=== block 1 ===
[config.mk]
export PLATFORM = sky130hd
export DESIGN_NAME = seg_display_scan
export DESIGN_NICKNAME = d
export VERILOG_FILES = /design/src/rtl/seg_display_scan.sv
export SDC_FILE = /design/constraint.sdc
export NUM_CORES = 1
export LEC_CHECK = 0
export CORE_MARGIN = 2
export CORE_UTILIZATION = 40
export CTS_CLUSTER_DIAMETER = 80
export DETAILED_ROUTE_END_ITERATION = 10
export MAX_ROUTING_LAYER = met4
export PLACE_DENSITY_LB_ADDON = 0.05
export SLEW_MARGIN = 5
export SYNTH_ARGS = -nofsm -noshare
export SYNTH_HDL_FRONTEND = slang
export SYNTH_SLANG_ARGS = --single-unit
[constraint.sdc]
create_clock -name clk -period 2.63 [get_ports clk]
set_clock_uncertainty 0.05 [all_clocks]
set_input_delay 0.6575 -clock clk [delete_from_list [all_inputs] [get_ports clk]]
set_output_delay 0.6575 -clock clk [all_outputs]
set_load 0.02 [all_outputs]
[src/rtl/seg_display_scan.sv]
// Multiplexed common-anode seven-segment scanner with atomic load shadows.
// Optional leading-zero blanking is enabled by defining SEGDISP_LZB_EN.
module seg_display_scan #(
  parameter int unsigned NUM_DIGITS  = 4,
  parameter int unsigned REFRESH_DIV = 100000
) (
  input  logic                    clk,
  input  logic                    clr,
  input  logic                    load,
  input  logic [4*NUM_DIGITS-1:0] digits,
  input  logic [NUM_DIGITS-1:0]   dp,
  input  logic [NUM_DIGITS-1:0]   blank,
  output logic [NUM_DIGITS-1:0]   an,
  output logic [6:0]              ca,
  output logic                    dp_n,
  output logic                    frame_tick
);

  localparam int unsigned IDX_W = (NUM_DIGITS > 1) ? $clog2(NUM_DIGITS) : 1;
  localparam int unsigned PRE_W = $clog2(REFRESH_DIV);
  localparam logic [IDX_W-1:0] LastIdx = IDX_W'(NUM_DIGITS - 1);
  localparam logic [PRE_W-1:0] LastPre = PRE_W'(REFRESH_DIV - 1);

  logic [4*NUM_DIGITS-1:0] digits_q;
  logic [NUM_DIGITS-1:0]   dp_q, blank_q;
  logic [PRE_W-1:0]        pre_q, pre_d;
  logic [IDX_W-1:0]        idx_q, idx_d;
  logic                    wrap_q, wrap_d;
  logic [NUM_DIGITS-1:0]   an_q, an_d;
  logic [6:0]              ca_q, ca_d;
  logic                    dp_n_q, dp_n_d;
  logic                    frame_tick_q;
  logic                    tc;
  logic                    dark;
  logic [3:0]              cur_val;
  logic [NUM_DIGITS-1:0]   lzb;

  function automatic logic [6:0] seg7(input logic [3:0] v);
    logic [6:0] s;
    unique case (v)
      4'h0: s = 7'b1000000;
      4'h1: s = 7'b1111001;
      4'h2: s = 7'b0100100;
      4'h3: s = 7'b0110000;
      4'h4: s = 7'b0011001;
      4'h5: s = 7'b0010010;
      4'h6: s = 7'b0000010;
      4'h7: s = 7'b1111000;
      4'h8: s = 7'b0000000;
      4'h9: s = 7'b0010000;
      4'hA: s = 7'b0001000;
      4'hB: s = 7'b0000011;
      4'hC: s = 7'b1000110;
      4'hD: s = 7'b0100001;
      4'hE: s = 7'b0000110;
      4'hF: s = 7'b0001110;
    endcase
    return s;
  endfunction

  assign tc = (pre_q == LastPre);

  always_comb begin
    pre_d  = tc ? '0 : pre_q + 1'b1;
    idx_d  = idx_q;
    if (tc) idx_d = (idx_q == LastIdx) ? '0 : idx_q + 1'b1;
    wrap_d = tc && (idx_q == LastIdx);
  end

  // Leading-zero run from the top digit; a set dp or nonzero value ends it.
  always_comb begin
    lzb = '0;
`ifdef SEGDISP_LZB_EN
    begin
      logic run;
      run = 1'b1;
      for (int i = int'(NUM_DIGITS) - 1; i >= 1; i--) begin
        run    = run && (digits_q[4*i +: 4] == 4'h0) && !dp_q[i];
        lzb[i] = run;
      end
    end
`endif
  end

  always_comb begin
    cur_val = digits_q[4*int'(idx_q) +: 4];
    dark    = blank_q[idx_q] | lzb[idx_q];
    an_d    = dark ? '1 : ~(NUM_DIGITS'(1) << idx_q);
    ca_d    = dark ? 7'b1111111 : seg7(cur_val);
    dp_n_d  = dark | ~dp_q[idx_q];
  end

  always_ff @(posedge clk) begin
    if (clr) begin
      digits_q     <= '0;
      dp_q         <= '0;
      blank_q      <= '0;
      pre_q        <= '0;
      idx_q        <= '0;
      wrap_q       <= 1'b0;
      an_q         <= '1;
      ca_q         <= 7'b1111111;
      dp_n_q       <= 1'b1;
      frame_tick_q <= 1'b0;
    end else begin
      if (load) begin
        digits_q <= digits;
        dp_q     <= dp;
        blank_q  <= blank;
      end
      pre_q        <= pre_d;
      idx_q        <= idx_d;
      wrap_q       <= wrap_d;
      an_q         <= an_d;
      ca_q         <= ca_d;
      dp_n_q       <= dp_n_d;
      // Outputs show the wrapped-to digit 0 one edge after the wrap.
      frame_tick_q <= wrap_q;
    end
  end

  assign an         = an_q;
  assign ca         = ca_q;
  assign dp_n       = dp_n_q;
  assign frame_tick = frame_tick_q;

endmodule

=== block 2 ===
File: src/rtl/cpu_pkg.sv
// Shared CPU definitions: opcodes, fetch FSM encoding and instruction field positions.
// Used by the fetch/decode unit, the PC controller and the reservation stations.
package cpu_pkg;

    localparam logic [5:0] ADD_OP = 6'b000001;
    localparam logic [5:0] LW_OP  = 6'b000010;
    localparam logic [5:0] SW_OP  = 6'b000100;
    localparam logic [5:0] BNE_OP = 6'b001000;

    localparam int OPC_MSB = 31;
    localparam int OPC_LSB = 26;
    localparam int RS_MSB  = 25;
    localparam int RS_LSB  = 21;
    localparam int RT_MSB  = 20;
    localparam int RT_LSB  = 16;
    localparam int RD_MSB  = 15;
    localparam int RD_LSB  = 11;
    localparam int IMM_MSB = 15;

    typedef enum logic [1:0] {
        ST_IDLE  = 2'd0,
        ST_WAIT  = 2'd1,
        ST_ISSUE = 2'd2
    } fetch_state_t;

    function automatic logic opcode_is_legal(input logic [5:0] op);
        return (op == ADD_OP) || (op == LW_OP) || (op == SW_OP) || (op == BNE_OP);
    endfunction

endpackage

File: src/rtl/fetch_decode_unit_if.sv
// Instruction-memory read handshake: one-cycle request strobe, held address,
// variable-latency in-order response strobe with data.
interface fetch_decode_unit_if #(
    parameter int ADDR_W = 32
);
    logic              req;
    logic [ADDR_W-1:0] addr;
    logic              valid;
    logic [31:0]       data;

    modport master (output req, output addr, input valid, input data);
    modport slave  (input req, input addr, output valid, output data);
endinterface

File: src/rtl/inst_decoder.sv
// Combinational instruction field extraction with sign-extended immediate
// and opcode legality check.
module inst_decoder
    import cpu_pkg::*;
(
    input  logic [31:0] word,
    output logic [5:0]  opcode,
    output logic [4:0]  rs,
    output logic [4:0]  rt,
    output logic [4:0]  rd,
    output logic [31:0] imm,
    output logic        legal
);

    assign opcode = word[OPC_MSB:OPC_LSB];
    assign rs     = word[RS_MSB:RS_LSB];
    assign rt     = word[RT_MSB:RT_LSB];
    assign rd     = word[RD_MSB:RD_LSB];
    assign legal  = opcode_is_legal(opcode);

    generate
        for (genvar gi = 0; gi < 32; gi++) begin : g_imm
            if (gi <= IMM_MSB) begin : g_low
                assign imm[gi] = word[gi];
            end else begin : g_ext
                assign imm[gi] = word[IMM_MSB];
            end
        end
    endgenerate

endmodule

File: src/rtl/fetch_decode_unit.sv
// Fetch/decode stage: requests the word at pc, waits for the memory response
// (with timeout and flush handling), decodes it and issues one instruction.
module fetch_decode_unit
    import cpu_pkg::*;
#(
    parameter int ADDR_W       = 32,
    parameter int IMEM_TIMEOUT = 64
) (
    input  logic                clock,
    input  logic                reset,
    input  logic [ADDR_W-1:0]   pc,
    input  logic                decodePulse,
    input  logic                pcChange,
    fetch_decode_unit_if.master imem,
    output logic                issue_valid,
    output logic [5:0]          operatorType,
    output logic [4:0]          rs,
    output logic [4:0]          rt,
    output logic [4:0]          rd,
    output logic [31:0]         imm,
    output logic [ADDR_W-1:0]   inst_pc,
    output logic                jump,
    output logic [ADDR_W-1:0]   jumppc,
    output logic                busy,
    output logic                illegal,
    output logic                timeout_err
);

    localparam int CNT_W = $clog2(IMEM_TIMEOUT + 1);

    fetch_state_t      state_reg, state_next;
    logic [CNT_W-1:0]  count_reg, count_next;
    logic              discard_reg, discard_next;
    logic              timeout_reg, timeout_next;
    logic              req_reg, req_next;
    logic [ADDR_W-1:0] addr_reg, addr_next;
    logic [ADDR_W-1:0] inst_pc_reg, inst_pc_next;
    logic              accept;

    logic [5:0]        op_reg;
    logic [4:0]        rs_reg, rt_reg, rd_reg;
    logic [31:0]       imm_reg;
    logic              jump_reg;
    logic [ADDR_W-1:0] jumppc_reg;
    logic              legal_reg;

    logic [5:0]        dec_op;
    logic [4:0]        dec_rs, dec_rt, dec_rd;
    logic [31:0]       dec_imm;
    logic              dec_legal;
    logic              dec_is_bne;
    logic [ADDR_W-1:0] branch_target;

    inst_decoder u_dec (
        .word   (imem.data),
        .opcode (dec_op),
        .rs     (dec_rs),
        .rt     (dec_rt),
        .rd     (dec_rd),
        .imm    (dec_imm),
        .legal  (dec_legal)
    );

    assign dec_is_bne    = dec_legal && (dec_op == BNE_OP);
    assign branch_target = inst_pc_reg + ADDR_W'(1) + ADDR_W'($signed(dec_imm));

    always_comb begin
        state_next   = state_reg;
        count_next   = count_reg;
        discard_next = discard_reg;
        timeout_next = timeout_reg;
        req_next     = 1'b0;
        addr_next    = addr_reg;
        inst_pc_next = inst_pc_reg;
        accept       = 1'b0;

        // A response arriving while the flag is set is the stale one being dropped.
        if (imem.valid && discard_reg) begin
            discard_next = 1'b0;
        end

        if (pcChange) begin
            state_next = ST_IDLE;
            // Our own response consumed this very cycle leaves nothing outstanding.
            if (state_reg == ST_WAIT && !(imem.valid && !discard_reg)) begin
                discard_next = 1'b1;
            end
        end else begin
            unique case (state_reg)
                ST_IDLE: begin
                    if (decodePulse) begin
                        req_next     = 1'b1;
                        addr_next    = pc;
                        inst_pc_next = pc;
                        count_next   = '0;
                        state_next   = ST_WAIT;
                    end
                end
                ST_WAIT: begin
                    count_next = count_reg + CNT_W'(1);
                    if (imem.valid && !discard_reg) begin
                        accept     = 1'b1;
                        state_next = ST_ISSUE;
                    end else if (count_next == CNT_W'(IMEM_TIMEOUT)) begin
                        timeout_next = 1'b1;
                        discard_next = 1'b1;
                        state_next   = ST_IDLE;
                    end
                end
                ST_ISSUE: begin
                    state_next = ST_IDLE;
                end
                default: begin
                    state_next = ST_IDLE;
                end
            endcase
        end
    end

    always_ff @(posedge clock) begin
        if (reset) begin
            state_reg   <= ST_IDLE;
            count_reg   <= '0;
            discard_reg <= 1'b0;
            timeout_reg <= 1'b0;
            req_reg     <= 1'b0;
            addr_reg    <= '0;
            inst_pc_reg <= '0;
        end else begin
            state_reg   <= state_next;
            count_reg   <= count_next;
            discard_reg <= discard_next;
            timeout_reg <= timeout_next;
            req_reg     <= req_next;
            addr_reg    <= addr_next;
            inst_pc_reg <= inst_pc_next;
        end
    end

    // Decoded fields are captured with the response and held until the next one.
    always_ff @(posedge clock) begin
        if (reset) begin
            op_reg     <= '0;
            rs_reg     <= '0;
            rt_reg     <= '0;
            rd_reg     <= '0;
            imm_reg    <= '0;
            jump_reg   <= 1'b0;
            jumppc_reg <= '0;
            legal_reg  <= 1'b0;
        end else if (accept) begin
            op_reg     <= dec_legal ? dec_op : 6'd0;
            rs_reg     <= dec_rs;
            rt_reg     <= dec_rt;
            rd_reg     <= dec_rd;
            imm_reg    <= dec_imm;
            jump_reg   <= dec_is_bne && dec_imm[31];
            jumppc_reg <= dec_is_bne ? branch_target : '0;
            legal_reg  <= dec_legal;
        end
    end

    assign imem.req     = req_reg;
    assign imem.addr    = addr_reg;
    assign issue_valid  = (state_reg == ST_ISSUE) && legal_reg && !pcChange;
    assign illegal      = (state_reg == ST_ISSUE) && !legal_reg && !pcChange;
    assign operatorType = op_reg;
    assign rs           = rs_reg;
    assign rt           = rt_reg;
    assign rd           = rd_reg;
    assign imm          = imm_reg;
    assign inst_pc      = inst_pc_reg;
    assign jump         = jump_reg;
    assign jumppc       = jumppc_reg;
    assign busy         = (state_reg != ST_IDLE);
    assign timeout_err  = timeout_reg;

endmodule
File: src/flat_wrapper.sv
// flat-port wrapper written by rule: the top's interface ports become plain ports
module fetch_decode_unit_flat import cpu_pkg::*;
#(
    parameter int ADDR_W       = 32,
    parameter int IMEM_TIMEOUT = 64
)
  (clock, reset, pc, decodePulse, pcChange, issue_valid, operatorType, rs, rt, rd, imm, inst_pc, jump, jumppc, busy, illegal, timeout_err, imem_req, imem_addr, imem_valid, imem_data);
  fetch_decode_unit_if #(.ADDR_W(ADDR_W)) imem_i ();
  input  logic clock;
  input  logic reset;
  input  logic [ADDR_W-1:0] pc;
  input  logic decodePulse;
  input  logic pcChange;
  output logic issue_valid;
  output logic [5:0] operatorType;
  output logic [4:0] rs;
  output logic [4:0] rt;
  output logic [4:0] rd;
  output logic [31:0] imm;
  output logic [ADDR_W-1:0] inst_pc;
  output logic jump;
  output logic [ADDR_W-1:0] jumppc;
  output logic busy;
  output logic illegal;
  output logic timeout_err;
  output wire logic [$bits(imem_i.req)-1:0] imem_req;
  output wire logic [$bits(imem_i.addr)-1:0] imem_addr;
  input wire logic [$bits(imem_i.valid)-1:0] imem_valid;
  input wire logic [$bits(imem_i.data)-1:0] imem_data;
  assign imem_req = imem_i.req;
  assign imem_addr = imem_i.addr;
  assign imem_i.valid = imem_valid;
  assign imem_i.data = imem_data;
  fetch_decode_unit #(.ADDR_W(ADDR_W), .IMEM_TIMEOUT(IMEM_TIMEOUT)) u_core (.clock(clock), .reset(reset), .pc(pc), .decodePulse(decodePulse), .pcChange(pcChange), .imem(imem_i), .issue_valid(issue_valid), .operatorType(operatorType), .rs(rs), .rt(rt), .rd(rd), .imm(imm), .inst_pc(inst_pc), .jump(jump), .jumppc(jumppc), .busy(busy), .illegal(illegal), .timeout_err(timeout_err));
endmodule
File: config.mk
export PLATFORM = sky130hd
export DESIGN_NAME = fetch_decode_unit_flat
export DESIGN_NICKNAME = d
export VERILOG_FILES = /design/src/rtl/cpu_pkg.sv /design/src/rtl/fetch_decode_unit_if.sv /design/src/rtl/inst_decoder.sv /design/src/rtl/fetch_decode_unit.sv /design/src/flat_wrapper.sv
export SDC_FILE = /design/constraint.sdc
export NUM_CORES = 1
export LEC_CHECK = 0
export ABC_AREA = 1
export CORE_MARGIN = 2
export CORE_UTILIZATION = 45
export CTS_CLUSTER_SIZE = 20
export DETAILED_ROUTE_END_ITERATION = 16
export PLACE_DENSITY = 0.78
export SLEW_MARGIN = 10
export SYNTH_ARGS = -nofsm -noshare
export SYNTH_HDL_FRONTEND = slang
export SYNTH_SLANG_ARGS = --single-unit
File: constraint.sdc
create_clock -name clock -period 5 [get_ports clock]
set_input_delay 0.5 -clock clock [delete_from_list [all_inputs] [get_ports clock]]
set_output_delay 0.5 -clock clock [all_outputs]
set_load 0.005 [all_outputs]
=== block 3 ===
$ cat config.mk
export PLATFORM = sky130hd
export DESIGN_NAME = memory_stage
export DESIGN_NICKNAME = d
export VERILOG_FILES = /design/src/rtl/memory_stage.sv
export SDC_FILE = /design/constraint.sdc
export NUM_CORES = 1
export LEC_CHECK = 0
export CORE_AREA = 10 10 243 245
export CTS_CLUSTER_DIAMETER = 120
export DETAILED_ROUTE_END_ITERATION = 16
export DIE_AREA = 0 0 253 255
export SLEW_MARGIN = 20
export SYNTH_ARGS = -nofsm -noshare
export SYNTH_HDL_FRONTEND = slang
export SYNTH_SLANG_ARGS = --single-unit
$ cat constraint.sdc
create_clock -name clk -period 4.61 [get_ports clk]
set_input_delay 1.1525 -clock clk [delete_from_list [all_inputs] [get_ports clk]]
set_output_delay 1.1525 -clock clk [all_outputs]
set_load 0.05 [all_outputs]
$ cat src/rtl/memory_stage.sv
// ---------------------------------------------------------------------------
// memory_stage
//
// Pipeline stage that sits directly after execute. Memory instructions go out
// on the data bus with a valid / data_ok handshake. Load data is aligned and
// extended, and store byte strobes are generated here. The stage stalls the
// pipeline while a bus access is outstanding. All other instructions pass
// through in the same cycle.
//
// Ports:
//   clk     in   clock
//   reset   in   synchronous, active-high reset
//   dataE   in   exec_data_t : address = aluout, store data = rd, ctl.op
//   flush   in   kill the instruction currently held in this stage
//   dresp   in   dbus_resp_t : data_ok strobe and 64-bit read data
//   dreq    out  dbus_req_t  : valid, addr, size, strobe, data
//   dataM   out  mem_data_t  : result and pass-through fields for writeback
//   stallM  out  high while a memory access is outstanding; upstream holds
//                dataE stable while this is high
//
// Optional feature macro: MEM_MISALIGN_CHECK_EN
//   When defined, misaligned H/W/D accesses do not reach the bus. Instead they
//   raise an exception in the same cycle: cause 4 for loads, 6 for stores, and
//   tval set to the address. When undefined, misaligned accesses are issued
//   unchanged, and the strobe is cut off at the 8-byte boundary.
// ---------------------------------------------------------------------------

package memory_stage_pkg;

   typedef enum logic [4:0] {
      OP_NOP, OP_ADD, OP_SUB, OP_AND, OP_OR, OP_XOR, OP_SLL, OP_SRL, OP_LUI,
      OP_LB, OP_LH, OP_LW, OP_LD, OP_LBU, OP_LHU, OP_LWU,
      OP_SB, OP_SH, OP_SW, OP_SD
   } decoded_op_t;

   typedef enum logic [1:0] {
      MSIZE1 = 2'd0,
      MSIZE2 = 2'd1,
      MSIZE4 = 2'd2,
      MSIZE8 = 2'd3
   } msize_t;

   typedef struct packed {
      decoded_op_t op;
      logic        regwrite;
   } control_t;

   typedef struct packed {
      logic        valid;
      control_t    ctl;
      logic [4:0]  dst;
      logic [31:0] instr;
      logic [63:0] aluout;
      logic [63:0] rd;
      logic [11:0] csr_addr;
      logic [63:0] csr_data;
   } exec_data_t;

   typedef struct packed {
      logic        valid;
      logic [63:0] addr;
      msize_t      size;
      logic [7:0]  strobe;
      logic [63:0] data;
   } dbus_req_t;

   typedef struct packed {
      logic        data_ok;
      logic [63:0] data;
   } dbus_resp_t;

   typedef struct packed {
      logic        valid;
      control_t    ctl;
      logic [4:0]  dst;
      logic [31:0] instr;
      logic [63:0] result;
      logic [11:0] csr_addr;
      logic [63:0] csr_data;
`ifdef MEM_MISALIGN_CHECK_EN
      logic        exc_valid;
      logic [3:0]  exc_cause;
      logic [63:0] exc_tval;
`endif
   } mem_data_t;

endpackage

module memory_stage
   import memory_stage_pkg::*;
#(
   parameter int XLEN = 64
) (
   input  logic       clk,
   input  logic       reset,
   input  exec_data_t dataE,
   input  logic       flush,
   input  dbus_resp_t dresp,
   output dbus_req_t  dreq,
   output mem_data_t  dataM,
   output logic       stallM
);

   typedef enum logic [1:0] {
      S_IDLE,
      S_WAIT,
      S_DONE
   } state_t;

   state_t          state_q, state_d;
   logic            killed_q, killed_d;
   logic [XLEN-1:0] result_q, result_d;

   // ------------------------------------------------------------------
   // Decode of the memory operation
   // ------------------------------------------------------------------
   logic   is_load;
   logic   is_store;
   logic   is_mem;
   logic   ld_signed;
   msize_t msize;

   always_comb begin
      is_load   = 1'b0;
      is_store  = 1'b0;
      ld_signed = 1'b0;
      msize     = MSIZE1;
      case (dataE.ctl.op)
         OP_LB:   begin is_load = 1'b1; ld_signed = 1'b1; msize = MSIZE1; end
         OP_LH:   begin is_load = 1'b1; ld_signed = 1'b1; msize = MSIZE2; end
         OP_LW:   begin is_load = 1'b1; ld_signed = 1'b1; msize = MSIZE4; end
         OP_LD:   begin is_load = 1'b1;                   msize = MSIZE8; end
         OP_LBU:  begin is_load = 1'b1;                   msize = MSIZE1; end
         OP_LHU:  begin is_load = 1'b1;                   msize = MSIZE2; end
         OP_LWU:  begin is_load = 1'b1;                   msize = MSIZE4; end
         OP_SB:   begin is_store = 1'b1;                  msize = MSIZE1; end
         OP_SH:   begin is_store = 1'b1;                  msize = MSIZE2; end
         OP_SW:   begin is_store = 1'b1;                  msize = MSIZE4; end
         OP_SD:   begin is_store = 1'b1;                  msize = MSIZE8; end
         default: ;
      endcase
   end

   assign is_mem = is_load | is_store;

   // ------------------------------------------------------------------
   // Byte lane placement for stores, alignment/extension for loads
   // ------------------------------------------------------------------
   logic [2:0]      byte_off;
   logic [5:0]      bit_off;
   logic [7:0]      base_strobe;
   logic [7:0]      store_strobe;
   logic [XLEN-1:0] store_data;
   logic [XLEN-1:0] load_raw;
   logic [XLEN-1:0] load_value;
   logic [XLEN-1:0] access_value;

   assign byte_off = dataE.aluout[2:0];
   assign bit_off  = {byte_off, 3'b000};

   always_comb begin
      base_strobe = 8'h01;
      case (msize)
         MSIZE1: base_strobe = 8'h01;
         MSIZE2: base_strobe = 8'h03;
         MSIZE4: base_strobe = 8'h0F;
         MSIZE8: base_strobe = 8'hFF;
      endcase
   end

   // The 8-bit shift drops lanes past byte 7, so a misaligned access that is
   // issued unchanged loses its upper bytes instead of wrapping around.
   assign store_strobe = base_strobe << byte_off;
   assign store_data   = dataE.rd << bit_off;
   assign load_raw     = dresp.data >> bit_off;

   always_comb begin
      load_value = load_raw;
      case (msize)
         MSIZE1: load_value = ld_signed ? {{(XLEN-8){load_raw[7]}},   load_raw[7:0]}
                                        : {{(XLEN-8){1'b0}},          load_raw[7:0]};
         MSIZE2: load_value = ld_signed ? {{(XLEN-16){load_raw[15]}}, load_raw[15:0]}
                                        : {{(XLEN-16){1'b0}},         load_raw[15:0]};
         MSIZE4: load_value = ld_signed ? {{(XLEN-32){load_raw[31]}}, load_raw[31:0]}
                                        : {{(XLEN-32){1'b0}},         load_raw[31:0]};
         MSIZE8: load_value = load_raw;
      endcase
   end

   // Stores write back nothing, so their result is forced to zero.
   assign access_value = is_load ? load_value : '0;

`ifdef MEM_MISALIGN_CHECK_EN
   logic misaligned;

   always_comb begin
      misaligned = 1'b0;
      case (msize)
         MSIZE1: misaligned = 1'b0;
         MSIZE2: misaligned = dataE.aluout[0];
         MSIZE4: misaligned = |dataE.aluout[1:0];
         MSIZE8: misaligned = |dataE.aluout[2:0];
      endcase
   end
`endif

   // ------------------------------------------------------------------
   // Control FSM
   // ------------------------------------------------------------------
   logic            req_valid;
   logic            stall;
   logic            out_valid;
   logic [XLEN-1:0] out_result;
`ifdef MEM_MISALIGN_CHECK_EN
   logic            out_exc;
`endif

   always_ff @(posedge clk) begin
      if (reset) begin
         state_q  <= S_IDLE;
         killed_q <= 1'b0;
         result_q <= '0;
      end else begin
         state_q  <= state_d;
         killed_q <= killed_d;
         result_q <= result_d;
      end
   end

   always_comb begin
      state_d    = state_q;
      killed_d   = killed_q;
      result_d   = result_q;
      req_valid  = 1'b0;
      stall      = 1'b0;
      out_valid  = 1'b0;
      out_result = '0;
`ifdef MEM_MISALIGN_CHECK_EN
      out_exc    = 1'b0;
`endif
      case (state_q)
         S_IDLE: begin
            if (dataE.valid && !flush) begin
               if (!is_mem) begin
                  out_valid  = 1'b1;
                  out_result = dataE.aluout;
               end
`ifdef MEM_MISALIGN_CHECK_EN
               else if (misaligned) begin
                  out_valid = 1'b1;
                  out_exc   = 1'b1;
               end
`endif
               else begin
                  req_valid = 1'b1;
                  stall     = 1'b1;
                  // A zero-wait response skips WAIT.
                  if (dresp.data_ok) begin
                     result_d = access_value;
                     state_d  = S_DONE;
                  end else begin
                     state_d = S_WAIT;
                  end
               end
            end
         end

         S_WAIT: begin
            // The bus cannot be cancelled, so the request stays up even
            // after a flush.
            req_valid = 1'b1;
            stall     = 1'b1;
            if (flush) begin
               killed_d = 1'b1;
            end
            if (dresp.data_ok) begin
               if (killed_q || flush) begin
                  // Release the stall so that the dead instruction leaves
                  // the upstream register. It is then never reissued.
                  stall    = 1'b0;
                  killed_d = 1'b0;
                  state_d  = S_IDLE;
               end else begin
                  result_d = access_value;
                  state_d  = S_DONE;
               end
            end
         end

         S_DONE: begin
            // dataE still holds the finished instruction. It advances this
            // cycle. A flush arriving now still suppresses the writeback.
            out_valid  = !flush;
            out_result = result_q;
            state_d    = S_IDLE;
         end

         default: state_d = S_IDLE;
      endcase
   end

   // ------------------------------------------------------------------
   // Output assembly. Every field is zero when it is not meaningful and
   // for the whole reset cycle.
   // ------------------------------------------------------------------
   always_comb begin
      dreq   = '0;
      dataM  = '0;
      stallM = 1'b0;
      if (!reset) begin
         stallM = stall;
         if (req_valid) begin
            dreq.valid = 1'b1;
            dreq.addr  = dataE.aluout;
            dreq.size  = msize;
            if (is_store) begin
               dreq.strobe = store_strobe;
               dreq.data   = store_data;
            end
         end
         if (out_valid) begin
            dataM.valid    = 1'b1;
            dataM.ctl      = dataE.ctl;
            dataM.dst      = dataE.dst;
            dataM.instr    = dataE.instr;
            dataM.result   = out_result;
            dataM.csr_addr = dataE.csr_addr;
            dataM.csr_data = dataE.csr_data;
`ifdef MEM_MISALIGN_CHECK_EN
            if (out_exc) begin
               dataM.exc_valid = 1'b1;
               dataM.exc_cause = is_load ? 4'd4 : 4'd6;
               dataM.exc_tval  = dataE.aluout;
            end
`endif
         end
      end
   end

endmodule

==> block_1/density.png <==
The die is cut into 8 by 8 equal tiles; white is low, dark blue is high, 0 to 100% covered.
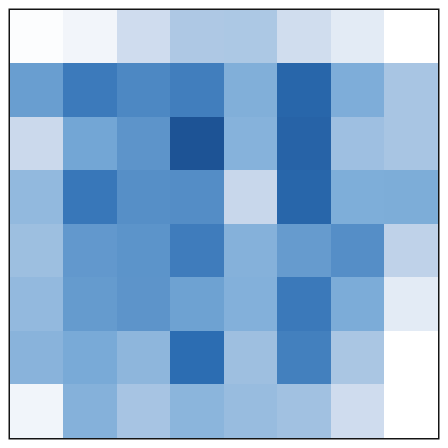
tiles over 75% full: 7.8%
fullest tile: 86%
mean over tiles: 44%
emptiest ninth of the die: lower right
nearly empty tiles: 6.2%

==> results.txt, block 1 <==
outcome = completed
aggregate global routing overflow = 0
clock network area share = 6.14%
Hold EP = frame_tick
CP arrival = 2.27 ns
number of cells in Yosys stat = 249
Psw = 0.441 mW
mux frac, synth = 16.7%
H-tree Lvls = 3
Seq area share = 36.3%
WL/cell = 12.9 microns
leakage power = 1.22 nW
HPWL Detailed = 3420 microns
die area = 6870 sq um
combinational group power = 0.197 mW
Setup Crit Path Kind = reg -> reg
fp_density = 41.8%
top logic cell by instance count in the layout = dfxtp_1
die height = 82.9 microns
Slew Viols, Final = 0
Net Sw Frac = 23.3%
core footprint = 5960 sq um
DIE WIDTH = 82.9 microns
final worst slack = 0.532 ns
Worst-Margin Slew = 0.446 ns
GR Layer Usage met3 = 3.38%
Syn Area/Cell = 9.99 sq um
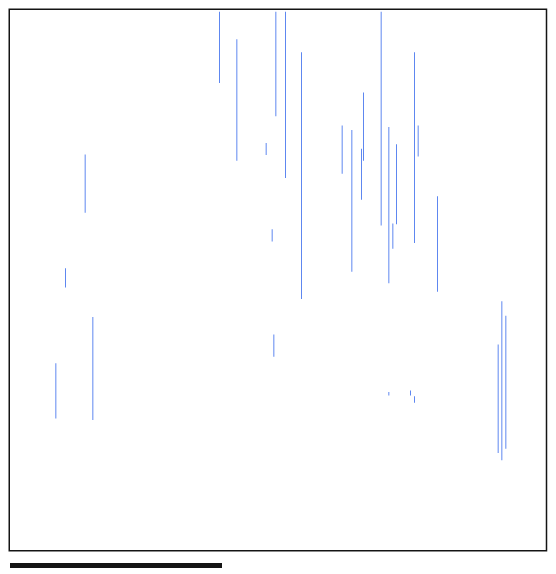
(block_3/met4.png)
The bar under the picture is 100 microns long.
main direction: vertical
nets with wire on the layer: 25
share of all routed wire: 1.8%
longest straight run: 116 microns
wire length on this layer: 1180 microns

==> results.txt, block 3 <==
grt met2 use = 31.5%
aoi share = 24.7%
WL/cell = 26.3 microns
number of antenna-violating nets in the routed design = 0
initial antenna violation count = 12
CP Cell Sequence = dlygate4sd2_1 > or3_4 > a21oi_2 > a21oi_1 > or4_4 > buf_6 > nor2_1 > buf_12
Synth Cell Area = 8220 sq um
outcome = completed
most common logic cells in the final layout = 333 x buf_12, 307 x clkdlybuf4s50_1, 179 x and2_1, 140 x nor2_1, 108 x mux2i_1
Synth Warn # = 0
Hold EP = result_q[2]
reg-to-reg startpoint = state_q[1]
TritonCTS clock tree = done
hold_sp = result_q[2]
CP arrival = 3.38 ns
layout cells sized above 1 = 28.9%
routed wl met3 = 5730 microns
Comb gates = 971
mux frac, synth = 17.0%
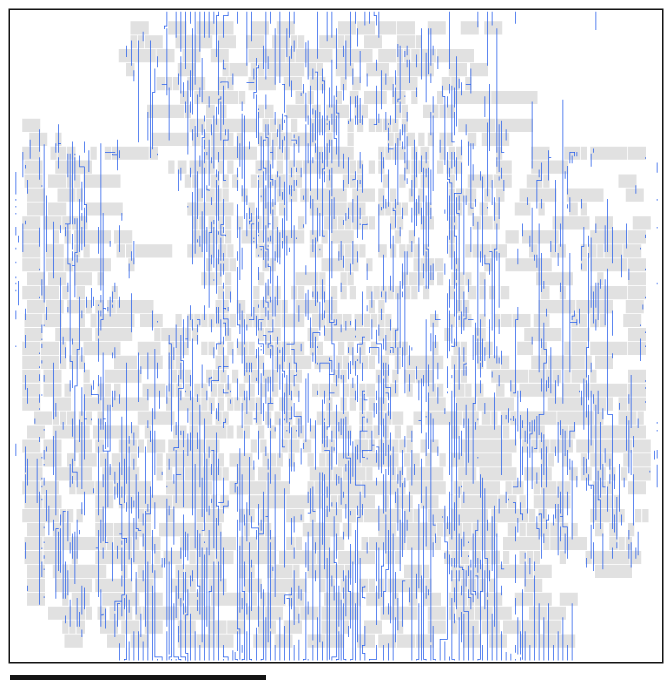
(block_2/met2.png)
The bar under the picture is 50 microns long. Cells faint in the background.
share of all routed wire: 43%
nets with wire on the layer: 1031
longest straight run: 59.2 microns
wire length on this layer: 8510 microns
main direction: vertical

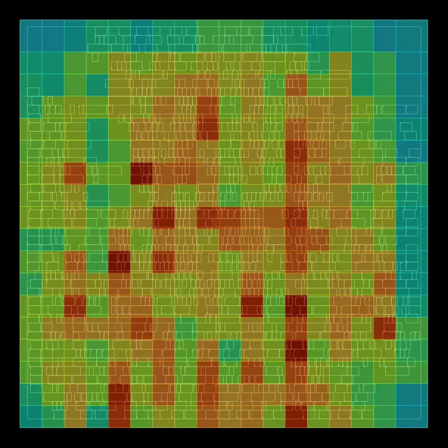
(block_2/final_congestion.png)
grt met2 use: 38.1%
M1 GR Usage: 34.1%
GR Layer Usage met3: 3.31%
GRT Util Overall: 24.2%
WL/cell: 13.8 microns

==> results.txt, block 2 <==
outcome = completed
vias = 6990
main flop type = dfxtp_1
Synth flops = 110
Finish-stage setup viols = 0
Rows = 45
reg-to-reg startpoint = u_core.state_reg[0]
aoi share = 11.5%
Insertion Delay late pin = 0.36 ns
CP endpoint kind = flip-flop
clk pwr = 0.738 mW
combinational group power = 0.475 mW
layout cells sized above 1 = 4.45%
Mapped Cells = 1075
first-pass GRT wire length = 31100 microns
Final Hold Fails = 0
Port Buffer Count = 223
Synth Warn # = 0
CP Cell Sequence = clkdlybuf4s50_1 > ha_1 > nand2_1 > nor2_1 > inv_1 > nor2_1 > and2_1 > nand2_1 > nand3_1 > nand3_2 > a21oi_2
Hold Crit Class = reg -> reg

=== block 4 ===
==> block_4/met2.png <==
The bar under the picture is 20 microns long. Cells faint in the background.
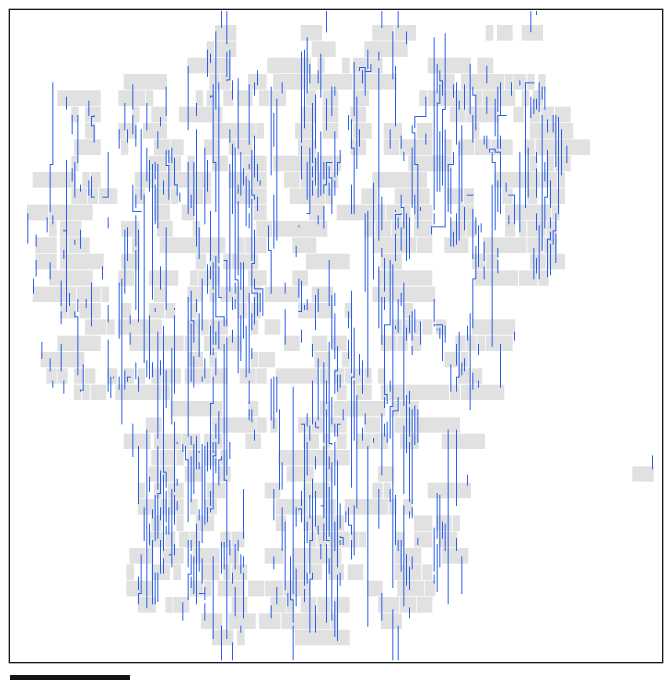

<file path="src/rtl/pll_cal_pkg.sv">
// pll_cal_pkg: shared types and helpers for the PLL coarse-calibration
// sequencer.
//   state_t  : sequencer states
//   dir_t    : direction of the last linear (+/-1) code move
//   code_mid : mid-scale DCO code, 2^(width-1)
//   code_max : full-scale DCO code, 2^width - 1
package pll_cal_pkg;

  typedef enum logic [2:0] {
    IDLE      = 3'd0,
    ARM       = 3'd1,
    WAIT      = 3'd2,
    ADJUST    = 3'd3,
    SETTLE    = 3'd4,
    DONE_OK   = 3'd5,
    DONE_FAIL = 3'd6
  } state_t;

  typedef enum logic [1:0] {
    NONE = 2'd0,
    UP   = 2'd1,
    DN   = 2'd2
  } dir_t;

  function automatic int unsigned code_mid(input int unsigned width);
    return 32'd1 << (width - 32'd1);
  endfunction

  function automatic int unsigned code_max(input int unsigned width);
    return (32'd1 << width) - 32'd1;
  endfunction

endpackage

</file>
<file path="src/rtl/pll_cal_timer.sv">
// pll_cal_timer: loadable down-counter with a one-cycle terminal-count pulse.
// A load of N makes tc pulse in the (N+1)-th cycle after the load, so a load
// of (len-1) marks the last cycle of a len-cycle interval.
// Ports:
//   clk, rst  : clock, synchronous active-high reset
//   load      : start a new interval (restarts any running one)
//   load_val  : interval length minus one
//   tc        : high for one cycle when the interval expires
module pll_cal_timer #(
  parameter int TW = 8
) (
  input  logic          clk,
  input  logic          rst,
  input  logic          load,
  input  logic [TW-1:0] load_val,
  output logic          tc
);

  localparam logic [TW-1:0] ZERO = {TW{1'b0}};
  localparam logic [TW-1:0] ONE  = TW'(1);

  logic [TW-1:0] cnt_r;
  logic          run_r;

  // Count down while running; stop after the terminal cycle.
  always_ff @(posedge clk) begin
    if (rst) begin
      cnt_r <= ZERO;
      run_r <= 1'b0;
    end else if (load) begin
      cnt_r <= load_val;
      run_r <= 1'b1;
    end else if (run_r) begin
      if (cnt_r == ZERO) begin
        run_r <= 1'b0;
      end else begin
        cnt_r <= cnt_r - ONE;
      end
    end
  end

  assign tc = run_r && (cnt_r == ZERO);

endmodule

</file>
<file path="src/rtl/pll_cal_ctrl.sv">
// pll_cal_ctrl: coarse DCO-code calibration sequencer driving a calibrating
// PFD. Re-arms the PFD, waits for its verdict, binary-searches the code, then
// walks it by +/-1 until the verdict flips (matched) or the PFD stays silent
// for a whole check window (locked).
// Optional build macro: PLL_CAL_ITER_CNT_EN adds the cal_iter output.
// Ports:
//   ref_clk, rst          : sole clock, synchronous active-high reset
//   cal_start             : start pulse, ignored unless idle
//   freq_check_done       : PFD verdict valid
//   ref_clk_is_faster/slower : PFD verdict flags (raise / lower the code)
//   pfd_rst_n             : registered active-low PFD reset, high only in WAIT
//   dco_code              : registered DCO tuning code
//   cal_busy              : calibration in progress
//   cal_locked, cal_fail  : sticky result flags, cleared on start/reset
//   cal_iter              : (optional) ADJUST count since start, saturating
module pll_cal_ctrl
  import pll_cal_pkg::*;
#(
  parameter int CODE_W        = 6,
  parameter int ARM_CYC       = 4,
  parameter int CHECK_TIMEOUT = 200,
  parameter int SETTLE_CYC    = 16,
  parameter int MAX_LIN       = 8,
  parameter int MAX_RETRY     = 3
) (
  input  logic              ref_clk,
  input  logic              rst,
  input  logic              cal_start,
  input  logic              freq_check_done,
  input  logic              ref_clk_is_faster,
  input  logic              ref_clk_is_slower,
  output logic              pfd_rst_n,
  output logic [CODE_W-1:0] dco_code,
  output logic              cal_busy,
  output logic              cal_locked,
  output logic              cal_fail
`ifdef PLL_CAL_ITER_CNT_EN
  ,
  output logic [7:0]        cal_iter
`endif
);

  localparam int TW = $clog2(CHECK_TIMEOUT + 1);
  localparam int LW = $clog2(MAX_LIN + 2);
  localparam int RW = $clog2(MAX_RETRY + 2);

  localparam logic [CODE_W-1:0] MID   = CODE_W'(code_mid(CODE_W));
  localparam logic [CODE_W-1:0] MAXC  = CODE_W'(code_max(CODE_W));
  localparam logic [CODE_W-1:0] STEP0 = CODE_W'(code_mid(CODE_W - 1));
  localparam logic [CODE_W-1:0] ZC    = {CODE_W{1'b0}};
  localparam logic [CODE_W-1:0] ONEC  = CODE_W'(1);

  state_t            state_r, state_nxt;
  logic [CODE_W-1:0] code_nxt, step_r, step_nxt;
  logic [LW-1:0]     lin_r, lin_nxt, lin_inc_s;
  logic [RW-1:0]     retry_r, retry_nxt;
  dir_t              dir_r, dir_nxt, mv_dir_s;
  logic              fast_r, fast_nxt, slow_r, slow_nxt;
  logic              locked_nxt, fail_nxt;
  logic [CODE_W:0]   sum_s, dif_s;
  logic              tmr_load_s, tc_s;
  logic [TW-1:0]     tmr_val_s;

  pll_cal_timer #(.TW(TW)) u_timer (
    .clk      (ref_clk),
    .rst      (rst),
    .load     (tmr_load_s),
    .load_val (tmr_val_s),
    .tc       (tc_s)
  );

  // Next-state and datapath decisions.
  always_comb begin
    state_nxt  = state_r;
    code_nxt   = dco_code;
    step_nxt   = step_r;
    lin_nxt    = lin_r;
    retry_nxt  = retry_r;
    dir_nxt    = dir_r;
    fast_nxt   = fast_r;
    slow_nxt   = slow_r;
    locked_nxt = cal_locked;
    fail_nxt   = cal_fail;
    // One extra bit catches overflow/underflow before clamping.
    sum_s      = {1'b0, dco_code} + {1'b0, step_r};
    dif_s      = {1'b0, dco_code} - {1'b0, step_r};
    lin_inc_s  = lin_r + LW'(1);
    mv_dir_s   = fast_r ? UP : DN;
    case (state_r)
      IDLE: begin
        if (cal_start) begin
          state_nxt  = ARM;
          code_nxt   = MID;
          step_nxt   = STEP0;
          lin_nxt    = {LW{1'b0}};
          retry_nxt  = {RW{1'b0}};
          dir_nxt    = NONE;
          locked_nxt = 1'b0;
          fail_nxt   = 1'b0;
        end else begin
          state_nxt = IDLE;
        end
      end
      ARM: begin
        if (tc_s) state_nxt = WAIT;
        else      state_nxt = ARM;
      end
      WAIT: begin
        if (freq_check_done) begin
          fast_nxt  = ref_clk_is_faster;
          slow_nxt  = ref_clk_is_slower;
          state_nxt = ADJUST;
        end else if (tc_s) begin
          // Silent PFD for a whole window: the code is in range.
          state_nxt = DONE_OK;
        end else begin
          state_nxt = WAIT;
        end
      end
      ADJUST: begin
        if (fast_r == slow_r) begin
          // Contradictory or empty verdict: recheck at the same code.
          retry_nxt = retry_r + RW'(1);
          if (retry_nxt > RW'(MAX_RETRY)) state_nxt = DONE_FAIL;
          else                            state_nxt = ARM;
        end else if (step_r != ZC) begin
          if (fast_r) begin
            code_nxt = (sum_s > {1'b0, MAXC}) ? MAXC : sum_s[CODE_W-1:0];
          end else begin
            code_nxt = dif_s[CODE_W] ? ZC : dif_s[CODE_W-1:0];
          end
          step_nxt  = step_r >> 1;
          state_nxt = SETTLE;
        end else begin
          lin_nxt = lin_inc_s;
          if ((dir_r != NONE) && (mv_dir_s != dir_r)) begin
            // Verdict flipped: keep the code from before this reversal.
            state_nxt = DONE_OK;
          end else if ((fast_r && (dco_code == MAXC)) || (!fast_r && (dco_code == ZC))) begin
            state_nxt = DONE_FAIL;
          end else if (lin_inc_s > LW'(MAX_LIN)) begin
            state_nxt = DONE_FAIL;
          end else begin
            code_nxt  = fast_r ? (dco_code + ONEC) : (dco_code - ONEC);
            dir_nxt   = mv_dir_s;
            state_nxt = SETTLE;
          end
        end
      end
      SETTLE: begin
        if (tc_s) state_nxt = ARM;
        else      state_nxt = SETTLE;
      end
      DONE_OK: begin
        locked_nxt = 1'b1;
        state_nxt  = IDLE;
      end
      DONE_FAIL: begin
        fail_nxt  = 1'b1;
        state_nxt = IDLE;
      end
      default: begin
        state_nxt = IDLE;
      end
    endcase
  end

  // Timer (re)load on entry to each timed state.
  always_comb begin
    tmr_load_s = 1'b0;
    tmr_val_s  = {TW{1'b0}};
    if (state_nxt != state_r) begin
      case (state_nxt)
        ARM: begin
          tmr_load_s = 1'b1;
          tmr_val_s  = TW'(ARM_CYC - 1);
        end
        WAIT: begin
          tmr_load_s = 1'b1;
          tmr_val_s  = TW'(CHECK_TIMEOUT - 1);
        end
        SETTLE: begin
          tmr_load_s = 1'b1;
          tmr_val_s  = TW'(SETTLE_CYC - 1);
        end
        default: begin
          tmr_load_s = 1'b0;
          tmr_val_s  = {TW{1'b0}};
        end
      endcase
    end else begin
      tmr_load_s = 1'b0;
    end
  end

  // State, datapath and registered outputs.
  always_ff @(posedge ref_clk) begin
    if (rst) begin
      state_r    <= IDLE;
      dco_code   <= MID;
      step_r     <= STEP0;
      lin_r      <= {LW{1'b0}};
      retry_r    <= {RW{1'b0}};
      dir_r      <= NONE;
      fast_r     <= 1'b0;
      slow_r     <= 1'b0;
      pfd_rst_n  <= 1'b0;
      cal_busy   <= 1'b0;
      cal_locked <= 1'b0;
      cal_fail   <= 1'b0;
    end else begin
      state_r    <= state_nxt;
      dco_code   <= code_nxt;
      step_r     <= step_nxt;
      lin_r      <= lin_nxt;
      retry_r    <= retry_nxt;
      dir_r      <= dir_nxt;
      fast_r     <= fast_nxt;
      slow_r     <= slow_nxt;
      pfd_rst_n  <= (state_nxt == WAIT);
      cal_busy   <= (state_nxt != IDLE);
      cal_locked <= locked_nxt;
      cal_fail   <= fail_nxt;
    end
  end

`ifdef PLL_CAL_ITER_CNT_EN
  // ADJUST-entry counter, saturating, held after done.
  always_ff @(posedge ref_clk) begin
    if (rst) begin
      cal_iter <= 8'd0;
    end else if ((state_r == IDLE) && cal_start) begin
      cal_iter <= 8'd0;
    end else if ((state_r == ADJUST) && (cal_iter != 8'd255)) begin
      cal_iter <= cal_iter + 8'd1;
    end
  end
`endif

endmodule

</file>
<file path="config.mk">
export PLATFORM = sky130hd
export DESIGN_NAME = pll_cal_ctrl
export DESIGN_NICKNAME = d
export VERILOG_FILES = /design/src/rtl/pll_cal_pkg.sv /design/src/rtl/pll_cal_timer.sv /design/src/rtl/pll_cal_ctrl.sv
export SDC_FILE = /design/constraint.sdc
export NUM_CORES = 1
export LEC_CHECK = 0
export CELL_PAD_IN_SITES_DETAIL_PLACEMENT = 0
export CELL_PAD_IN_SITES_GLOBAL_PLACEMENT = 1
export CORE_UTILIZATION = 25
export DETAILED_ROUTE_END_ITERATION = 6
export GPL_ROUTABILITY_DRIVEN = 0
export PLACE_DENSITY = 0.57
export REMOVE_ABC_BUFFERS = 1
export SYNTH_ARGS = -nofsm -noshare
export SYNTH_HDL_FRONTEND = slang
export SYNTH_SLANG_ARGS = --single-unit
</file>
<file path="constraint.sdc">
create_clock -name ref_clk -period 2.3 [get_ports ref_clk]
set_input_delay 0.575 -clock ref_clk [delete_from_list [all_inputs] [get_ports ref_clk]]
set_output_delay 0.575 -clock ref_clk [all_outputs]
set_load 0.02 [all_outputs]
</file>
=== block 5 ===
<file path="config.mk">
export PLATFORM = sky130hd
export DESIGN_NAME = quadrature_step_generator
export DESIGN_NICKNAME = d
export VERILOG_FILES = /design/src/rtl/quadrature_step_generator_pkg.sv /design/src/rtl/quadrature_step_generator_step_fifo.sv /design/src/rtl/quadrature_step_generator.sv
export SDC_FILE = /design/constraint.sdc
export NUM_CORES = 1
export LEC_CHECK = 0
export CORE_ASPECT_RATIO = 1.2
export CORE_UTILIZATION = 58
export CTS_CLUSTER_DIAMETER = 50
export DETAILED_ROUTE_END_ITERATION = 8
export GPL_ROUTABILITY_DRIVEN = 0
export PLACE_DENSITY = 0.86
export SLEW_MARGIN = 20
export SYNTH_ARGS = -nofsm -noshare
export SYNTH_HDL_FRONTEND = slang
export SYNTH_HIERARCHICAL = 1
export SYNTH_SLANG_ARGS = --single-unit
</file>
<file path="constraint.sdc">
create_clock -name clk -period 2.6 [get_ports clk]
set_clock_uncertainty 0.1 [all_clocks]
set_input_delay 0.52 -clock clk [delete_from_list [all_inputs] [get_ports clk]]
set_output_delay 0.52 -clock clk [all_outputs]
set_load 0.05 [all_outputs]
</file>
<file path="src/rtl/quadrature_step_generator_pkg.sv">
// Shared types and helpers for the quadrature step generator.
// Latency: n/a (types, constants and a pure function only).
// Backpressure: n/a.
//
// Contents:
//   state_t        - step sequencer states (IDLE, P1, P2, P3, GAP)
//   LINES_IDLE     - {A,B} rest level, both lines high
//   LINES_BOTH_LOW - {A,B} mid-detent level, both lines low
//   lines()        - {A,B} line pattern for a given state and direction
//   max_int()      - larger of two ints, used for timer sizing
package quad_gen_pkg;

    typedef enum logic [2:0] {
        IDLE = 3'd0,
        P1   = 3'd1,
        P2   = 3'd2,
        P3   = 3'd3,
        GAP  = 3'd4
    } state_t;

    localparam logic [1:0] LINES_IDLE     = 2'b11;
    localparam logic [1:0] LINES_BOTH_LOW = 2'b00;

    // {A,B} for each state. Right steps let A lead (A falls first), left
    // steps let B lead. The sequence 11 -> x -> 00 -> y -> 11 is Gray coded,
    // so only one line moves on any state change.
    function automatic logic [1:0] lines(input state_t st, input logic dir_left);
        logic [1:0] ab;
        ab = LINES_IDLE;
        case (st)
            P1:      ab = dir_left ? 2'b10 : 2'b01;
            P2:      ab = LINES_BOTH_LOW;
            P3:      ab = dir_left ? 2'b01 : 2'b10;
            default: ab = LINES_IDLE;
        endcase
        return ab;
    endfunction

    function automatic int max_int(input int a, input int b);
        return (a > b) ? a : b;
    endfunction

endpackage

</file>
<file path="src/rtl/quadrature_step_generator_step_fifo.sv">
// Small synchronous FIFO holding one direction bit per queued step.
// Latency: a pushed entry is visible at pop_dat (empty=0) the cycle after the push.
// Backpressure: pushes while full and pops while empty are ignored; full/count are registered.
//
// Ports:
//   clk, rst_n          - clock, asynchronous active-low reset
//   push_vld, push_dat  - write request and data bit
//   pop_rdy, pop_dat    - read request and head-of-queue data bit
//   full, empty, count  - occupancy status (count is $clog2(DEPTH)+1 bits)
module step_fifo #(
    parameter int DEPTH = 4
) (
    input  logic                     clk,
    input  logic                     rst_n,
    input  logic                     push_vld,
    input  logic                     push_dat,
    input  logic                     pop_rdy,
    output logic                     pop_dat,
    output logic                     full,
    output logic                     empty,
    output logic [$clog2(DEPTH):0]   count
);

    localparam int AW = (DEPTH > 1) ? $clog2(DEPTH) : 1;
    localparam int CW = $clog2(DEPTH) + 1;

    logic [DEPTH-1:0] mem_q;
    logic [AW-1:0]    wr_ptr_q;
    logic [AW-1:0]    rd_ptr_q;
    logic [CW-1:0]    count_q;
    logic             do_push;
    logic             do_pop;

    assign full    = (count_q == CW'(DEPTH));
    assign empty   = (count_q == '0);
    assign do_push = push_vld && !full;
    assign do_pop  = pop_rdy && !empty;
    assign pop_dat = mem_q[rd_ptr_q];
    assign count   = count_q;

    // DEPTH is a power of two, so pointers wrap by plain overflow.
    always_ff @(posedge clk or negedge rst_n) begin
        if (!rst_n) begin
            mem_q    <= '0;
            wr_ptr_q <= '0;
            rd_ptr_q <= '0;
            count_q  <= '0;
        end else begin
            if (do_push) begin
                mem_q[wr_ptr_q] <= push_dat;
                wr_ptr_q        <= wr_ptr_q + 1'b1;
            end
            if (do_pop) begin
                rd_ptr_q <= rd_ptr_q + 1'b1;
            end
            case ({do_push, do_pop})
                2'b10:   count_q <= count_q + 1'b1;
                2'b01:   count_q <= count_q - 1'b1;
                default: count_q <= count_q;
            endcase
        end
    end

endmodule

</file>
<file path="src/rtl/quadrature_step_generator.sv">
// Turns queued step requests into one full A/B quadrature detent cycle per step.
// Latency: request accepted at edge t (idle, queue empty) -> first line edge at t+2.
// Backpressure: step_ready drops while the DEPTH-entry request queue is full.
//
// Ports:
//   clk, rst_n              - clock, asynchronous active-low reset
//   step_valid, step_left   - step request and its direction (1=left, 0=right)
//   step_ready              - request queue can accept
//   quad_a, quad_b          - registered quadrature lines, rest at 1/1
//   busy                    - sequencer active or requests queued (registered)
//   step_done               - one-cycle pulse as the lines return to 1/1
//   pending                 - request queue occupancy
module quadrature_step_generator
    import quad_gen_pkg::*;
#(
    parameter int PHASE_CYCLES = 1000,
    parameter int GAP_CYCLES   = 1000,
    parameter int DEPTH        = 4
) (
    input  logic                   clk,
    input  logic                   rst_n,
    input  logic                   step_valid,
    input  logic                   step_left,
    output logic                   step_ready,
    output logic                   quad_a,
    output logic                   quad_b,
    output logic                   busy,
    output logic                   step_done,
    output logic [$clog2(DEPTH):0] pending
);

    // Timer only ever holds a reload value minus something, so max-1 must fit.
    localparam int TMAX = max_int(PHASE_CYCLES, GAP_CYCLES);
    localparam int TW   = (TMAX > 1) ? $clog2(TMAX) : 1;

    localparam logic [TW-1:0] PHASE_LOAD = TW'(PHASE_CYCLES - 1);
    localparam logic [TW-1:0] GAP_LOAD   = TW'(GAP_CYCLES - 1);

    state_t        state_q, state_d;
    logic [TW-1:0] timer_q, timer_d;
    logic          dir_q, dir_d;
    logic          timer_zero;

    logic          fifo_push;
    logic          fifo_pop;
    logic          fifo_dat;
    logic          fifo_full;
    logic          fifo_empty;

    logic [1:0]    lines_d, lines_q;
    logic          done_d, done_q;
    logic          busy_d, busy_q;

    // ------------------------------------------------------------------
    // Request queue
    // ------------------------------------------------------------------
    assign step_ready = !fifo_full;
    assign fifo_push  = step_valid && step_ready;

    step_fifo #(
        .DEPTH (DEPTH)
    ) u_step_fifo (
        .clk      (clk),
        .rst_n    (rst_n),
        .push_vld (fifo_push),
        .push_dat (step_left),
        .pop_rdy  (fifo_pop),
        .pop_dat  (fifo_dat),
        .full     (fifo_full),
        .empty    (fifo_empty),
        .count    (pending)
    );

    // ------------------------------------------------------------------
    // Sequencer: state register
    // ------------------------------------------------------------------
    always_ff @(posedge clk or negedge rst_n) begin
        if (!rst_n) begin
            state_q <= IDLE;
            timer_q <= '0;
            dir_q   <= 1'b0;
        end else begin
            state_q <= state_d;
            timer_q <= timer_d;
            dir_q   <= dir_d;
        end
    end

    // ------------------------------------------------------------------
    // Sequencer: next state
    // ------------------------------------------------------------------
    assign timer_zero = (timer_q == '0);

    always_comb begin
        state_d  = state_q;
        timer_d  = timer_q;
        dir_d    = dir_q;
        fifo_pop = 1'b0;
        case (state_q)
            IDLE: begin
                if (!fifo_empty) begin
                    fifo_pop = 1'b1;
                    dir_d    = fifo_dat;
                    state_d  = P1;
                    timer_d  = PHASE_LOAD;
                end
            end
            P1: begin
                if (timer_zero) begin
                    state_d = P2;
                    timer_d = PHASE_LOAD;
                end else begin
                    timer_d = timer_q - 1'b1;
                end
            end
            P2: begin
                if (timer_zero) begin
                    state_d = P3;
                    timer_d = PHASE_LOAD;
                end else begin
                    timer_d = timer_q - 1'b1;
                end
            end
            P3: begin
                if (timer_zero) begin
                    state_d = GAP;
                    timer_d = GAP_LOAD;
                end else begin
                    timer_d = timer_q - 1'b1;
                end
            end
            GAP: begin
                if (timer_zero) begin
                    state_d = IDLE;
                end else begin
                    timer_d = timer_q - 1'b1;
                end
            end
            default: begin
                state_d = IDLE;
                timer_d = '0;
            end
        endcase
    end

    // ------------------------------------------------------------------
    // Sequencer: outputs
    // ------------------------------------------------------------------
    // The first GAP cycle is the one where the lines are about to return
    // to rest; flagging it here makes step_done coincide with that edge
    // once both go through the output register.
    always_comb begin
        lines_d = lines(state_q, dir_q);
        done_d  = (state_q == GAP) && (timer_q == GAP_LOAD);
        busy_d  = (state_q != IDLE) || !fifo_empty;
    end

    // Registered outputs keep the lines glitch-free for the wheel input.
    always_ff @(posedge clk or negedge rst_n) begin
        if (!rst_n) begin
            lines_q <= LINES_IDLE;
            done_q  <= 1'b0;
            busy_q  <= 1'b0;
        end else begin
            lines_q <= lines_d;
            done_q  <= done_d;
            busy_q  <= busy_d;
        end
    end

    assign quad_a    = lines_q[1];
    assign quad_b    = lines_q[0];
    assign step_done = done_q;
    assign busy      = busy_q;

endmodule

</file>
=== block 6 ===
$ cat src/rtl/serial_add_ctrl_pkg.sv
// Shared types for the bit-serial adder controller.
package serial_add_ctrl_pkg;

  // Controller states; encodings are shared with other blocks that decode them.
  typedef enum logic [1:0] {
    ST_IDLE = 2'b00,
    ST_RUN  = 2'b01,
    ST_DONE = 2'b10
  } state_e;

  // Supported operand width range.
  localparam int WIDTH_MIN = 1;
  localparam int WIDTH_MAX = 32;

  // Counter width needed to count 0..w.
  function automatic int cnt_width(input int w);
    return (w < 1) ? 1 : $clog2(w + 1);
  endfunction

endpackage

$ cat src/rtl/serial_add_if.sv
// Request/result bundle between a requester and serial_add_ctrl.
interface serial_add_if #(
  parameter int WIDTH = 8
);
  logic             start;
  logic [WIDTH-1:0] a;
  logic [WIDTH-1:0] b;
  logic             ci;
  logic             busy;
  logic             done;
  logic [WIDTH-1:0] s;
  logic             co;

  modport master (
    output start, a, b, ci,
    input  busy, done, s, co
  );

  modport slave (
    input  start, a, b, ci,
    output busy, done, s, co
  );
endinterface

$ cat src/rtl/serial_add_ctrl_fa.sv
// Single-bit full adder, reused by the serial adder datapath.
module fa (
  input  logic a,
  input  logic b,
  input  logic ci,
  output logic s,
  output logic co
);
  assign s  = a ^ b ^ ci;
  assign co = (a & b) | (a & ci) | (b & ci);
endmodule

$ cat src/rtl/serial_add_ctrl.sv
// Bit-serial adder: one full adder sequenced over WIDTH cycles, LSB first.
// Operands are captured on an accepted start; the result and a one-cycle
// done pulse appear WIDTH edges later. s/co hold the last completed result.
module serial_add_ctrl
  import serial_add_ctrl_pkg::*;
#(
  parameter int WIDTH = 8
) (
  input  logic       clk,
  input  logic       reset,
  serial_add_if.slave bus
);

  localparam int CW = cnt_width(WIDTH);

  state_e           state, state_nxt;
  logic [WIDTH-1:0] a_sr, b_sr, s_sr, s_nxt;
  logic             carry;
  logic [CW-1:0]    cnt;
  logic             last;
  logic             fa_s, fa_co;
  logic [WIDTH-1:0] s_q;
  logic             co_q;
  logic             done_q;

  // The only arithmetic in the block: current bit pair plus stored carry.
  fa U0_fa (
    .a  (a_sr[0]),
    .b  (b_sr[0]),
    .ci (carry),
    .s  (fa_s),
    .co (fa_co)
  );

  assign last = (cnt == CW'(WIDTH - 1));

  // Sum shift register entry: new bit enters at the MSB so that after WIDTH
  // shifts bit 0 of the operands lands in bit 0 of the sum.
  generate
    if (WIDTH == 1) begin : g_w1
      assign s_nxt = fa_s;
    end else begin : g_wn
      assign s_nxt = {fa_s, s_sr[WIDTH-1:1]};
    end
  endgenerate

  // State register.
  always_ff @(posedge clk or posedge reset) begin
    if (reset) state <= ST_IDLE;
    else       state <= state_nxt;
  end

  // Next-state logic; start is only looked at in IDLE, so requests while
  // busy are dropped rather than queued.
  always_comb begin
    state_nxt = state;
    case (state)
      ST_IDLE: if (bus.start) state_nxt = ST_RUN;
      ST_RUN:  if (last)      state_nxt = ST_DONE;
      ST_DONE:                state_nxt = ST_IDLE;
      default:                state_nxt = ST_IDLE;
    endcase
  end

  // Datapath: operand capture, per-bit shift, carry and result registers.
  always_ff @(posedge clk or posedge reset) begin
    if (reset) begin
      a_sr   <= '0;
      b_sr   <= '0;
      s_sr   <= '0;
      carry  <= 1'b0;
      cnt    <= '0;
      s_q    <= '0;
      co_q   <= 1'b0;
      done_q <= 1'b0;
    end else begin
      done_q <= 1'b0;
      case (state)
        ST_IDLE: begin
          if (bus.start) begin
            a_sr  <= bus.a;
            b_sr  <= bus.b;
            carry <= bus.ci;
            cnt   <= '0;
          end
        end
        ST_RUN: begin
          s_sr  <= s_nxt;
          a_sr  <= a_sr >> 1;
          b_sr  <= b_sr >> 1;
          carry <= fa_co;
          cnt   <= cnt + CW'(1);
          if (last) begin
            s_q    <= s_nxt;
            co_q   <= fa_co;
            done_q <= 1'b1;
          end
        end
        default: ;
      endcase
    end
  end

  assign bus.busy = (state != ST_IDLE);
  assign bus.done = done_q;
  assign bus.s    = s_q;
  assign bus.co   = co_q;

endmodule

$ cat src/flat_wrapper.sv
// flat-port wrapper written by rule: the top's interface ports become plain ports
module serial_add_ctrl_flat import serial_add_ctrl_pkg::*;
#(
  parameter int WIDTH = 8
)
  (clk, reset, bus_start, bus_a, bus_b, bus_ci, bus_busy, bus_done, bus_s, bus_co);
  serial_add_if #(.WIDTH(WIDTH)) bus_i ();
  input  logic clk;
  input  logic reset;
  input wire logic [$bits(bus_i.start)-1:0] bus_start;
  input wire logic [$bits(bus_i.a)-1:0] bus_a;
  input wire logic [$bits(bus_i.b)-1:0] bus_b;
  input wire logic [$bits(bus_i.ci)-1:0] bus_ci;
  output wire logic [$bits(bus_i.busy)-1:0] bus_busy;
  output wire logic [$bits(bus_i.done)-1:0] bus_done;
  output wire logic [$bits(bus_i.s)-1:0] bus_s;
  output wire logic [$bits(bus_i.co)-1:0] bus_co;
  assign bus_i.start = bus_start;
  assign bus_i.a = bus_a;
  assign bus_i.b = bus_b;
  assign bus_i.ci = bus_ci;
  assign bus_busy = bus_i.busy;
  assign bus_done = bus_i.done;
  assign bus_s = bus_i.s;
  assign bus_co = bus_i.co;
  serial_add_ctrl #(.WIDTH(WIDTH)) u_core (.clk(clk), .reset(reset), .bus(bus_i));
endmodule
$ cat config.mk
export PLATFORM = sky130hd
export DESIGN_NAME = serial_add_ctrl_flat
export DESIGN_NICKNAME = d
export VERILOG_FILES = /design/src/rtl/serial_add_ctrl_pkg.sv /design/src/rtl/serial_add_if.sv /design/src/rtl/serial_add_ctrl_fa.sv /design/src/rtl/serial_add_ctrl.sv /design/src/flat_wrapper.sv
export SDC_FILE = /design/constraint.sdc
export NUM_CORES = 1
export LEC_CHECK = 0
export CORE_UTILIZATION = 56
export CTS_BUF_LIST = sky130_fd_sc_hd__clkbuf_16
export CTS_CLUSTER_SIZE = 8
export DETAILED_ROUTE_END_ITERATION = 8
export HOLD_SLACK_MARGIN = 0.1
export PLACE_DENSITY_LB_ADDON = 0.08
export SYNTH_ARGS = -nofsm -noshare
export SYNTH_HDL_FRONTEND = slang
export SYNTH_SLANG_ARGS = --single-unit
$ cat constraint.sdc
create_clock -name clk -period 2.4 [get_ports clk]
set_input_delay 0.48 -clock clk [delete_from_list [all_inputs] [get_ports clk]]
set_output_delay 0.48 -clock clk [all_outputs]
set_load 0.01 [all_outputs]
=== block 7 ===
--- config.mk ---
export PLATFORM = sky130hd
export DESIGN_NAME = seg_scan
export DESIGN_NICKNAME = d
export VERILOG_FILES = /design/src/rtl/seg_scan.sv
export SDC_FILE = /design/constraint.sdc
export NUM_CORES = 1
export LEC_CHECK = 0
export CAP_MARGIN = 40
export CORE_UTILIZATION = 59
export DETAILED_ROUTE_END_ITERATION = 12
export GPL_TIMING_DRIVEN = 0
export PLACE_DENSITY = 0.9
export REMOVE_ABC_BUFFERS = 1
export SYNTH_ARGS = -nofsm -noshare
export SYNTH_HDL_FRONTEND = slang
export SYNTH_SLANG_ARGS = --single-unit
--- constraint.sdc ---
create_clock -name clk -period 5.03 [get_ports clk]
set_clock_uncertainty 0.05 [all_clocks]
set_input_delay 0.503 -clock clk [delete_from_list [all_inputs] [get_ports clk]]
set_output_delay 0.503 -clock clk [all_outputs]
set_load 0.03 [all_outputs]
--- src/rtl/seg_scan.sv ---
// seg_scan: time-multiplexed common-anode 7-segment driver with per-frame shadow capture
// and ghost blanking; define SEG_LZB_EN for leading-zero blanking.
module seg_scan #(
    parameter int DIGITS   = 4,
    parameter int SCAN_DIV = 50000,
    parameter int GHOST    = 500
) (
    input  logic                  clk,
    input  logic                  reset,
    input  logic [4*DIGITS-1:0]   dig_bus,
    output logic [6:0]            seg_n,
    output logic [DIGITS-1:0]     an_n,
    output logic                  frame_tick
);
    localparam int DW = 20;
    localparam int SW = (DIGITS > 1) ? $clog2(DIGITS) : 1;

    logic [DW-1:0]         r_div;
    logic [SW-1:0]         r_slot;
    logic [4*DIGITS-1:0]   r_shadow;
    logic [3:0]            w_digit;
    logic [6:0]            w_seg;
    logic [DIGITS-1:0]     w_sup;
    logic                  w_start;
    logic                  w_blank;
    logic                  w_div_wrap;

    assign w_div_wrap = (r_div == DW'(SCAN_DIV - 1));
    assign w_start    = (r_div == '0) && (r_slot == '0);
    assign w_digit    = 4'(r_shadow >> {r_slot, 2'b00});

`ifdef SEG_LZB_EN
    // A digit is suppressed while it and every more significant digit are zero.
    always_comb begin
        logic w_zero;
        w_zero = 1'b1;
        w_sup  = '0;
        for (int k = DIGITS - 1; k >= 1; k--) begin
            w_zero   = w_zero && (r_shadow[4*k +: 4] == 4'h0);
            w_sup[k] = w_zero;
        end
    end
`else
    assign w_sup = '0;
`endif

    assign w_blank = (r_div < DW'(GHOST)) || w_sup[r_slot];

    always_comb begin
        w_seg = 7'h7F;
        case (w_digit)
            4'h0: w_seg = 7'h40;
            4'h1: w_seg = 7'h79;
            4'h2: w_seg = 7'h24;
            4'h3: w_seg = 7'h30;
            4'h4: w_seg = 7'h19;
            4'h5: w_seg = 7'h12;
            4'h6: w_seg = 7'h02;
            4'h7: w_seg = 7'h78;
            4'h8: w_seg = 7'h00;
            4'h9: w_seg = 7'h10;
            4'hA: w_seg = 7'h08;
            4'hB: w_seg = 7'h03;
            4'hC: w_seg = 7'h46;
            4'hD: w_seg = 7'h21;
            4'hE: w_seg = 7'h06;
            4'hF: w_seg = 7'h0E;
            default: w_seg = 7'h7F;
        endcase
    end

    // Capture happens at div==0, inside the blank window, so a new shadow is never half-shown.
    always_ff @(posedge clk) begin
        if (reset) begin
            r_div      <= '0;
            r_slot     <= '0;
            r_shadow   <= '0;
            an_n       <= '1;
            seg_n      <= 7'h7F;
            frame_tick <= 1'b0;
        end else begin
            r_div      <= w_div_wrap ? '0 : r_div + 1'b1;
            if (w_div_wrap)
                r_slot <= (r_slot == SW'(DIGITS - 1)) ? '0 : r_slot + 1'b1;
            if (w_start)
                r_shadow <= dig_bus;
            frame_tick <= w_start;
            an_n       <= w_blank ? '1 : ~(DIGITS'(1) << r_slot);
            seg_n      <= w_blank ? 7'h7F : w_seg;
        end
    end
endmodule

==> block_4/density.png <==
The die is cut into 11 by 11 equal tiles; white is low, dark blue is high, 0 to 100% covered.
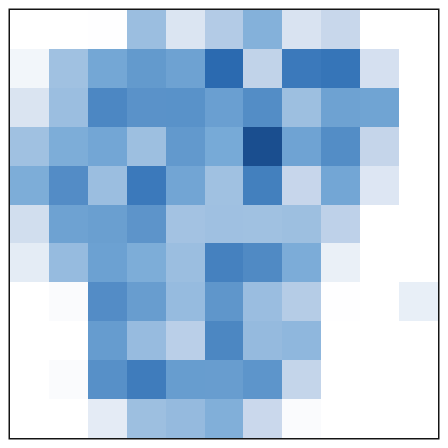
tiles over 75% full: 1.7%
fullest tile: 88%
mean over tiles: 33%
emptiest ninth of the die: lower right
nearly empty tiles: 25%

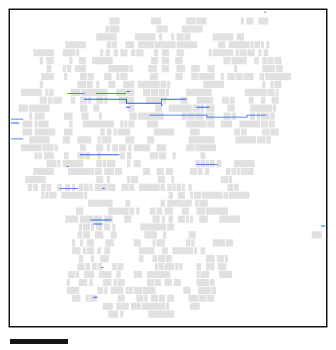
(block_4/met3.png)
The bar under the picture is 20 microns long. Cells faint in the background.
longest straight run: 19.6 microns
main direction: horizontal

Notes on block_4/met2.png above:
share of all routed wire: 45%
nets with wire on the layer: 397
longest straight run: 34.3 microns

==> results.txt, block 4 <==
Slew Viols, Final = 0
CTS Hold Buffers Added = 0
top logic cell by instance count in the layout = buf_4
routed wl met3 = 151 microns
final worst slack = -0.105 ns
Final nets = 481
XORs/XNORs by Area = 4.94%
RSZ-0062 raised after global routing = yes
most common logic cells in the final layout = 78 x buf_4, 40 x nor2_1, 33 x nand2_1, 32 x a21oi_1, 32 x dfxtp_1
Comb gates = 288
EDFF count, synth = 0
clock network area share = 4.21%
CP Cell Sequence = inv_2 > ha_4 > or4bb_4 > or2_4 > nor3_4 > nor4_4 > buf_4 > xor2_1 > a31o_2 > a221oi_2
vias in the first global route = 2737
post-CTS sizing = 18
Synth area leaders = dfxtp_1 27%, ha_1 8.4%, a21oi_1 6.7%
violated checks = setup timing
yosys adder share = 10.5%
outcome = finished, violations left
WL/cell = 14.4 microns
Finish-stage setup viols = 7
sequential cell count = 38
Top Metal Used = met4
grt met2 use = 23.3%
Pre-antenna DRT Iters = 4
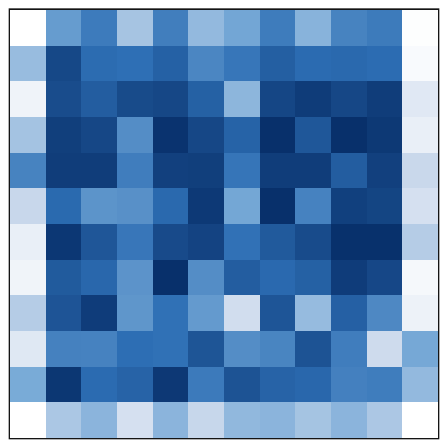
(block_6/density.png)
The die is cut into 12 by 12 equal tiles; white is low, dark blue is high, 0 to 100% covered.
fullest tile: 100%
emptiest ninth of the die: lower right
mean over tiles: 65%

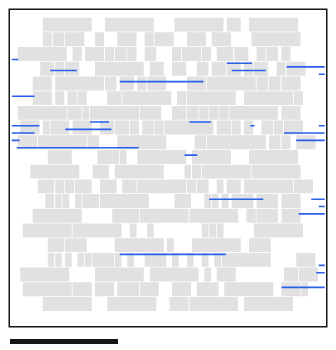
(block_6/met3.png)
The bar under the picture is 20 microns long. Cells faint in the background.
nets with wire on the layer: 24
main direction: horizontal

==> results.txt, block 6 <==
Synth cell types = 29
final worst slack = 0.266 ns
outcome = completed
Clk Tree Root Cell = clkbuf_16
CLK BUF = 5
Basic Gates by Area = 14.0%
most common logic cells in the final layout = 40 x dfrtp_1, 30 x clkdlybuf4s50_1, 24 x nand2_1, 15 x a21oi_1, 15 x o21ai_1
Seq. cell area = 1000 sq um
grt met2 use = 36.5%
Net Sw Frac = 33.7%
aoi share = 18.3%
die area = 3420 sq um
Seq area share = 43.7%
HPWL Detailed = 2280 microns
Synth logic family = AND-OR/OR-AND gates
Rows = 20
worst reg2reg endpoint = u_core.bus.co
aggregate global routing overflow = 0
top logic cell by instance count in the layout = dfrtp_1
worst clock skew = 0.00446 ns
Area Growth Syn to Fin = 28.3%
M1 GR Usage = 35.2%
Port Buffer Count = 30
violation count after the first detailed-route iteration = 68
CTS Hold Buffers Added = 0
post-layout period usage = 88.9%
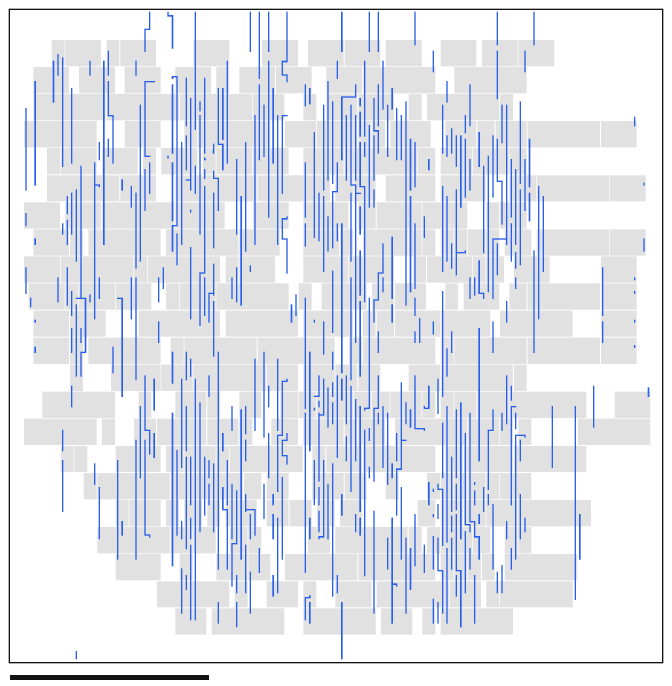
(block_7/met2.png)
The bar under the picture is 20 microns long. Cells faint in the background.
longest straight run: 24.1 microns
share of all routed wire: 48%
main direction: vertical

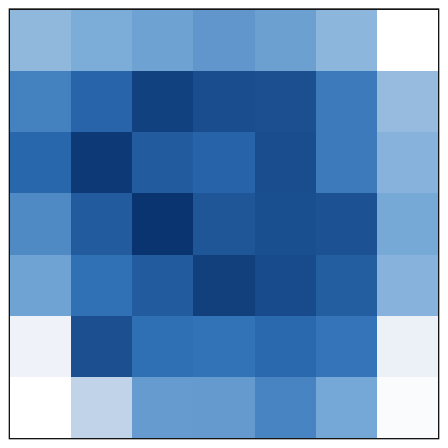
(block_7/density.png)
The die is cut into 7 by 7 equal tiles; white is low, dark blue is high, 0 to 100% covered.
nearly empty tiles: 4.1%
densest ninth of the die: center
tiles over 75% full: 41%
fullest tile: 99%
mean over tiles: 63%

==> results.txt, block 7 <==
top logic cell by instance count in the layout = dfxtp_1
routed wl met3 = 152 microns
critical path depth = 7
Final Hold Fails = 0
outcome = completed
Filler Cell Count = 248
Most Crowded Layer GR = met2
main flop type = dfxtp_1
fin crit period = 2.30 ns
clk slew on worst S/H paths = 0.08 ns
internal power = 0.574 mW
EDFF count, synth = 0
Hold Crit Class = reg -> reg
Synth Cell Area = 2380 sq um
Clk pwr share = 30.5%
TritonCTS buffer count = 5
yosys adder share = 6.31%
combinational group power = 0.109 mW
Clk Tree Root Cell = clkbuf_8
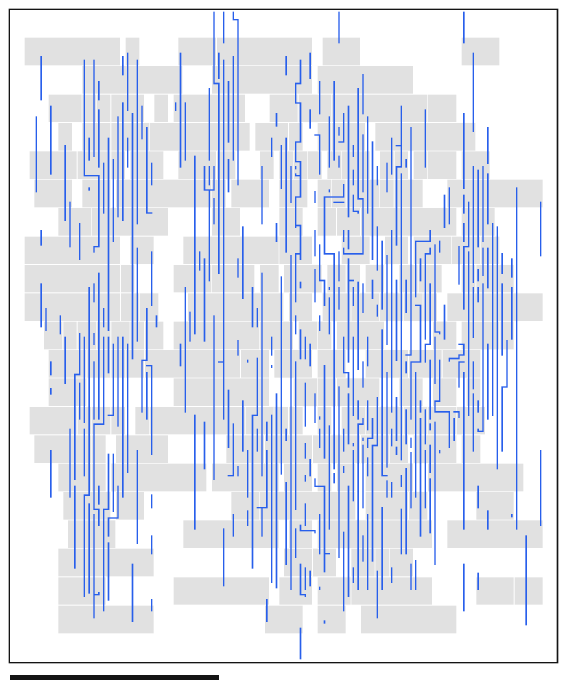
(block_5/met2.png)
The bar under the picture is 20 microns long. Cells faint in the background.
main direction: vertical
wire length on this layer: 1950 microns
longest straight run: 34.3 microns
share of all routed wire: 51%
nets with wire on the layer: 179

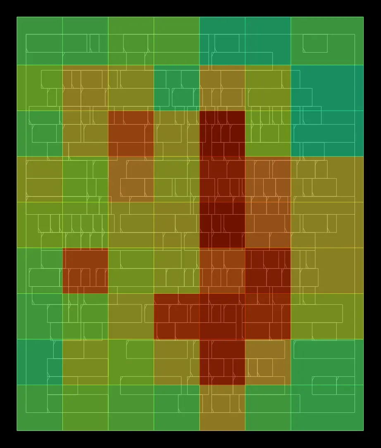
(block_5/final_congestion.png)
M1 GR Usage: 32.4%
final core occ: 71.3%
GRT Util Overall: 27.2%

==> results.txt, block 5 <==
CP endpoint kind = output pin
part of the power in registers = 40.8%
top logic cell by instance count in the layout = dfrtp_1
Worst R2R Setup Slack = 0.32 ns
crit path to = step_ready
Basic Gates by Area = 20.6%
sequential cell count = 29
GR Layer Usage met3 = 7.30%
worst reg2reg endpoint = u_step_fifo/count[2]
final worst slack = 0.0960 ns
TNS Setup = 0 ns
outcome = completed
chip area line of the yosys report = 1770 sq um
H-tree Lvls = 2
Biggest Area Class = logic gates
CP Cell Sequence = nor3b_4 > inv_1 > clkdlybuf4s50_1
combinational group power = 0.795 mW
XORs/XNORs by Area = 4.46%
Top Metal Used = met4
Synth flops = 29
Pwr Density = 984 nW/um^2
Met2 Routed Length = 1950 microns

=== block 8 ===
==> block_8/density.png <==
The die is cut into 11 by 11 equal tiles; white is low, dark blue is high, 0 to 100% covered.
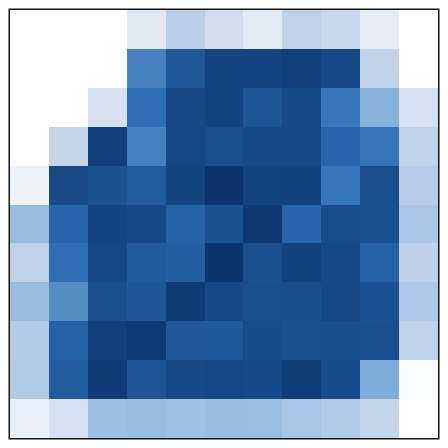

File: config.mk
export PLATFORM = sky130hd
export DESIGN_NAME = text_overlay_pipe
export DESIGN_NICKNAME = d
export VERILOG_FILES = /design/src/rtl/text_overlay_pipe.sv
export SDC_FILE = /design/constraint.sdc
export NUM_CORES = 1
export LEC_CHECK = 0
export CAP_MARGIN = 20
export CORE_MARGIN = 4
export CORE_UTILIZATION = 55
export CTS_CLUSTER_SIZE = 28
export DETAILED_ROUTE_END_ITERATION = 12
export PLACE_DENSITY = 0.94
export SYNTH_ARGS = -nofsm -noshare
export SYNTH_HDL_FRONTEND = slang
export SYNTH_SLANG_ARGS = --single-unit
export TNS_END_PERCENT = 1
File: constraint.sdc
create_clock -name pclk -period 4.2 [get_ports pclk]
set_input_delay 0.84 -clock pclk [delete_from_list [all_inputs] [get_ports pclk]]
set_output_delay 0.84 -clock pclk [all_outputs]
set_load 0.005 [all_outputs]
File: src/rtl/text_overlay_pipe.sv
// -----------------------------------------------------------------------------
// text_overlay_pipe
//   Overlays a COLS x ROWS character box on a VGA-style pixel stream. The
//   box starts at pixel (X0, Y0). Each character cell is 8*SCALE pixels wide
//   and 16*SCALE lines high. Stage 1 decodes the box position and issues a
//   glyph lookup (char_xy / char_line) to an external font ROM. The ROM
//   answers ROM_LAT cycles later. Meanwhile the side-band (flags, bit index,
//   timing, rgb) rides a matching shift pipeline. An output stage then
//   registers the colour decision. Input-to-output latency is ROM_LAT+2
//   cycles for every output.
//
//   A cursor cell is inverted while the blink phase is 0. The blink phase
//   toggles every BLINK_FRAMES rising edges of vblnk_in.
//
// Ports
//   pclk, rst                 pixel clock, synchronous active-high reset
//   hcount_in, vcount_in      incoming pixel coordinates (11 bit)
//   hsync/hblnk/vsync/vblnk_in incoming timing strobes
//   rgb_in                    incoming 12-bit pixel colour
//   char_pixels               glyph line from the font ROM, bit 7 = leftmost
//   cursor_en/col/row         cursor enable and cell position
//   char_xy, char_line        registered font lookup address {row,col}, line
//   *_out                     timing and colour, delayed ROM_LAT+2 cycles
// -----------------------------------------------------------------------------
module text_overlay_pipe #(
  parameter int          X0           = 336,
  parameter int          Y0           = 500,
  parameter int          COLS         = 16,
  parameter int          ROWS         = 2,
  parameter int          SCALE        = 1,
  parameter int          ROM_LAT      = 2,
  parameter logic [11:0] FG           = 12'h444,
  parameter logic [11:0] BG           = 12'h7af,
  parameter int          OPAQUE       = 0,
  parameter int          BLINK_FRAMES = 30,
  localparam int         CW           = (COLS > 1) ? $clog2(COLS) : 1,
  localparam int         RW           = (ROWS > 1) ? $clog2(ROWS) : 1
) (
  input  logic             pclk,
  input  logic             rst,
  input  logic [10:0]      hcount_in,
  input  logic [10:0]      vcount_in,
  input  logic             hsync_in,
  input  logic             hblnk_in,
  input  logic             vsync_in,
  input  logic             vblnk_in,
  input  logic [11:0]      rgb_in,
  input  logic [7:0]       char_pixels,
  input  logic             cursor_en,
  input  logic [CW-1:0]    cursor_col,
  input  logic [RW-1:0]    cursor_row,
  output logic [RW+CW-1:0] char_xy,
  output logic [3:0]       char_line,
  output logic [10:0]      hcount_out,
  output logic [10:0]      vcount_out,
  output logic             hsync_out,
  output logic             hblnk_out,
  output logic             vsync_out,
  output logic             vblnk_out,
  output logic [11:0]      rgb_out
);

  // SCALE is 1 or 2, so the divide by SCALE is a shift.
  localparam int          SSH        = (SCALE == 2) ? 1 : 0;
  // One extra bit keeps the box bounds from overflowing the compare.
  localparam logic [11:0] X_LO       = 12'(X0);
  localparam logic [11:0] X_HI       = 12'(X0 + COLS * 8 * SCALE);
  localparam logic [11:0] Y_LO       = 12'(Y0);
  localparam logic [11:0] Y_HI       = 12'(Y0 + ROWS * 16 * SCALE);
  localparam logic [7:0]  FRAME_LAST = 8'(BLINK_FRAMES - 1);

  // Per-pixel side-band. Each pixel carries its own flags, so a coordinate
  // wrap mid-pipeline cannot disturb data already in flight.
  typedef struct packed {
    logic        in_box;
    logic        cur;     // cursor hit while the cursor is visible
    logic [2:0]  bidx;
    logic [10:0] hc;
    logic [10:0] vc;
    logic        hs;
    logic        hb;
    logic        vs;
    logic        vb;
    logic [11:0] rgb;
  } side_t;

  logic [11:0]      hc_w;
  logic [11:0]      vc_w;
  logic [11:0]      dx;
  logic [11:0]      dy;
  logic             in_box;
  logic             cursor_on;
  logic [CW-1:0]    col;
  logic [RW-1:0]    row;
  side_t            sb_d;
  side_t            sb_q [ROM_LAT+1];
  side_t            tail;
  logic [RW+CW-1:0] char_xy_d;
  logic [RW+CW-1:0] char_xy_q;
  logic [3:0]       char_line_d;
  logic [3:0]       char_line_q;
  logic             pix;
  logic [11:0]      rgb_d;
  logic [11:0]      rgb_q;
  logic [10:0]      hcount_q;
  logic [10:0]      vcount_q;
  logic             hsync_q;
  logic             hblnk_q;
  logic             vsync_q;
  logic             vblnk_q;
  logic [7:0]       frame_d;
  logic [7:0]       frame_q;
  logic             blink_d;
  logic             blink_q;
  logic             vblnk_prev_q;

  // Stage-1 decode: box test, cell/line/bit position, cursor hit.
  always_comb begin
    hc_w        = {1'b0, hcount_in};
    vc_w        = {1'b0, vcount_in};
    in_box      = (hc_w >= X_LO) && (hc_w < X_HI) && (vc_w >= Y_LO) && (vc_w < Y_HI);
    dx          = (hc_w - X_LO) >> SSH;
    dy          = (vc_w - Y_LO) >> SSH;
    col         = CW'(dx >> 3);
    row         = RW'(dy >> 4);
    // Inside the box col < COLS and row < ROWS, so an out-of-range cursor
    // never matches. The blink phase is folded in here so the visibility
    // travels with the pixel.
    cursor_on   = in_box && cursor_en && (col == cursor_col) && (row == cursor_row) && !blink_q;
    sb_d        = '0;
    char_xy_d   = '0;
    char_line_d = 4'd0;
    if (in_box) begin
      sb_d.bidx   = 3'd7 - dx[2:0];
      char_xy_d   = {row, col};
      char_line_d = dy[3:0];
    end else begin
      sb_d.bidx   = 3'd0;
    end
    sb_d.in_box = in_box;
    sb_d.cur    = cursor_on;
    sb_d.hc     = hcount_in;
    sb_d.vc     = vcount_in;
    sb_d.hs     = hsync_in;
    sb_d.hb     = hblnk_in;
    sb_d.vs     = vsync_in;
    sb_d.vb     = vblnk_in;
    sb_d.rgb    = rgb_in;
  end

  // Stage-1 registers plus a side-band shift pipeline that matches ROM latency.
  always_ff @(posedge pclk) begin
    if (rst) begin
      char_xy_q   <= '0;
      char_line_q <= 4'd0;
      for (int i = 0; i <= ROM_LAT; i++) begin
        sb_q[i] <= '0;
      end
    end else begin
      char_xy_q   <= char_xy_d;
      char_line_q <= char_line_d;
      sb_q[0]     <= sb_d;
      for (int i = 1; i <= ROM_LAT; i++) begin
        sb_q[i] <= sb_q[i-1];
      end
    end
  end

  // Frame counter and blink phase, advanced on vblnk_in rising edges.
  always_comb begin
    frame_d = frame_q;
    blink_d = blink_q;
    if (vblnk_in && !vblnk_prev_q) begin
      if (frame_q == FRAME_LAST) begin
        frame_d = 8'd0;
        blink_d = !blink_q;
      end else begin
        frame_d = frame_q + 8'd1;
      end
    end else begin
      frame_d = frame_q;
    end
  end

  // Frame counter, blink phase and previous-vblnk registers.
  always_ff @(posedge pclk) begin
    if (rst) begin
      frame_q      <= 8'd0;
      blink_q      <= 1'b0;
      vblnk_prev_q <= 1'b0;
    end else begin
      frame_q      <= frame_d;
      blink_q      <= blink_d;
      vblnk_prev_q <= vblnk_in;
    end
  end

  // Colour decision for the pixel whose glyph line is now on char_pixels.
  always_comb begin
    tail = sb_q[ROM_LAT];
    pix  = char_pixels[tail.bidx] ^ tail.cur;
    if (tail.hb || tail.vb) begin
      rgb_d = 12'h000;
    end else if (!tail.in_box) begin
      rgb_d = tail.rgb;
    end else if (pix) begin
      rgb_d = FG;
    end else if (OPAQUE != 0) begin
      rgb_d = BG;
    end else begin
      rgb_d = tail.rgb;
    end
  end

  // Output stage registers.
  always_ff @(posedge pclk) begin
    if (rst) begin
      rgb_q    <= 12'h000;
      hcount_q <= 11'd0;
      vcount_q <= 11'd0;
      hsync_q  <= 1'b0;
      hblnk_q  <= 1'b0;
      vsync_q  <= 1'b0;
      vblnk_q  <= 1'b0;
    end else begin
      rgb_q    <= rgb_d;
      hcount_q <= tail.hc;
      vcount_q <= tail.vc;
      hsync_q  <= tail.hs;
      hblnk_q  <= tail.hb;
      vsync_q  <= tail.vs;
      vblnk_q  <= tail.vb;
    end
  end

  assign char_xy    = char_xy_q;
  assign char_line  = char_line_q;
  assign rgb_out    = rgb_q;
  assign hcount_out = hcount_q;
  assign vcount_out = vcount_q;
  assign hsync_out  = hsync_q;
  assign hblnk_out  = hblnk_q;
  assign vsync_out  = vsync_q;
  assign vblnk_out  = vblnk_q;

endmodule

=== block 9 ===
<file path="config.mk">
export PLATFORM = sky130hd
export DESIGN_NAME = csa_accumulator
export DESIGN_NICKNAME = d
export VERILOG_FILES = /design/src/rtl/csa_acc_pkg.sv /design/src/rtl/csa_3to2_row.sv /design/src/rtl/csa_accumulator.sv
export SDC_FILE = /design/constraint.sdc
export NUM_CORES = 1
export LEC_CHECK = 0
export CORE_ASPECT_RATIO = 1.75
export CORE_MARGIN = 2
export CORE_UTILIZATION = 40
export DETAILED_ROUTE_END_ITERATION = 8
export GPL_TIMING_DRIVEN = 0
export REMOVE_ABC_BUFFERS = 1
export SLEW_MARGIN = 0
export SYNTH_ARGS = -nofsm -noshare
export SYNTH_HDL_FRONTEND = slang
export SYNTH_SLANG_ARGS = --single-unit
</file>
<file path="constraint.sdc">
create_clock -name clk -period 2.75 [get_ports clk]
set_input_delay 0.275 -clock clk [delete_from_list [all_inputs] [get_ports clk]]
set_output_delay 0.275 -clock clk [all_outputs]
set_load 0.02 [all_outputs]
</file>
<file path="src/rtl/csa_acc_pkg.sv">
// Shared types and helpers for the carry-save accumulator.
// Holds the controller state encoding and the ceil-division used to size the resolve phase.
package csa_acc_pkg;

   typedef enum logic [1:0] {
      ACCUM   = 2'd0,
      RESOLVE = 2'd1,
      OUT     = 2'd2
   } state_t;

   function automatic int ceil_div(input int a, input int b);
      return (a + b - 1) / b;
   endfunction

endpackage

</file>
<file path="src/rtl/csa_3to2_row.sv">
// W-bit combinational 3:2 compressor row: bitwise sum and unshifted majority.
// The caller owns the weight shift of the majority vector.
module csa_3to2_row #(
   parameter int W = 12
) (
   input  logic [W-1:0] a,
   input  logic [W-1:0] b,
   input  logic [W-1:0] c,
   output logic [W-1:0] sum,
   output logic [W-1:0] maj
);

   assign sum = a ^ b ^ c;
   assign maj = (a & b) | (a & c) | (b & c);

endmodule

</file>
<file path="src/rtl/csa_accumulator.sv">
// Carry-save accumulator: compresses shifted partial-product rows, resolves sum+carry K bits per cycle.
// Optional overflow flag on the product output is enabled with macro CSA_ACC_OVF_DET_EN.
module csa_accumulator
   import csa_acc_pkg::*;
#(
   parameter int W = 12,
   parameter int K = 4
) (
   input  logic         clk,
   input  logic         rst_n,
   input  logic         pp_valid,
   output logic         pp_ready,
   input  logic [W-1:0] pp_data,
   input  logic         pp_last,
   output logic         prod_valid,
   input  logic         prod_ready,
   output logic [W-1:0] prod_data
`ifdef CSA_ACC_OVF_DET_EN
   ,
   output logic         prod_ovf
`endif
);

   localparam int NCH = ceil_div(W, K);
   localparam int IW  = (NCH > 1) ? $clog2(NCH) : 1;
   localparam int WL  = W - (NCH - 1) * K;
   localparam int KP  = K + 1;

   state_t        state_q, state_d;
   logic [W-1:0]  s_q, c_q, result_q;
   logic [IW-1:0] idx_q;
   logic          cy_q;

   logic [W-1:0]  row_sum, row_maj;
   logic          last_chunk;
   int            sh;
   logic [K-1:0]  s_chunk, c_chunk;
   logic [K:0]    chunk_sum;
   logic          chunk_cout;
   logic [W-1:0]  chunk_mask, chunk_val, result_next;

   csa_3to2_row #(.W(W)) u_row (
      .a   (s_q),
      .b   (c_q),
      .c   (pp_data),
      .sum (row_sum),
      .maj (row_maj)
   );

   always_ff @(posedge clk or negedge rst_n) begin
      if (!rst_n) state_q <= ACCUM;
      else        state_q <= state_d;
   end

   always_comb begin
      state_d    = state_q;
      pp_ready   = 1'b0;
      prod_valid = 1'b0;
      case (state_q)
         ACCUM: begin
            pp_ready = 1'b1;
            if (pp_valid && pp_last) state_d = RESOLVE;
         end
         RESOLVE: if (last_chunk) state_d = OUT;
         OUT: begin
            prod_valid = 1'b1;
            if (prod_ready) state_d = ACCUM;
         end
         default: state_d = ACCUM;
      endcase
   end

   // A narrow final chunk has zero padding above bit WL, so its carry-out lands at bit WL.
   always_comb begin
      last_chunk  = (idx_q == IW'(NCH - 1));
      sh          = int'(idx_q) * K;
      s_chunk     = K'(s_q >> sh);
      c_chunk     = K'(c_q >> sh);
      chunk_sum   = {1'b0, s_chunk} + {1'b0, c_chunk} + KP'(cy_q);
      chunk_cout  = last_chunk ? chunk_sum[WL] : chunk_sum[K];
      chunk_mask  = W'({K{1'b1}}) << sh;
      chunk_val   = W'(chunk_sum[K-1:0]) << sh;
      result_next = (result_q & ~chunk_mask) | chunk_val;
   end

   always_ff @(posedge clk or negedge rst_n) begin
      if (!rst_n) begin
         s_q      <= '0;
         c_q      <= '0;
         result_q <= '0;
         idx_q    <= '0;
         cy_q     <= 1'b0;
      end else begin
         case (state_q)
            ACCUM: if (pp_valid) begin
               s_q <= row_sum;
               c_q <= row_maj << 1;
               if (pp_last) begin
                  idx_q <= '0;
                  cy_q  <= 1'b0;
               end
            end
            RESOLVE: begin
               result_q <= result_next;
               cy_q     <= last_chunk ? 1'b0 : chunk_cout;
               idx_q    <= last_chunk ? '0 : idx_q + IW'(1);
            end
            OUT: if (prod_ready) begin
               s_q      <= '0;
               c_q      <= '0;
               result_q <= '0;
            end
            default: ;
         endcase
      end
   end

   assign prod_data = result_q;

`ifdef CSA_ACC_OVF_DET_EN
   logic ovf_q;

   always_ff @(posedge clk or negedge rst_n) begin
      if (!rst_n) begin
         ovf_q <= 1'b0;
      end else begin
         case (state_q)
            ACCUM:   if (pp_valid) ovf_q <= ovf_q | row_maj[W-1];
            RESOLVE: if (last_chunk) ovf_q <= ovf_q | chunk_cout;
            OUT:     if (prod_ready) ovf_q <= 1'b0;
            default: ;
         endcase
      end
   end

   assign prod_ovf = ovf_q;
`endif

endmodule
</file>
=== block 10 ===
[src/rtl/yutorina_bus_arbiter_pkg.sv]
// Shared bus constants for the yutorina arbiter: word widths, active-low
// enable levels, read/write encoding and the arbiter state type.
package yutorina_bus_arbiter_pkg;

    localparam int WORD_ADDR_W = 30;
    localparam int WORD_DATA_W = 32;

    localparam logic ENABLE_  = 1'b0;
    localparam logic DISABLE_ = 1'b1;

    localparam logic RW_READ  = 1'b1;

    typedef enum logic {
        ARB_IDLE  = 1'b0,
        ARB_OWNED = 1'b1
    } arb_state_e;

endpackage

[src/rtl/yutorina_rr_pick.sv]
// Round-robin search: first active request after last_i, wrapping, with
// last_i itself considered last.
module yutorina_rr_pick #(
    parameter int N     = 4,
    parameter int IDX_W = 2
) (
    input  logic [N-1:0]     req_i,
    input  logic [IDX_W-1:0] last_i,
    output logic             found_o,
    output logic [IDX_W-1:0] idx_o
);

    logic [IDX_W-1:0] cand;

    // Walk from the farthest offset to the nearest so the nearest match wins.
    always_comb begin
        found_o = 1'b0;
        idx_o   = last_i;
        cand    = last_i;
        for (int off = N; off >= 1; off--) begin
            cand = IDX_W'((int'(last_i) + off) % N);
            if (req_i[cand]) begin
                found_o = 1'b1;
                idx_o   = cand;
            end
        end
    end

endmodule

[src/rtl/yutorina_bus_arbiter.sv]
// Round-robin shared-bus arbiter with bus lock: grants one master, muxes its
// request signals onto the slave bus and routes ready back to it alone.
module yutorina_bus_arbiter
    import yutorina_bus_arbiter_pkg::*;
#(
    parameter int NUM_MASTERS = 4,
    parameter int ADDR_W      = WORD_ADDR_W,
    parameter int DATA_W      = WORD_DATA_W
) (
    input  logic                          clk,
    input  logic                          rst,
    input  logic [NUM_MASTERS-1:0]        m_req_,
    input  logic [NUM_MASTERS*ADDR_W-1:0] m_addr,
    input  logic [NUM_MASTERS-1:0]        m_as_,
    input  logic [NUM_MASTERS-1:0]        m_rw,
    input  logic [NUM_MASTERS*DATA_W-1:0] m_w_data,
    output logic [NUM_MASTERS-1:0]        m_grnt_,
    output logic [NUM_MASTERS-1:0]        m_rdy_,
    output logic [DATA_W-1:0]             m_r_data,
    output logic [ADDR_W-1:0]             s_addr,
    output logic                          s_as_,
    output logic                          s_rw,
    output logic [DATA_W-1:0]             s_w_data,
    input  logic                          s_rdy_,
    input  logic [DATA_W-1:0]             s_r_data
);

    localparam int IDX_W = (NUM_MASTERS > 1) ? $clog2(NUM_MASTERS) : 1;

    arb_state_e             state_q, state_d;
    logic [IDX_W-1:0]       owner_q, owner_d;
    logic [NUM_MASTERS-1:0] grnt_q, grnt_d;

    logic                   pick_found;
    logic [IDX_W-1:0]       pick_idx;

    logic [ADDR_W-1:0]      addr_arr  [NUM_MASTERS];
    logic [DATA_W-1:0]      wdata_arr [NUM_MASTERS];

    for (genvar k = 0; k < NUM_MASTERS; k++) begin : g_split
        assign addr_arr[k]  = m_addr[k*ADDR_W +: ADDR_W];
        assign wdata_arr[k] = m_w_data[k*DATA_W +: DATA_W];
    end

    yutorina_rr_pick #(
        .N     (NUM_MASTERS),
        .IDX_W (IDX_W)
    ) u_rr_pick (
        .req_i   (~m_req_),
        .last_i  (owner_q),
        .found_o (pick_found),
        .idx_o   (pick_idx)
    );

    always_ff @(posedge clk or negedge rst) begin
        if (!rst) begin
            state_q <= ARB_IDLE;
            owner_q <= IDX_W'(NUM_MASTERS - 1);
            grnt_q  <= '1;
        end else begin
            state_q <= state_d;
            owner_q <= owner_d;
            grnt_q  <= grnt_d;
        end
    end

    // The owner keeps the bus while its request stays low; on release the
    // next requester is granted at the same edge.
    always_comb begin
        state_d = state_q;
        owner_d = owner_q;
        grnt_d  = grnt_q;
        if (state_q == ARB_IDLE || m_req_[owner_q] == DISABLE_) begin
            grnt_d = '1;
            if (pick_found) begin
                state_d          = ARB_OWNED;
                owner_d          = pick_idx;
                grnt_d[pick_idx] = ENABLE_;
            end else begin
                state_d = ARB_IDLE;
            end
        end
    end

    always_comb begin
        s_addr   = '0;
        s_as_    = DISABLE_;
        s_rw     = RW_READ;
        s_w_data = '0;
        m_rdy_   = '1;
        if (state_q == ARB_OWNED) begin
            s_addr          = addr_arr[owner_q];
            s_as_           = m_as_[owner_q];
            s_rw            = m_rw[owner_q];
            s_w_data        = wdata_arr[owner_q];
            m_rdy_[owner_q] = s_rdy_;
        end
    end

    assign m_grnt_  = grnt_q;
    assign m_r_data = s_r_data;

endmodule
[config.mk]
export PLATFORM = sky130hd
export DESIGN_NAME = yutorina_bus_arbiter
export DESIGN_NICKNAME = d
export VERILOG_FILES = /design/src/rtl/yutorina_bus_arbiter_pkg.sv /design/src/rtl/yutorina_rr_pick.sv /design/src/rtl/yutorina_bus_arbiter.sv
export SDC_FILE = /design/constraint.sdc
export NUM_CORES = 1
export LEC_CHECK = 0
export CORE_AREA = 2 2 155 157
export DETAILED_ROUTE_END_ITERATION = 10
export DIE_AREA = 0 0 157 159
export GPL_TIMING_DRIVEN = 1
export PLACE_DENSITY = 0.45
export SYNTH_ARGS = -nofsm -noshare
export SYNTH_HDL_FRONTEND = slang
export SYNTH_SLANG_ARGS = --single-unit
[constraint.sdc]
create_clock -name clk -period 3.45 [get_ports clk]
set_clock_uncertainty 0.2 [all_clocks]
set_input_delay 0.69 -clock clk [delete_from_list [all_inputs] [get_ports clk]]
set_output_delay 0.69 -clock clk [all_outputs]
set_load 0.01 [all_outputs]

## Gallery

M1 wires.
picture 1
The bar under the picture is 20 microns long.
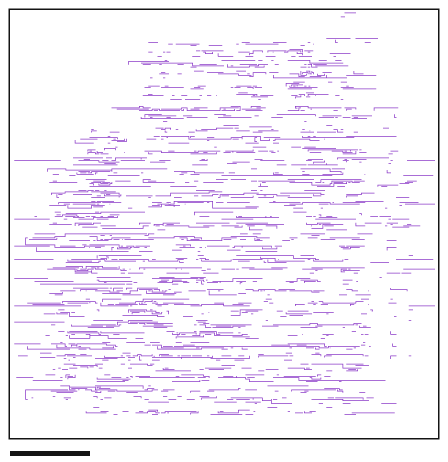
picture 2
The bar under the picture is 50 microns long.
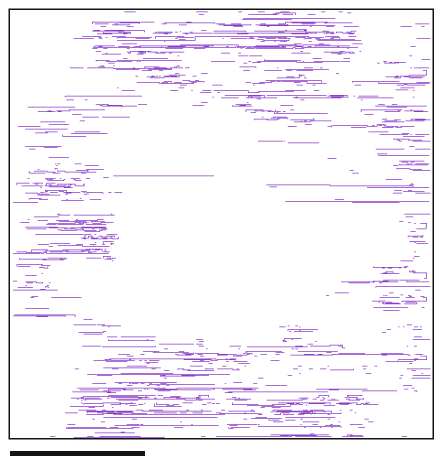
picture 3
The bar under the picture is 20 microns long.
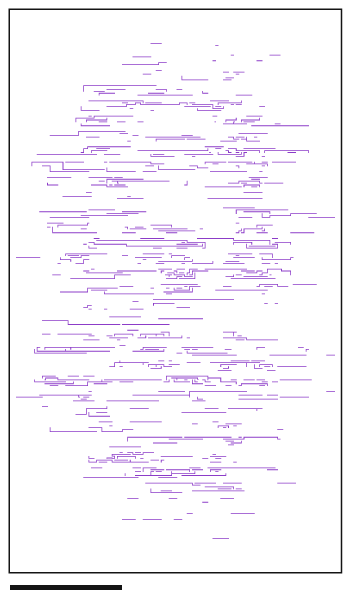
Of these, smallest die: picture 3
Of these, largest die: picture 2
picture 3: block 9
picture 2: block 10
picture 1: block 8

Key to picture 2:
share of all routed wire: 38%
longest straight run: 53.4 microns
nets with wire on the layer: 692

==> block_9/density.png <==
The die is cut into 6 by 10 equal tiles; white is low, dark blue is high, 0 to 100% covered.
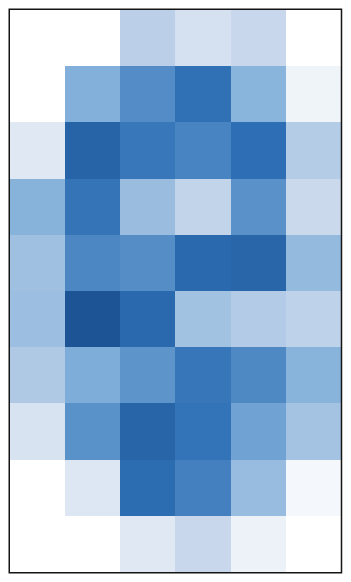
emptiest ninth of the die: lower left
fullest tile: 86%
nearly empty tiles: 13%

==> results.txt, block 9 <==
drt drc = 2
TNS Setup = 0 ns
Tapcell Cnt = 55
outcome = finished, violations left
H-tree Lvls = 2
violated checks = DRC
Crit-path slowest cell = dfrtp_1
core footprint = 5170 sq um
Comb gates = 123
Power Sequential = 1.20 mW
Finish-stage setup viols = 0
Port Buffer Count = 30
fp_density = 40.8%
Most Crowded Layer GR = met2
setup bufs post-CTS = 0
Critical Path Source Type = flip-flop
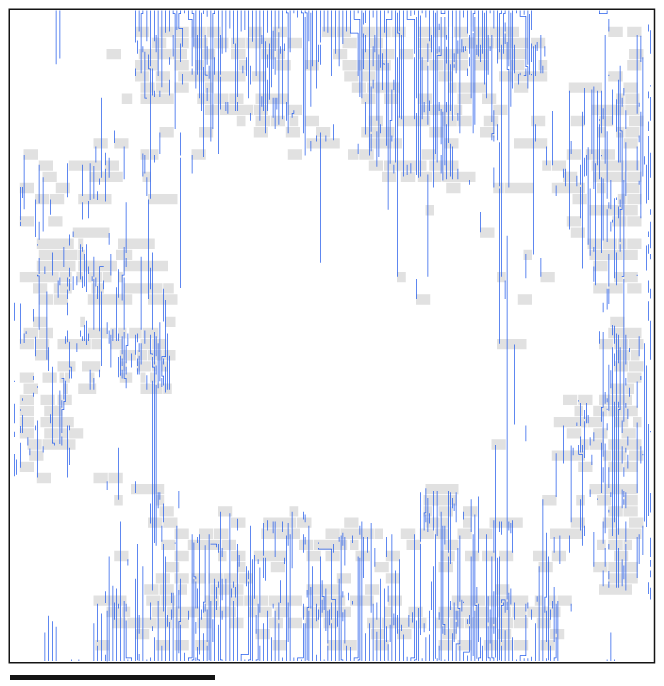
(block_10/met2.png)
The bar under the picture is 50 microns long. Cells faint in the background.
wire length on this layer: 8490 microns
nets with wire on the layer: 735

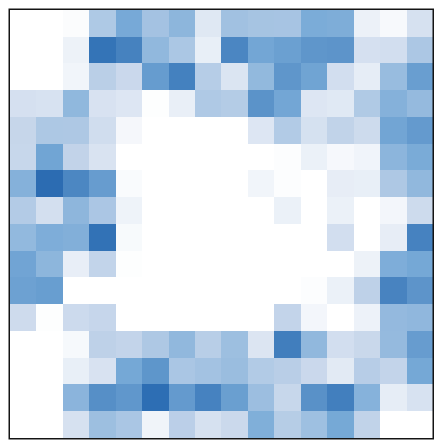
(block_10/density.png)
The die is cut into 16 by 16 equal tiles; white is low, dark blue is high, 0 to 100% covered.
emptiest ninth of the die: center
tiles over 75% full: 0.40%
nearly empty tiles: 30%
fullest tile: 76%
mean over tiles: 24%

==> results.txt, block 10 <==
Finish-stage setup viols = 0
Biggest Area Class = buffers
final worst slack = 0.109 ns
count of non-CTS buffers in the layout = 344
Met2 Routed Length = 8490 microns
Synth logic family = multiplexers
Hold Crit Class = reg -> reg
placer's final routability congestion estimate = 0.828
Worst Reg-to-Reg Cells = 8
worst vdd ir = 0.426 mV
die area = 25000 sq um
DIE WIDTH = 157 microns
most common logic cells in the final layout = 334 x clkdlybuf4s50_1, 65 x mux4_2, 62 x and2_1, 6 x buf_4, 5 x nand2_1
Non-clock inverters = 3
Clk pwr share = 5.1%
Tapcell Cnt = 319
RSZ-0062 raised after global routing = no
final core occ = 27.3%
leakage power = 2.20 nW
CP endpoint kind = output pin
largest net degree at the start of global routing = 45
Insertion Delay late pin = 0.22 ns
outcome = completed
Basic Gates by Area = 17.4%
Psw = 1.37 mW
MaxCap Viol Count = 0
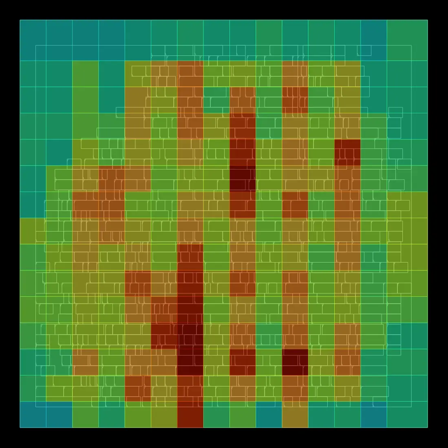
(block_8/final_congestion.png)
grt met2 use: 33.3%
Most Crowded Layer GR: met2

About block_8/density.png:
emptiest ninth of the die: upper left
mean over tiles: 61%
densest ninth of the die: center
nearly empty tiles: 11%
tiles over 75% full: 54%
fullest tile: 99%

==> results.txt, block 8 <==
CLK BUF = 18
Seq area share = 51.8%
TritonCTS buffer count = 17
family with the most delay on the worst path = AND-OR/OR-AND gates
Hold Crit Class = reg -> reg
Finish-stage setup viols = 0
die height = 107 microns
RSZ-0062 raised after global routing = no
MaxCap Viol Count = 0
clk sink count = 185
clock network area share = 8.74%
outcome = completed
combinational share of power = 4.5%
Synth flops = 185
post-layout period usage = 60.5%
hold_sp = sb_q[0][86]
Final Power = 3.62 mW
Slew Viols, Final = 0
fp_density = 57.6%
GR Layer Usage met3 = 4.92%

=== block 11 ===
## src/rtl/seq_detect_pkg.sv

```systemverilog
// Shared types and defaults for the serial pattern detector.
package seq_detect_pkg;

  localparam int unsigned PAT_W_DEF = 8;

  typedef enum logic [1:0] {
    ST_IDLE = 2'd0,
    ST_RUN  = 2'd1,
    ST_DONE = 2'd2
  } seq_state_e;

  function automatic logic [7:0] sat_inc8(input logic [7:0] v);
    return (v == 8'hFF) ? v : v + 8'd1;
  endfunction

endpackage

```

## src/rtl/seq_match_core.sv

```systemverilog
// History shift register, fill counter and masked comparator; match_o is
// combinational on the post-shift history so the parent can register it.
module seq_match_core
  import seq_detect_pkg::*;
#(
  parameter int unsigned PAT_W = PAT_W_DEF
) (
  input  logic                     clk,
  input  logic                     rst,
  input  logic                     clear_i,
  input  logic                     shift_i,
  input  logic                     data_i,
  input  logic [PAT_W-1:0]         pattern_i,
  input  logic [$clog2(PAT_W)-1:0] len_i,
  input  logic                     overlap_i,
  output logic                     match_o
);

  localparam int unsigned FILL_W = $clog2(PAT_W + 1);

  logic [PAT_W-1:0]  hist_q, hist_d, mask;
  logic [FILL_W-1:0] fill_q, fill_d;

  always_comb begin
    hist_d = {hist_q[PAT_W-2:0], data_i};
    fill_d = (fill_q == FILL_W'(PAT_W)) ? fill_q : fill_q + FILL_W'(1);
    mask   = '0;
    for (int i = 0; i < PAT_W; i++) begin
      mask[i] = (i <= int'(len_i));
    end
  end

  assign match_o = shift_i
                && (fill_d >= FILL_W'(len_i) + FILL_W'(1))
                && (((hist_d ^ pattern_i) & mask) == '0);

  // Non-overlapping mode restarts the fill so a new match needs a fresh window.
  always_ff @(posedge clk or negedge rst) begin
    if (!rst) begin
      hist_q <= '0;
      fill_q <= '0;
    end else if (clear_i) begin
      hist_q <= '0;
      fill_q <= '0;
    end else if (shift_i) begin
      hist_q <= hist_d;
      fill_q <= (match_o && !overlap_i) ? '0 : fill_d;
    end
  end

endmodule

```

## src/rtl/seq_detect_ctrl.sv

```systemverilog
// Run-controlled serial pattern detector with match counting and limit.
// Optional idle timeout enabled by defining SEQ_TIMEOUT_EN.
//
// state   | meaning
// IDLE    | after reset, config writable, waiting for start
// RUN     | shifting data, counting matches
// DONE    | run ended (stop/limit/timeout), results held, config writable
module seq_detect_ctrl
  import seq_detect_pkg::*;
#(
  parameter int unsigned PAT_W       = PAT_W_DEF,
  parameter int unsigned TIMEOUT_CYC = 1024
) (
  input  logic                     clk,
  input  logic                     rst,
  input  logic                     cfg_we,
  input  logic [PAT_W-1:0]         cfg_pattern,
  input  logic [$clog2(PAT_W)-1:0] cfg_len,
  input  logic                     cfg_overlap,
  input  logic [7:0]               cfg_limit,
  input  logic                     start,
  input  logic                     stop,
  input  logic                     data,
  input  logic                     data_vld,
  output logic                     flag,
  output logic [7:0]               match_cnt,
  output logic                     busy,
  output logic                     done,
  output logic                     timeout
);

  seq_state_e               state_q;
  logic [PAT_W-1:0]         cfg_pattern_q;
  logic [$clog2(PAT_W)-1:0] cfg_len_q;
  logic                     cfg_overlap_q;
  logic [7:0]               cfg_limit_q;
  logic                     flag_q;
  logic [7:0]               match_cnt_q, match_cnt_d;
  logic                     run_start, shift_en, match, limit_hit;

  assign run_start   = (state_q != ST_RUN) && start;
  assign shift_en    = (state_q == ST_RUN) && data_vld;
  assign match_cnt_d = sat_inc8(match_cnt_q);
  assign limit_hit   = match && (cfg_limit_q != 8'd0) && (match_cnt_d == cfg_limit_q);

  seq_match_core #(.PAT_W(PAT_W)) u_core (
    .clk       (clk),
    .rst       (rst),
    .clear_i   (run_start),
    .shift_i   (shift_en),
    .data_i    (data),
    .pattern_i (cfg_pattern_q),
    .len_i     (cfg_len_q),
    .overlap_i (cfg_overlap_q),
    .match_o   (match)
  );

`ifdef SEQ_TIMEOUT_EN
  localparam int unsigned TMR_W = $clog2(TIMEOUT_CYC + 1);
  logic [TMR_W-1:0] tmr_q;
  logic             timeout_q;
`endif

  always_ff @(posedge clk or negedge rst) begin
    if (!rst) begin
      state_q       <= ST_IDLE;
      cfg_pattern_q <= '0;
      cfg_len_q     <= '0;
      cfg_overlap_q <= 1'b1;
      cfg_limit_q   <= '0;
      flag_q        <= 1'b0;
      match_cnt_q   <= '0;
`ifdef SEQ_TIMEOUT_EN
      tmr_q         <= '0;
      timeout_q     <= 1'b0;
`endif
    end else begin
      flag_q <= 1'b0;
      unique case (state_q)
        ST_IDLE, ST_DONE: begin
          if (cfg_we) begin
            cfg_pattern_q <= cfg_pattern;
            cfg_len_q     <= cfg_len;
            cfg_overlap_q <= cfg_overlap;
            cfg_limit_q   <= cfg_limit;
          end
          if (start) begin
            state_q     <= ST_RUN;
            match_cnt_q <= '0;
`ifdef SEQ_TIMEOUT_EN
            tmr_q       <= TMR_W'(TIMEOUT_CYC - 1);
            timeout_q   <= 1'b0;
`endif
          end
        end
        ST_RUN: begin
          // A match in the stop cycle is still counted and flagged.
          if (match) begin
            flag_q      <= 1'b1;
            match_cnt_q <= match_cnt_d;
          end
          if (stop || limit_hit) begin
            state_q <= ST_DONE;
          end
`ifdef SEQ_TIMEOUT_EN
          if (match) begin
            tmr_q <= TMR_W'(TIMEOUT_CYC - 1);
          end else if (tmr_q == '0) begin
            state_q   <= ST_DONE;
            timeout_q <= 1'b1;
          end else begin
            tmr_q <= tmr_q - TMR_W'(1);
          end
`endif
        end
        default: state_q <= ST_IDLE;
      endcase
    end
  end

  assign flag      = flag_q;
  assign match_cnt = match_cnt_q;
  assign busy      = (state_q == ST_RUN);
  assign done      = (state_q == ST_DONE);

`ifdef SEQ_TIMEOUT_EN
  assign timeout = timeout_q;
`else
  // No timer in this build; the parameter stays so both builds share one interface.
  assign timeout = 1'b0 && (TIMEOUT_CYC != 0);
`endif

endmodule

```

## config.mk

```make
export PLATFORM = sky130hd
export DESIGN_NAME = seq_detect_ctrl
export DESIGN_NICKNAME = d
export VERILOG_FILES = /design/src/rtl/seq_detect_pkg.sv /design/src/rtl/seq_match_core.sv /design/src/rtl/seq_detect_ctrl.sv
export SDC_FILE = /design/constraint.sdc
export NUM_CORES = 1
export LEC_CHECK = 0
export ABC_CLOCK_PERIOD_IN_PS = 4960
export CORE_MARGIN = 3
export CORE_UTILIZATION = 45
export DETAILED_ROUTE_END_ITERATION = 10
export GPL_TIMING_DRIVEN = 0
export PLACE_DENSITY = 0.8
export SLEW_MARGIN = 20
export SYNTH_ARGS = -nofsm -noshare
export SYNTH_HDL_FRONTEND = slang
export SYNTH_SLANG_ARGS = --single-unit
```

## constraint.sdc

```tcl
create_clock -name clk -period 4.96 [get_ports clk]
set_input_delay 1.488 -clock clk [delete_from_list [all_inputs] [get_ports clk]]
set_output_delay 1.488 -clock clk [all_outputs]
set_load 0.005 [all_outputs]
```

=== block 12 ===
## src/rtl/freq_div_pkg.sv

```systemverilog
// Shared constants for the programmable divider bank: default counter width,
// reset divisor and half-period divisors for common beep tones at 40 MHz.
package freq_div_pkg;

    localparam int FDIV_CNT_W   = 26;
    localparam int FDIV_DEF_DIV = 20_000;

    // Half-period divisors D for a 40 MHz Clk: f_out = 40e6 / (2 * (D + 1)).
    localparam int DIV_500HZ = 39_999;
    localparam int DIV_1KHZ  = 19_999;
    localparam int DIV_2KHZ  = 9_999;

endpackage

```

## src/rtl/freq_div_chan.sv

```systemverilog
// One divider channel: counter, active/shadow divisor, square-wave and tick flops.
// Latency: outputs registered; toggle D+1 cycles after the counter restarts.
// Backpressure: none; shadow writes are accepted every cycle.
module freq_div_chan
    import freq_div_pkg::*;
#(
    parameter int               CNT_W   = FDIV_CNT_W,
    parameter logic [CNT_W-1:0] DEF_DIV = CNT_W'(FDIV_DEF_DIV)
) (
    input  logic             Clk,
    input  logic             Rst,
    input  logic             en,
    input  logic             wr,
    input  logic [CNT_W-1:0] wr_div,
    input  logic             sync,
    output logic             sq_out,
    output logic             tick
);

    logic [CNT_W-1:0] cnt_q, cnt_d;
    logic [CNT_W-1:0] act_q, act_d;
    logic [CNT_W-1:0] shd_q, shd_d;
    logic             sq_q, sq_d;
    logic             tick_q, tick_d;

    always_comb begin
        // A write landing on the terminal-count edge is already the next active divisor.
        shd_d  = wr ? wr_div : shd_q;
        cnt_d  = cnt_q;
        act_d  = act_q;
        sq_d   = sq_q;
        tick_d = 1'b0;
        if (!en || sync) begin
            cnt_d = '0;
            sq_d  = 1'b0;
            act_d = shd_d;
        end else if (cnt_q == act_q) begin
            cnt_d  = '0;
            sq_d   = ~sq_q;
            tick_d = 1'b1;
            act_d  = shd_d;
        end else begin
            cnt_d = cnt_q + CNT_W'(1);
        end
    end

    always_ff @(posedge Clk) begin
        if (Rst) begin
            cnt_q  <= '0;
            act_q  <= DEF_DIV;
            shd_q  <= DEF_DIV;
            sq_q   <= 1'b0;
            tick_q <= 1'b0;
        end else begin
            cnt_q  <= cnt_d;
            act_q  <= act_d;
            shd_q  <= shd_d;
            sq_q   <= sq_d;
            tick_q <= tick_d;
        end
    end

    assign sq_out = sq_q;
    assign tick   = tick_q;

endmodule

```

## src/rtl/freq_div_bank.sv

```systemverilog
// N-channel programmable square-wave / tick generator with run-time divisor writes.
// Latency: wr_ack/wr_err 1 cycle after wr_en; ch_en registered, channel follows 1 cycle later.
// Backpressure: none; FDIV_SYNC_START_EN adds sync_go for an in-phase restart of all channels.
module freq_div_bank
    import freq_div_pkg::*;
#(
    parameter int                N_CH    = 4,
    parameter int                CNT_W   = FDIV_CNT_W,
    parameter logic [CNT_W-1:0]  DEF_DIV = CNT_W'(FDIV_DEF_DIV),
    parameter logic [N_CH-1:0]   RST_EN  = {N_CH{1'b1}},
    // One spare index bit so out-of-range channel numbers can be seen and rejected.
    localparam int               CH_W    = $clog2(N_CH) + 1
) (
    input  logic             Clk,
    input  logic             Rst,
    input  logic [N_CH-1:0]  ch_en,
    input  logic             wr_en,
    input  logic [CH_W-1:0]  wr_ch,
    input  logic [CNT_W-1:0] wr_div,
    output logic             wr_ack,
    output logic             wr_err,
    output logic [N_CH-1:0]  sq_out,
    output logic [N_CH-1:0]  tick
`ifdef FDIV_SYNC_START_EN
    ,
    input  logic             sync_go
`endif
);

    localparam logic [CH_W-1:0] N_CH_L = CH_W'(N_CH);

    logic [N_CH-1:0] en_q, en_d;
    logic            wr_ack_q, wr_ack_d;
    logic            wr_err_q, wr_err_d;
    logic            wr_vld;
    logic            sync_all;

`ifdef FDIV_SYNC_START_EN
    assign sync_all = sync_go;
`else
    assign sync_all = 1'b0;
`endif

    assign wr_vld = wr_en && (wr_ch < N_CH_L);

    always_comb begin
        en_d     = ch_en;
        wr_ack_d = wr_vld;
        wr_err_d = wr_en && !wr_vld;
    end

    always_ff @(posedge Clk) begin
        if (Rst) begin
            en_q     <= RST_EN;
            wr_ack_q <= 1'b0;
            wr_err_q <= 1'b0;
        end else begin
            en_q     <= en_d;
            wr_ack_q <= wr_ack_d;
            wr_err_q <= wr_err_d;
        end
    end

    assign wr_ack = wr_ack_q;
    assign wr_err = wr_err_q;

    for (genvar i = 0; i < N_CH; i++) begin : g_chan
        freq_div_chan #(
            .CNT_W   (CNT_W),
            .DEF_DIV (DEF_DIV)
        ) u_chan (
            .Clk     (Clk),
            .Rst     (Rst),
            .en      (en_q[i]),
            .wr      (wr_vld && (wr_ch == CH_W'(i))),
            .wr_div  (wr_div),
            .sync    (sync_all),
            .sq_out  (sq_out[i]),
            .tick    (tick[i])
        );
    end

endmodule
```

## config.mk

```make
export PLATFORM = sky130hd
export DESIGN_NAME = freq_div_bank
export DESIGN_NICKNAME = d
export VERILOG_FILES = /design/src/rtl/freq_div_pkg.sv /design/src/rtl/freq_div_chan.sv /design/src/rtl/freq_div_bank.sv
export SDC_FILE = /design/constraint.sdc
export NUM_CORES = 1
export LEC_CHECK = 0
export CORE_MARGIN = 10
export CORE_UTILIZATION = 46
export CTS_CLUSTER_DIAMETER = 80
export DETAILED_ROUTE_END_ITERATION = 10
export PLACE_DENSITY = 0.68
export SETUP_SLACK_MARGIN = 0.3
export SYNTH_ARGS = -nofsm -noshare
export SYNTH_HDL_FRONTEND = slang
export SYNTH_SLANG_ARGS = --single-unit
```

## constraint.sdc

```tcl
create_clock -name Clk -period 2.1 [get_ports Clk]
set_clock_uncertainty 0.05 [all_clocks]
set_input_delay 0.525 -clock Clk [delete_from_list [all_inputs] [get_ports Clk]]
set_output_delay 0.525 -clock Clk [all_outputs]
set_load 0.005 [all_outputs]
```


==> gallery <==
Signal wires on met3.
shot_01.png
The bar under the picture is 20 microns long. Cells faint in the background.
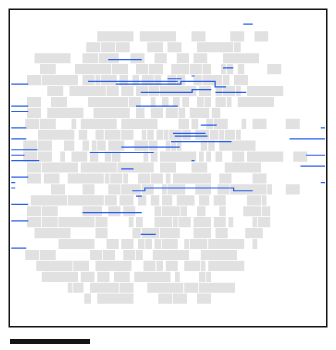
shot_02.png
The bar under the picture is 50 microns long. Cells faint in the background.
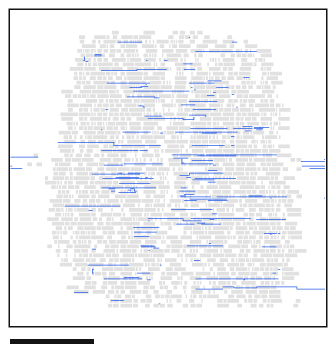
block 11: shot_01.png
block 12: shot_02.png
The one with the largest die is shot_02.png.

==> block_11/final_congestion.png <==
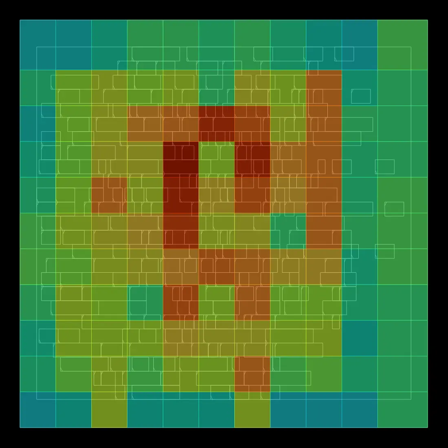
M1 GR Usage: 24.8%
Most Crowded Layer GR: met2
grt met2 use: 26.2%

==> results.txt, block 11 <==
outcome = completed
Seq/Total Area, Yosys = 44.3%
final worst slack = 1.76 ns
GRT Util Overall = 17.7%
Slew Viols, Final = 0
yosys adder share = 5.80%
pre-CTS setup slack = 1.59 ns
worst-path maximum fanout = 7
Setup Crit Path Kind = reg -> reg
Clk pwr share = 22.8%
Worst Setup SP = u_core.fill_q[0]
leakage power = 1.28 nW
layout cells sized above 1 = 15.8%
Hold Crit Class = reg -> reg
Comb gates = 157
Ant. Diodes = 0
H-tree Lvls = 2
post-layout period usage = 64.6%
clk buf depth = 2
Synth Warn # = 0
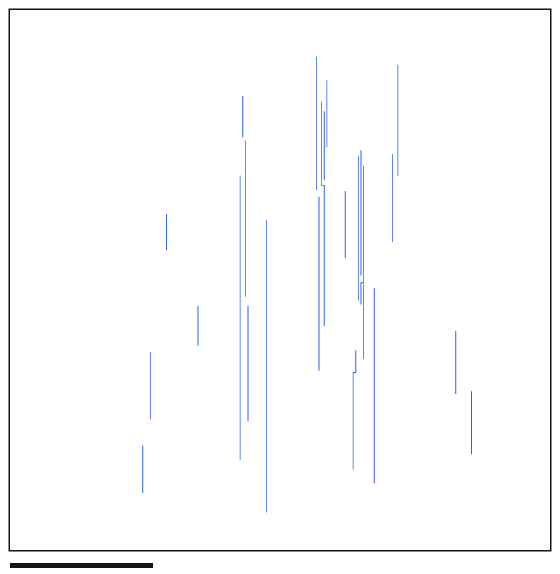
(block_12/met4.png)
The bar under the picture is 50 microns long.
longest straight run: 102 microns
share of all routed wire: 2.8%

==> results.txt, block 12 <==
top logic cell by instance count in the layout = dfxtp_1
part of the power in registers = 47.9%
clk slew on worst S/H paths = 0.06 ns
combinational share of power = 8.9%
GRT Util Overall = 19.1%
Psw = 3.18 mW
vias in the first global route = 10263
outcome = completed
M1 GR Usage = 23.8%
post-layout instance area = 17800 sq um
num ports = 46
Seq. cell area = 6610 sq um
HPWL Detailed = 21300 microns
Worst Reg-to-Reg Cells = 9
fin crit period = 2.06 ns
Setup Crit Path Kind = reg -> reg
reg-to-reg startpoint = g_chan[2].u_chan.act_q[11]


==> layout pictures side by side <==
M1 wires.
(a)
The bar under the picture is 50 microns long.
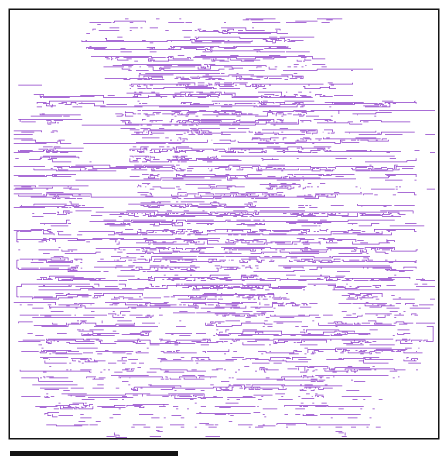
(b)
The bar under the picture is 20 microns long.
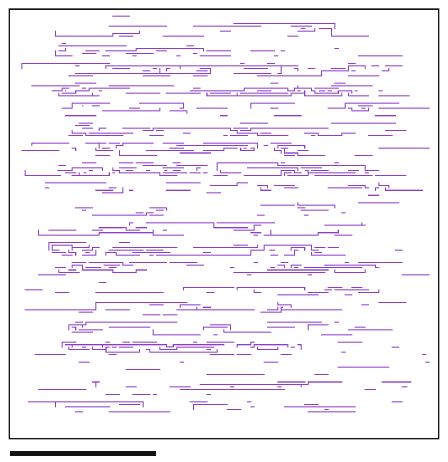
(c)
The bar under the picture is 20 microns long.
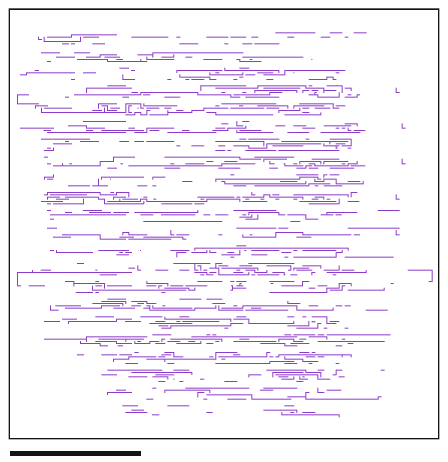
(d)
The bar under the picture is 20 microns long.
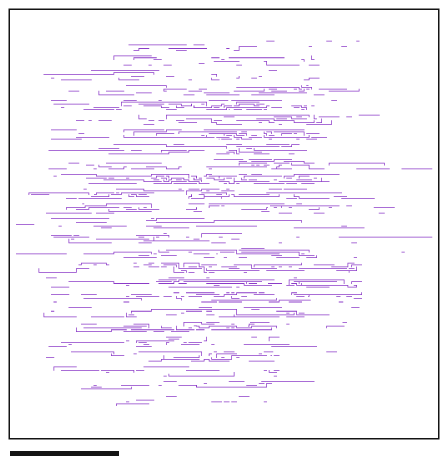
(e)
The bar under the picture is 100 microns long.
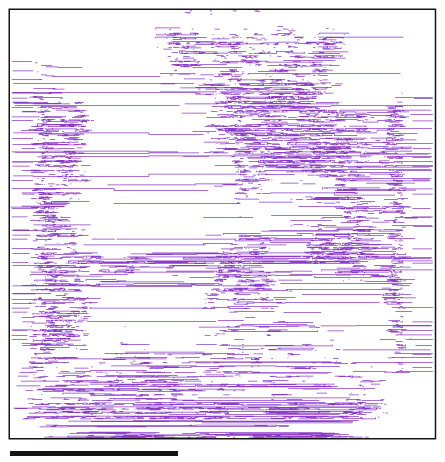
(f)
The bar under the picture is 20 microns long.
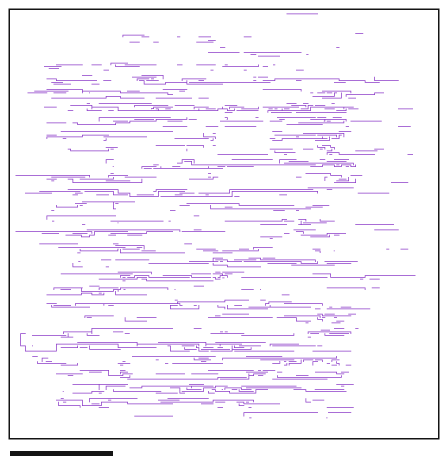
- smallest die: (b)
- largest die: (e)
| from | picture |
|---|---|
| block 1 | (f) |
| block 11 | (d) |
| block 6 | (b) |
| block 2 | (a) |
| block 3 | (e) |
| block 7 | (c) |

Key to (c):
share of all routed wire: 46%
longest straight run: 23.5 microns
wire length on this layer: 2000 microns
main direction: horizontal
nets with wire on the layer: 269


==> screenshots <==
Signal wires on met2.
Plate I
The bar under the picture is 20 microns long. Cells faint in the background.
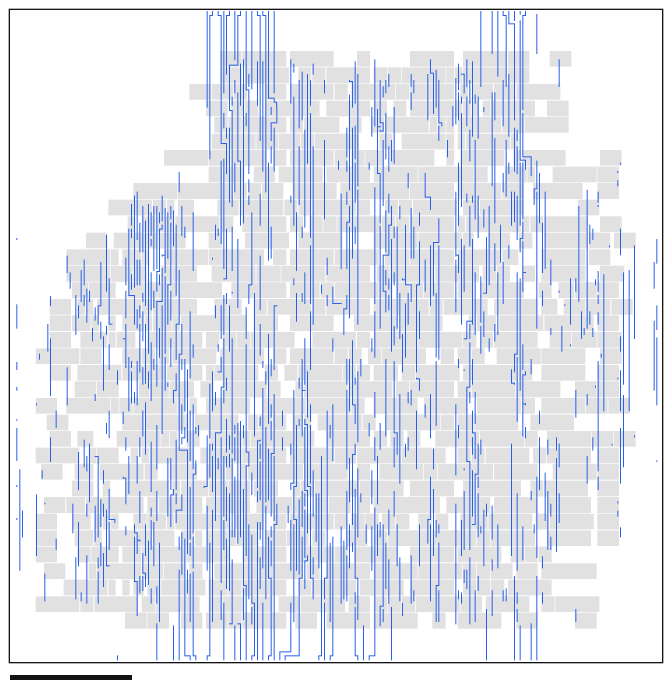
Plate II
The bar under the picture is 100 microns long. Cells faint in the background.
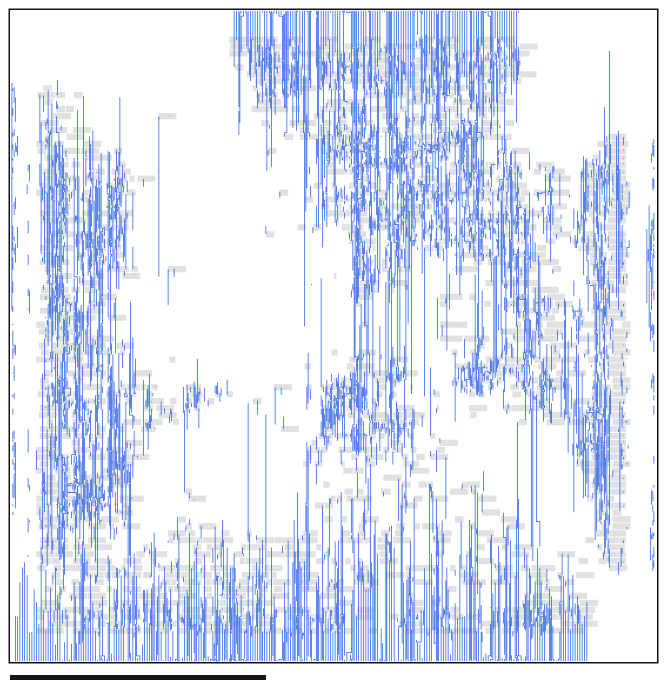
Plate III
The bar under the picture is 20 microns long. Cells faint in the background.
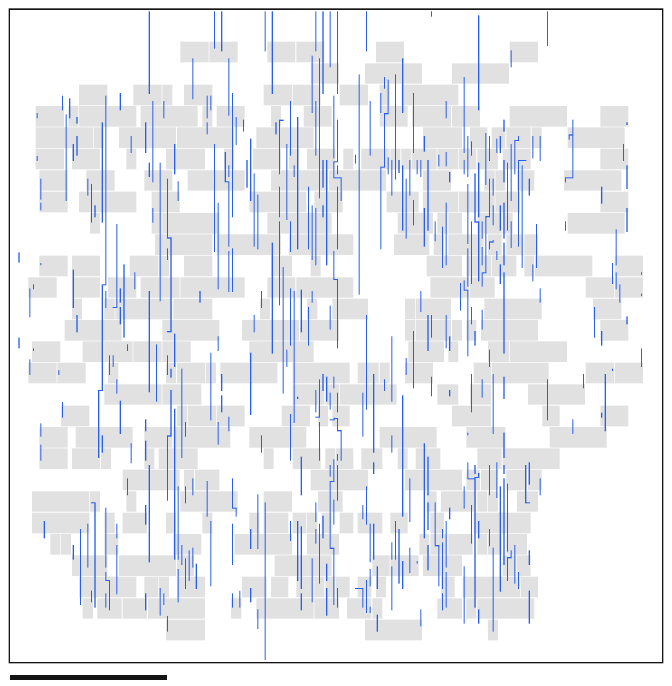
Plate IV
The bar under the picture is 50 microns long. Cells faint in the background.
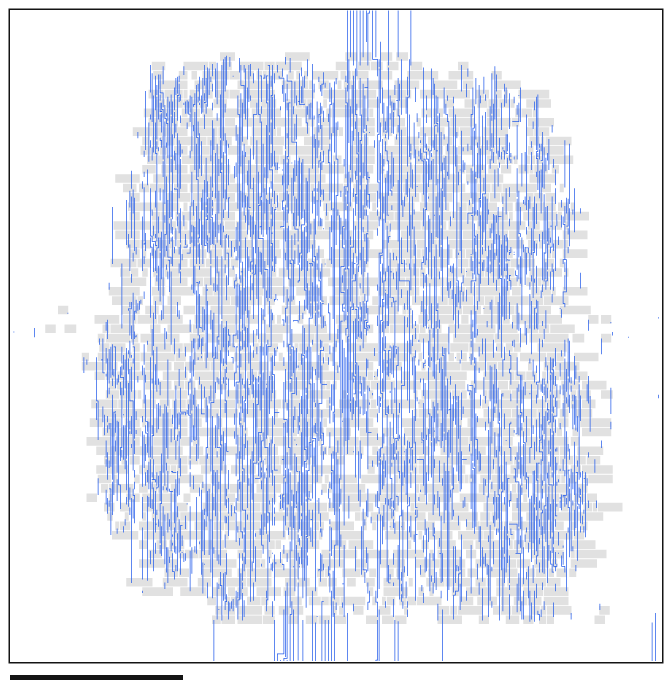
Plate V
The bar under the picture is 20 microns long. Cells faint in the background.
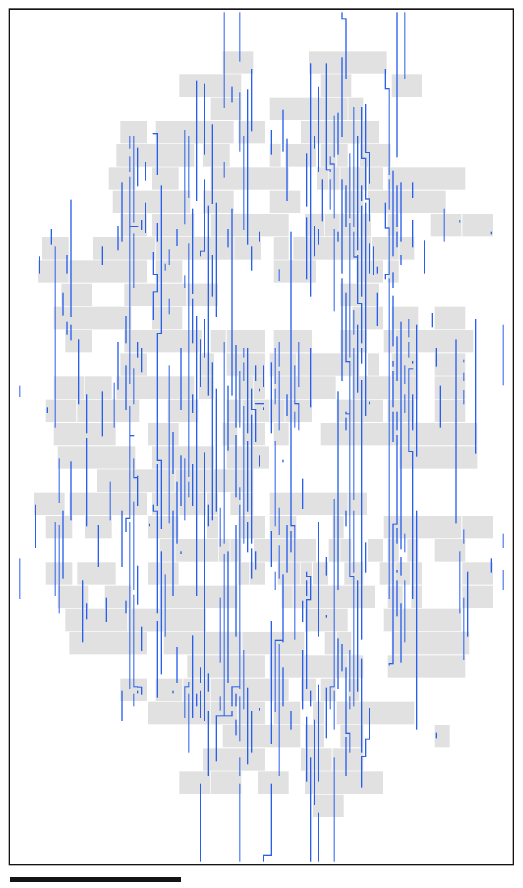
Plate VI
The bar under the picture is 20 microns long. Cells faint in the background.
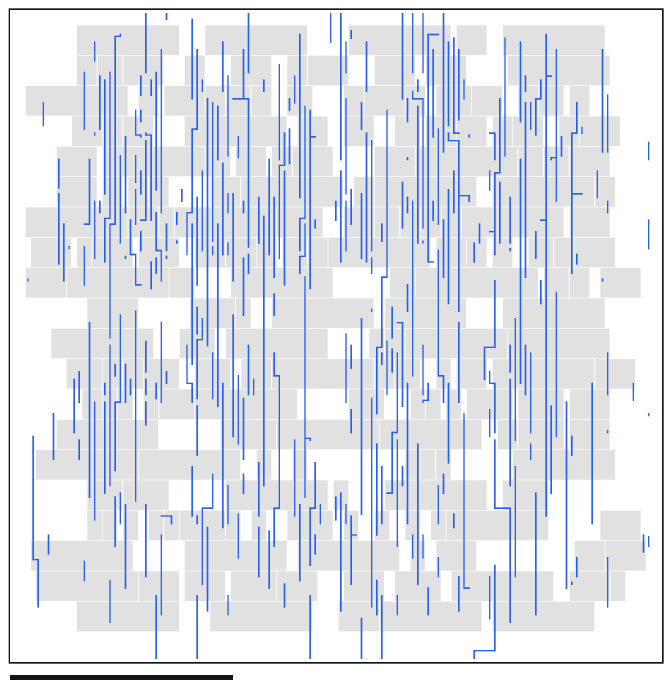
Of these, smallest die: Plate VI
Of these, largest die: Plate II
Plate II comes from block 3.
Plate III comes from block 1.
Plate I comes from block 8.
Plate V comes from block 9.
Plate IV comes from block 12.
Plate VI comes from block 6.

Power and IR drop assume default switching activity.
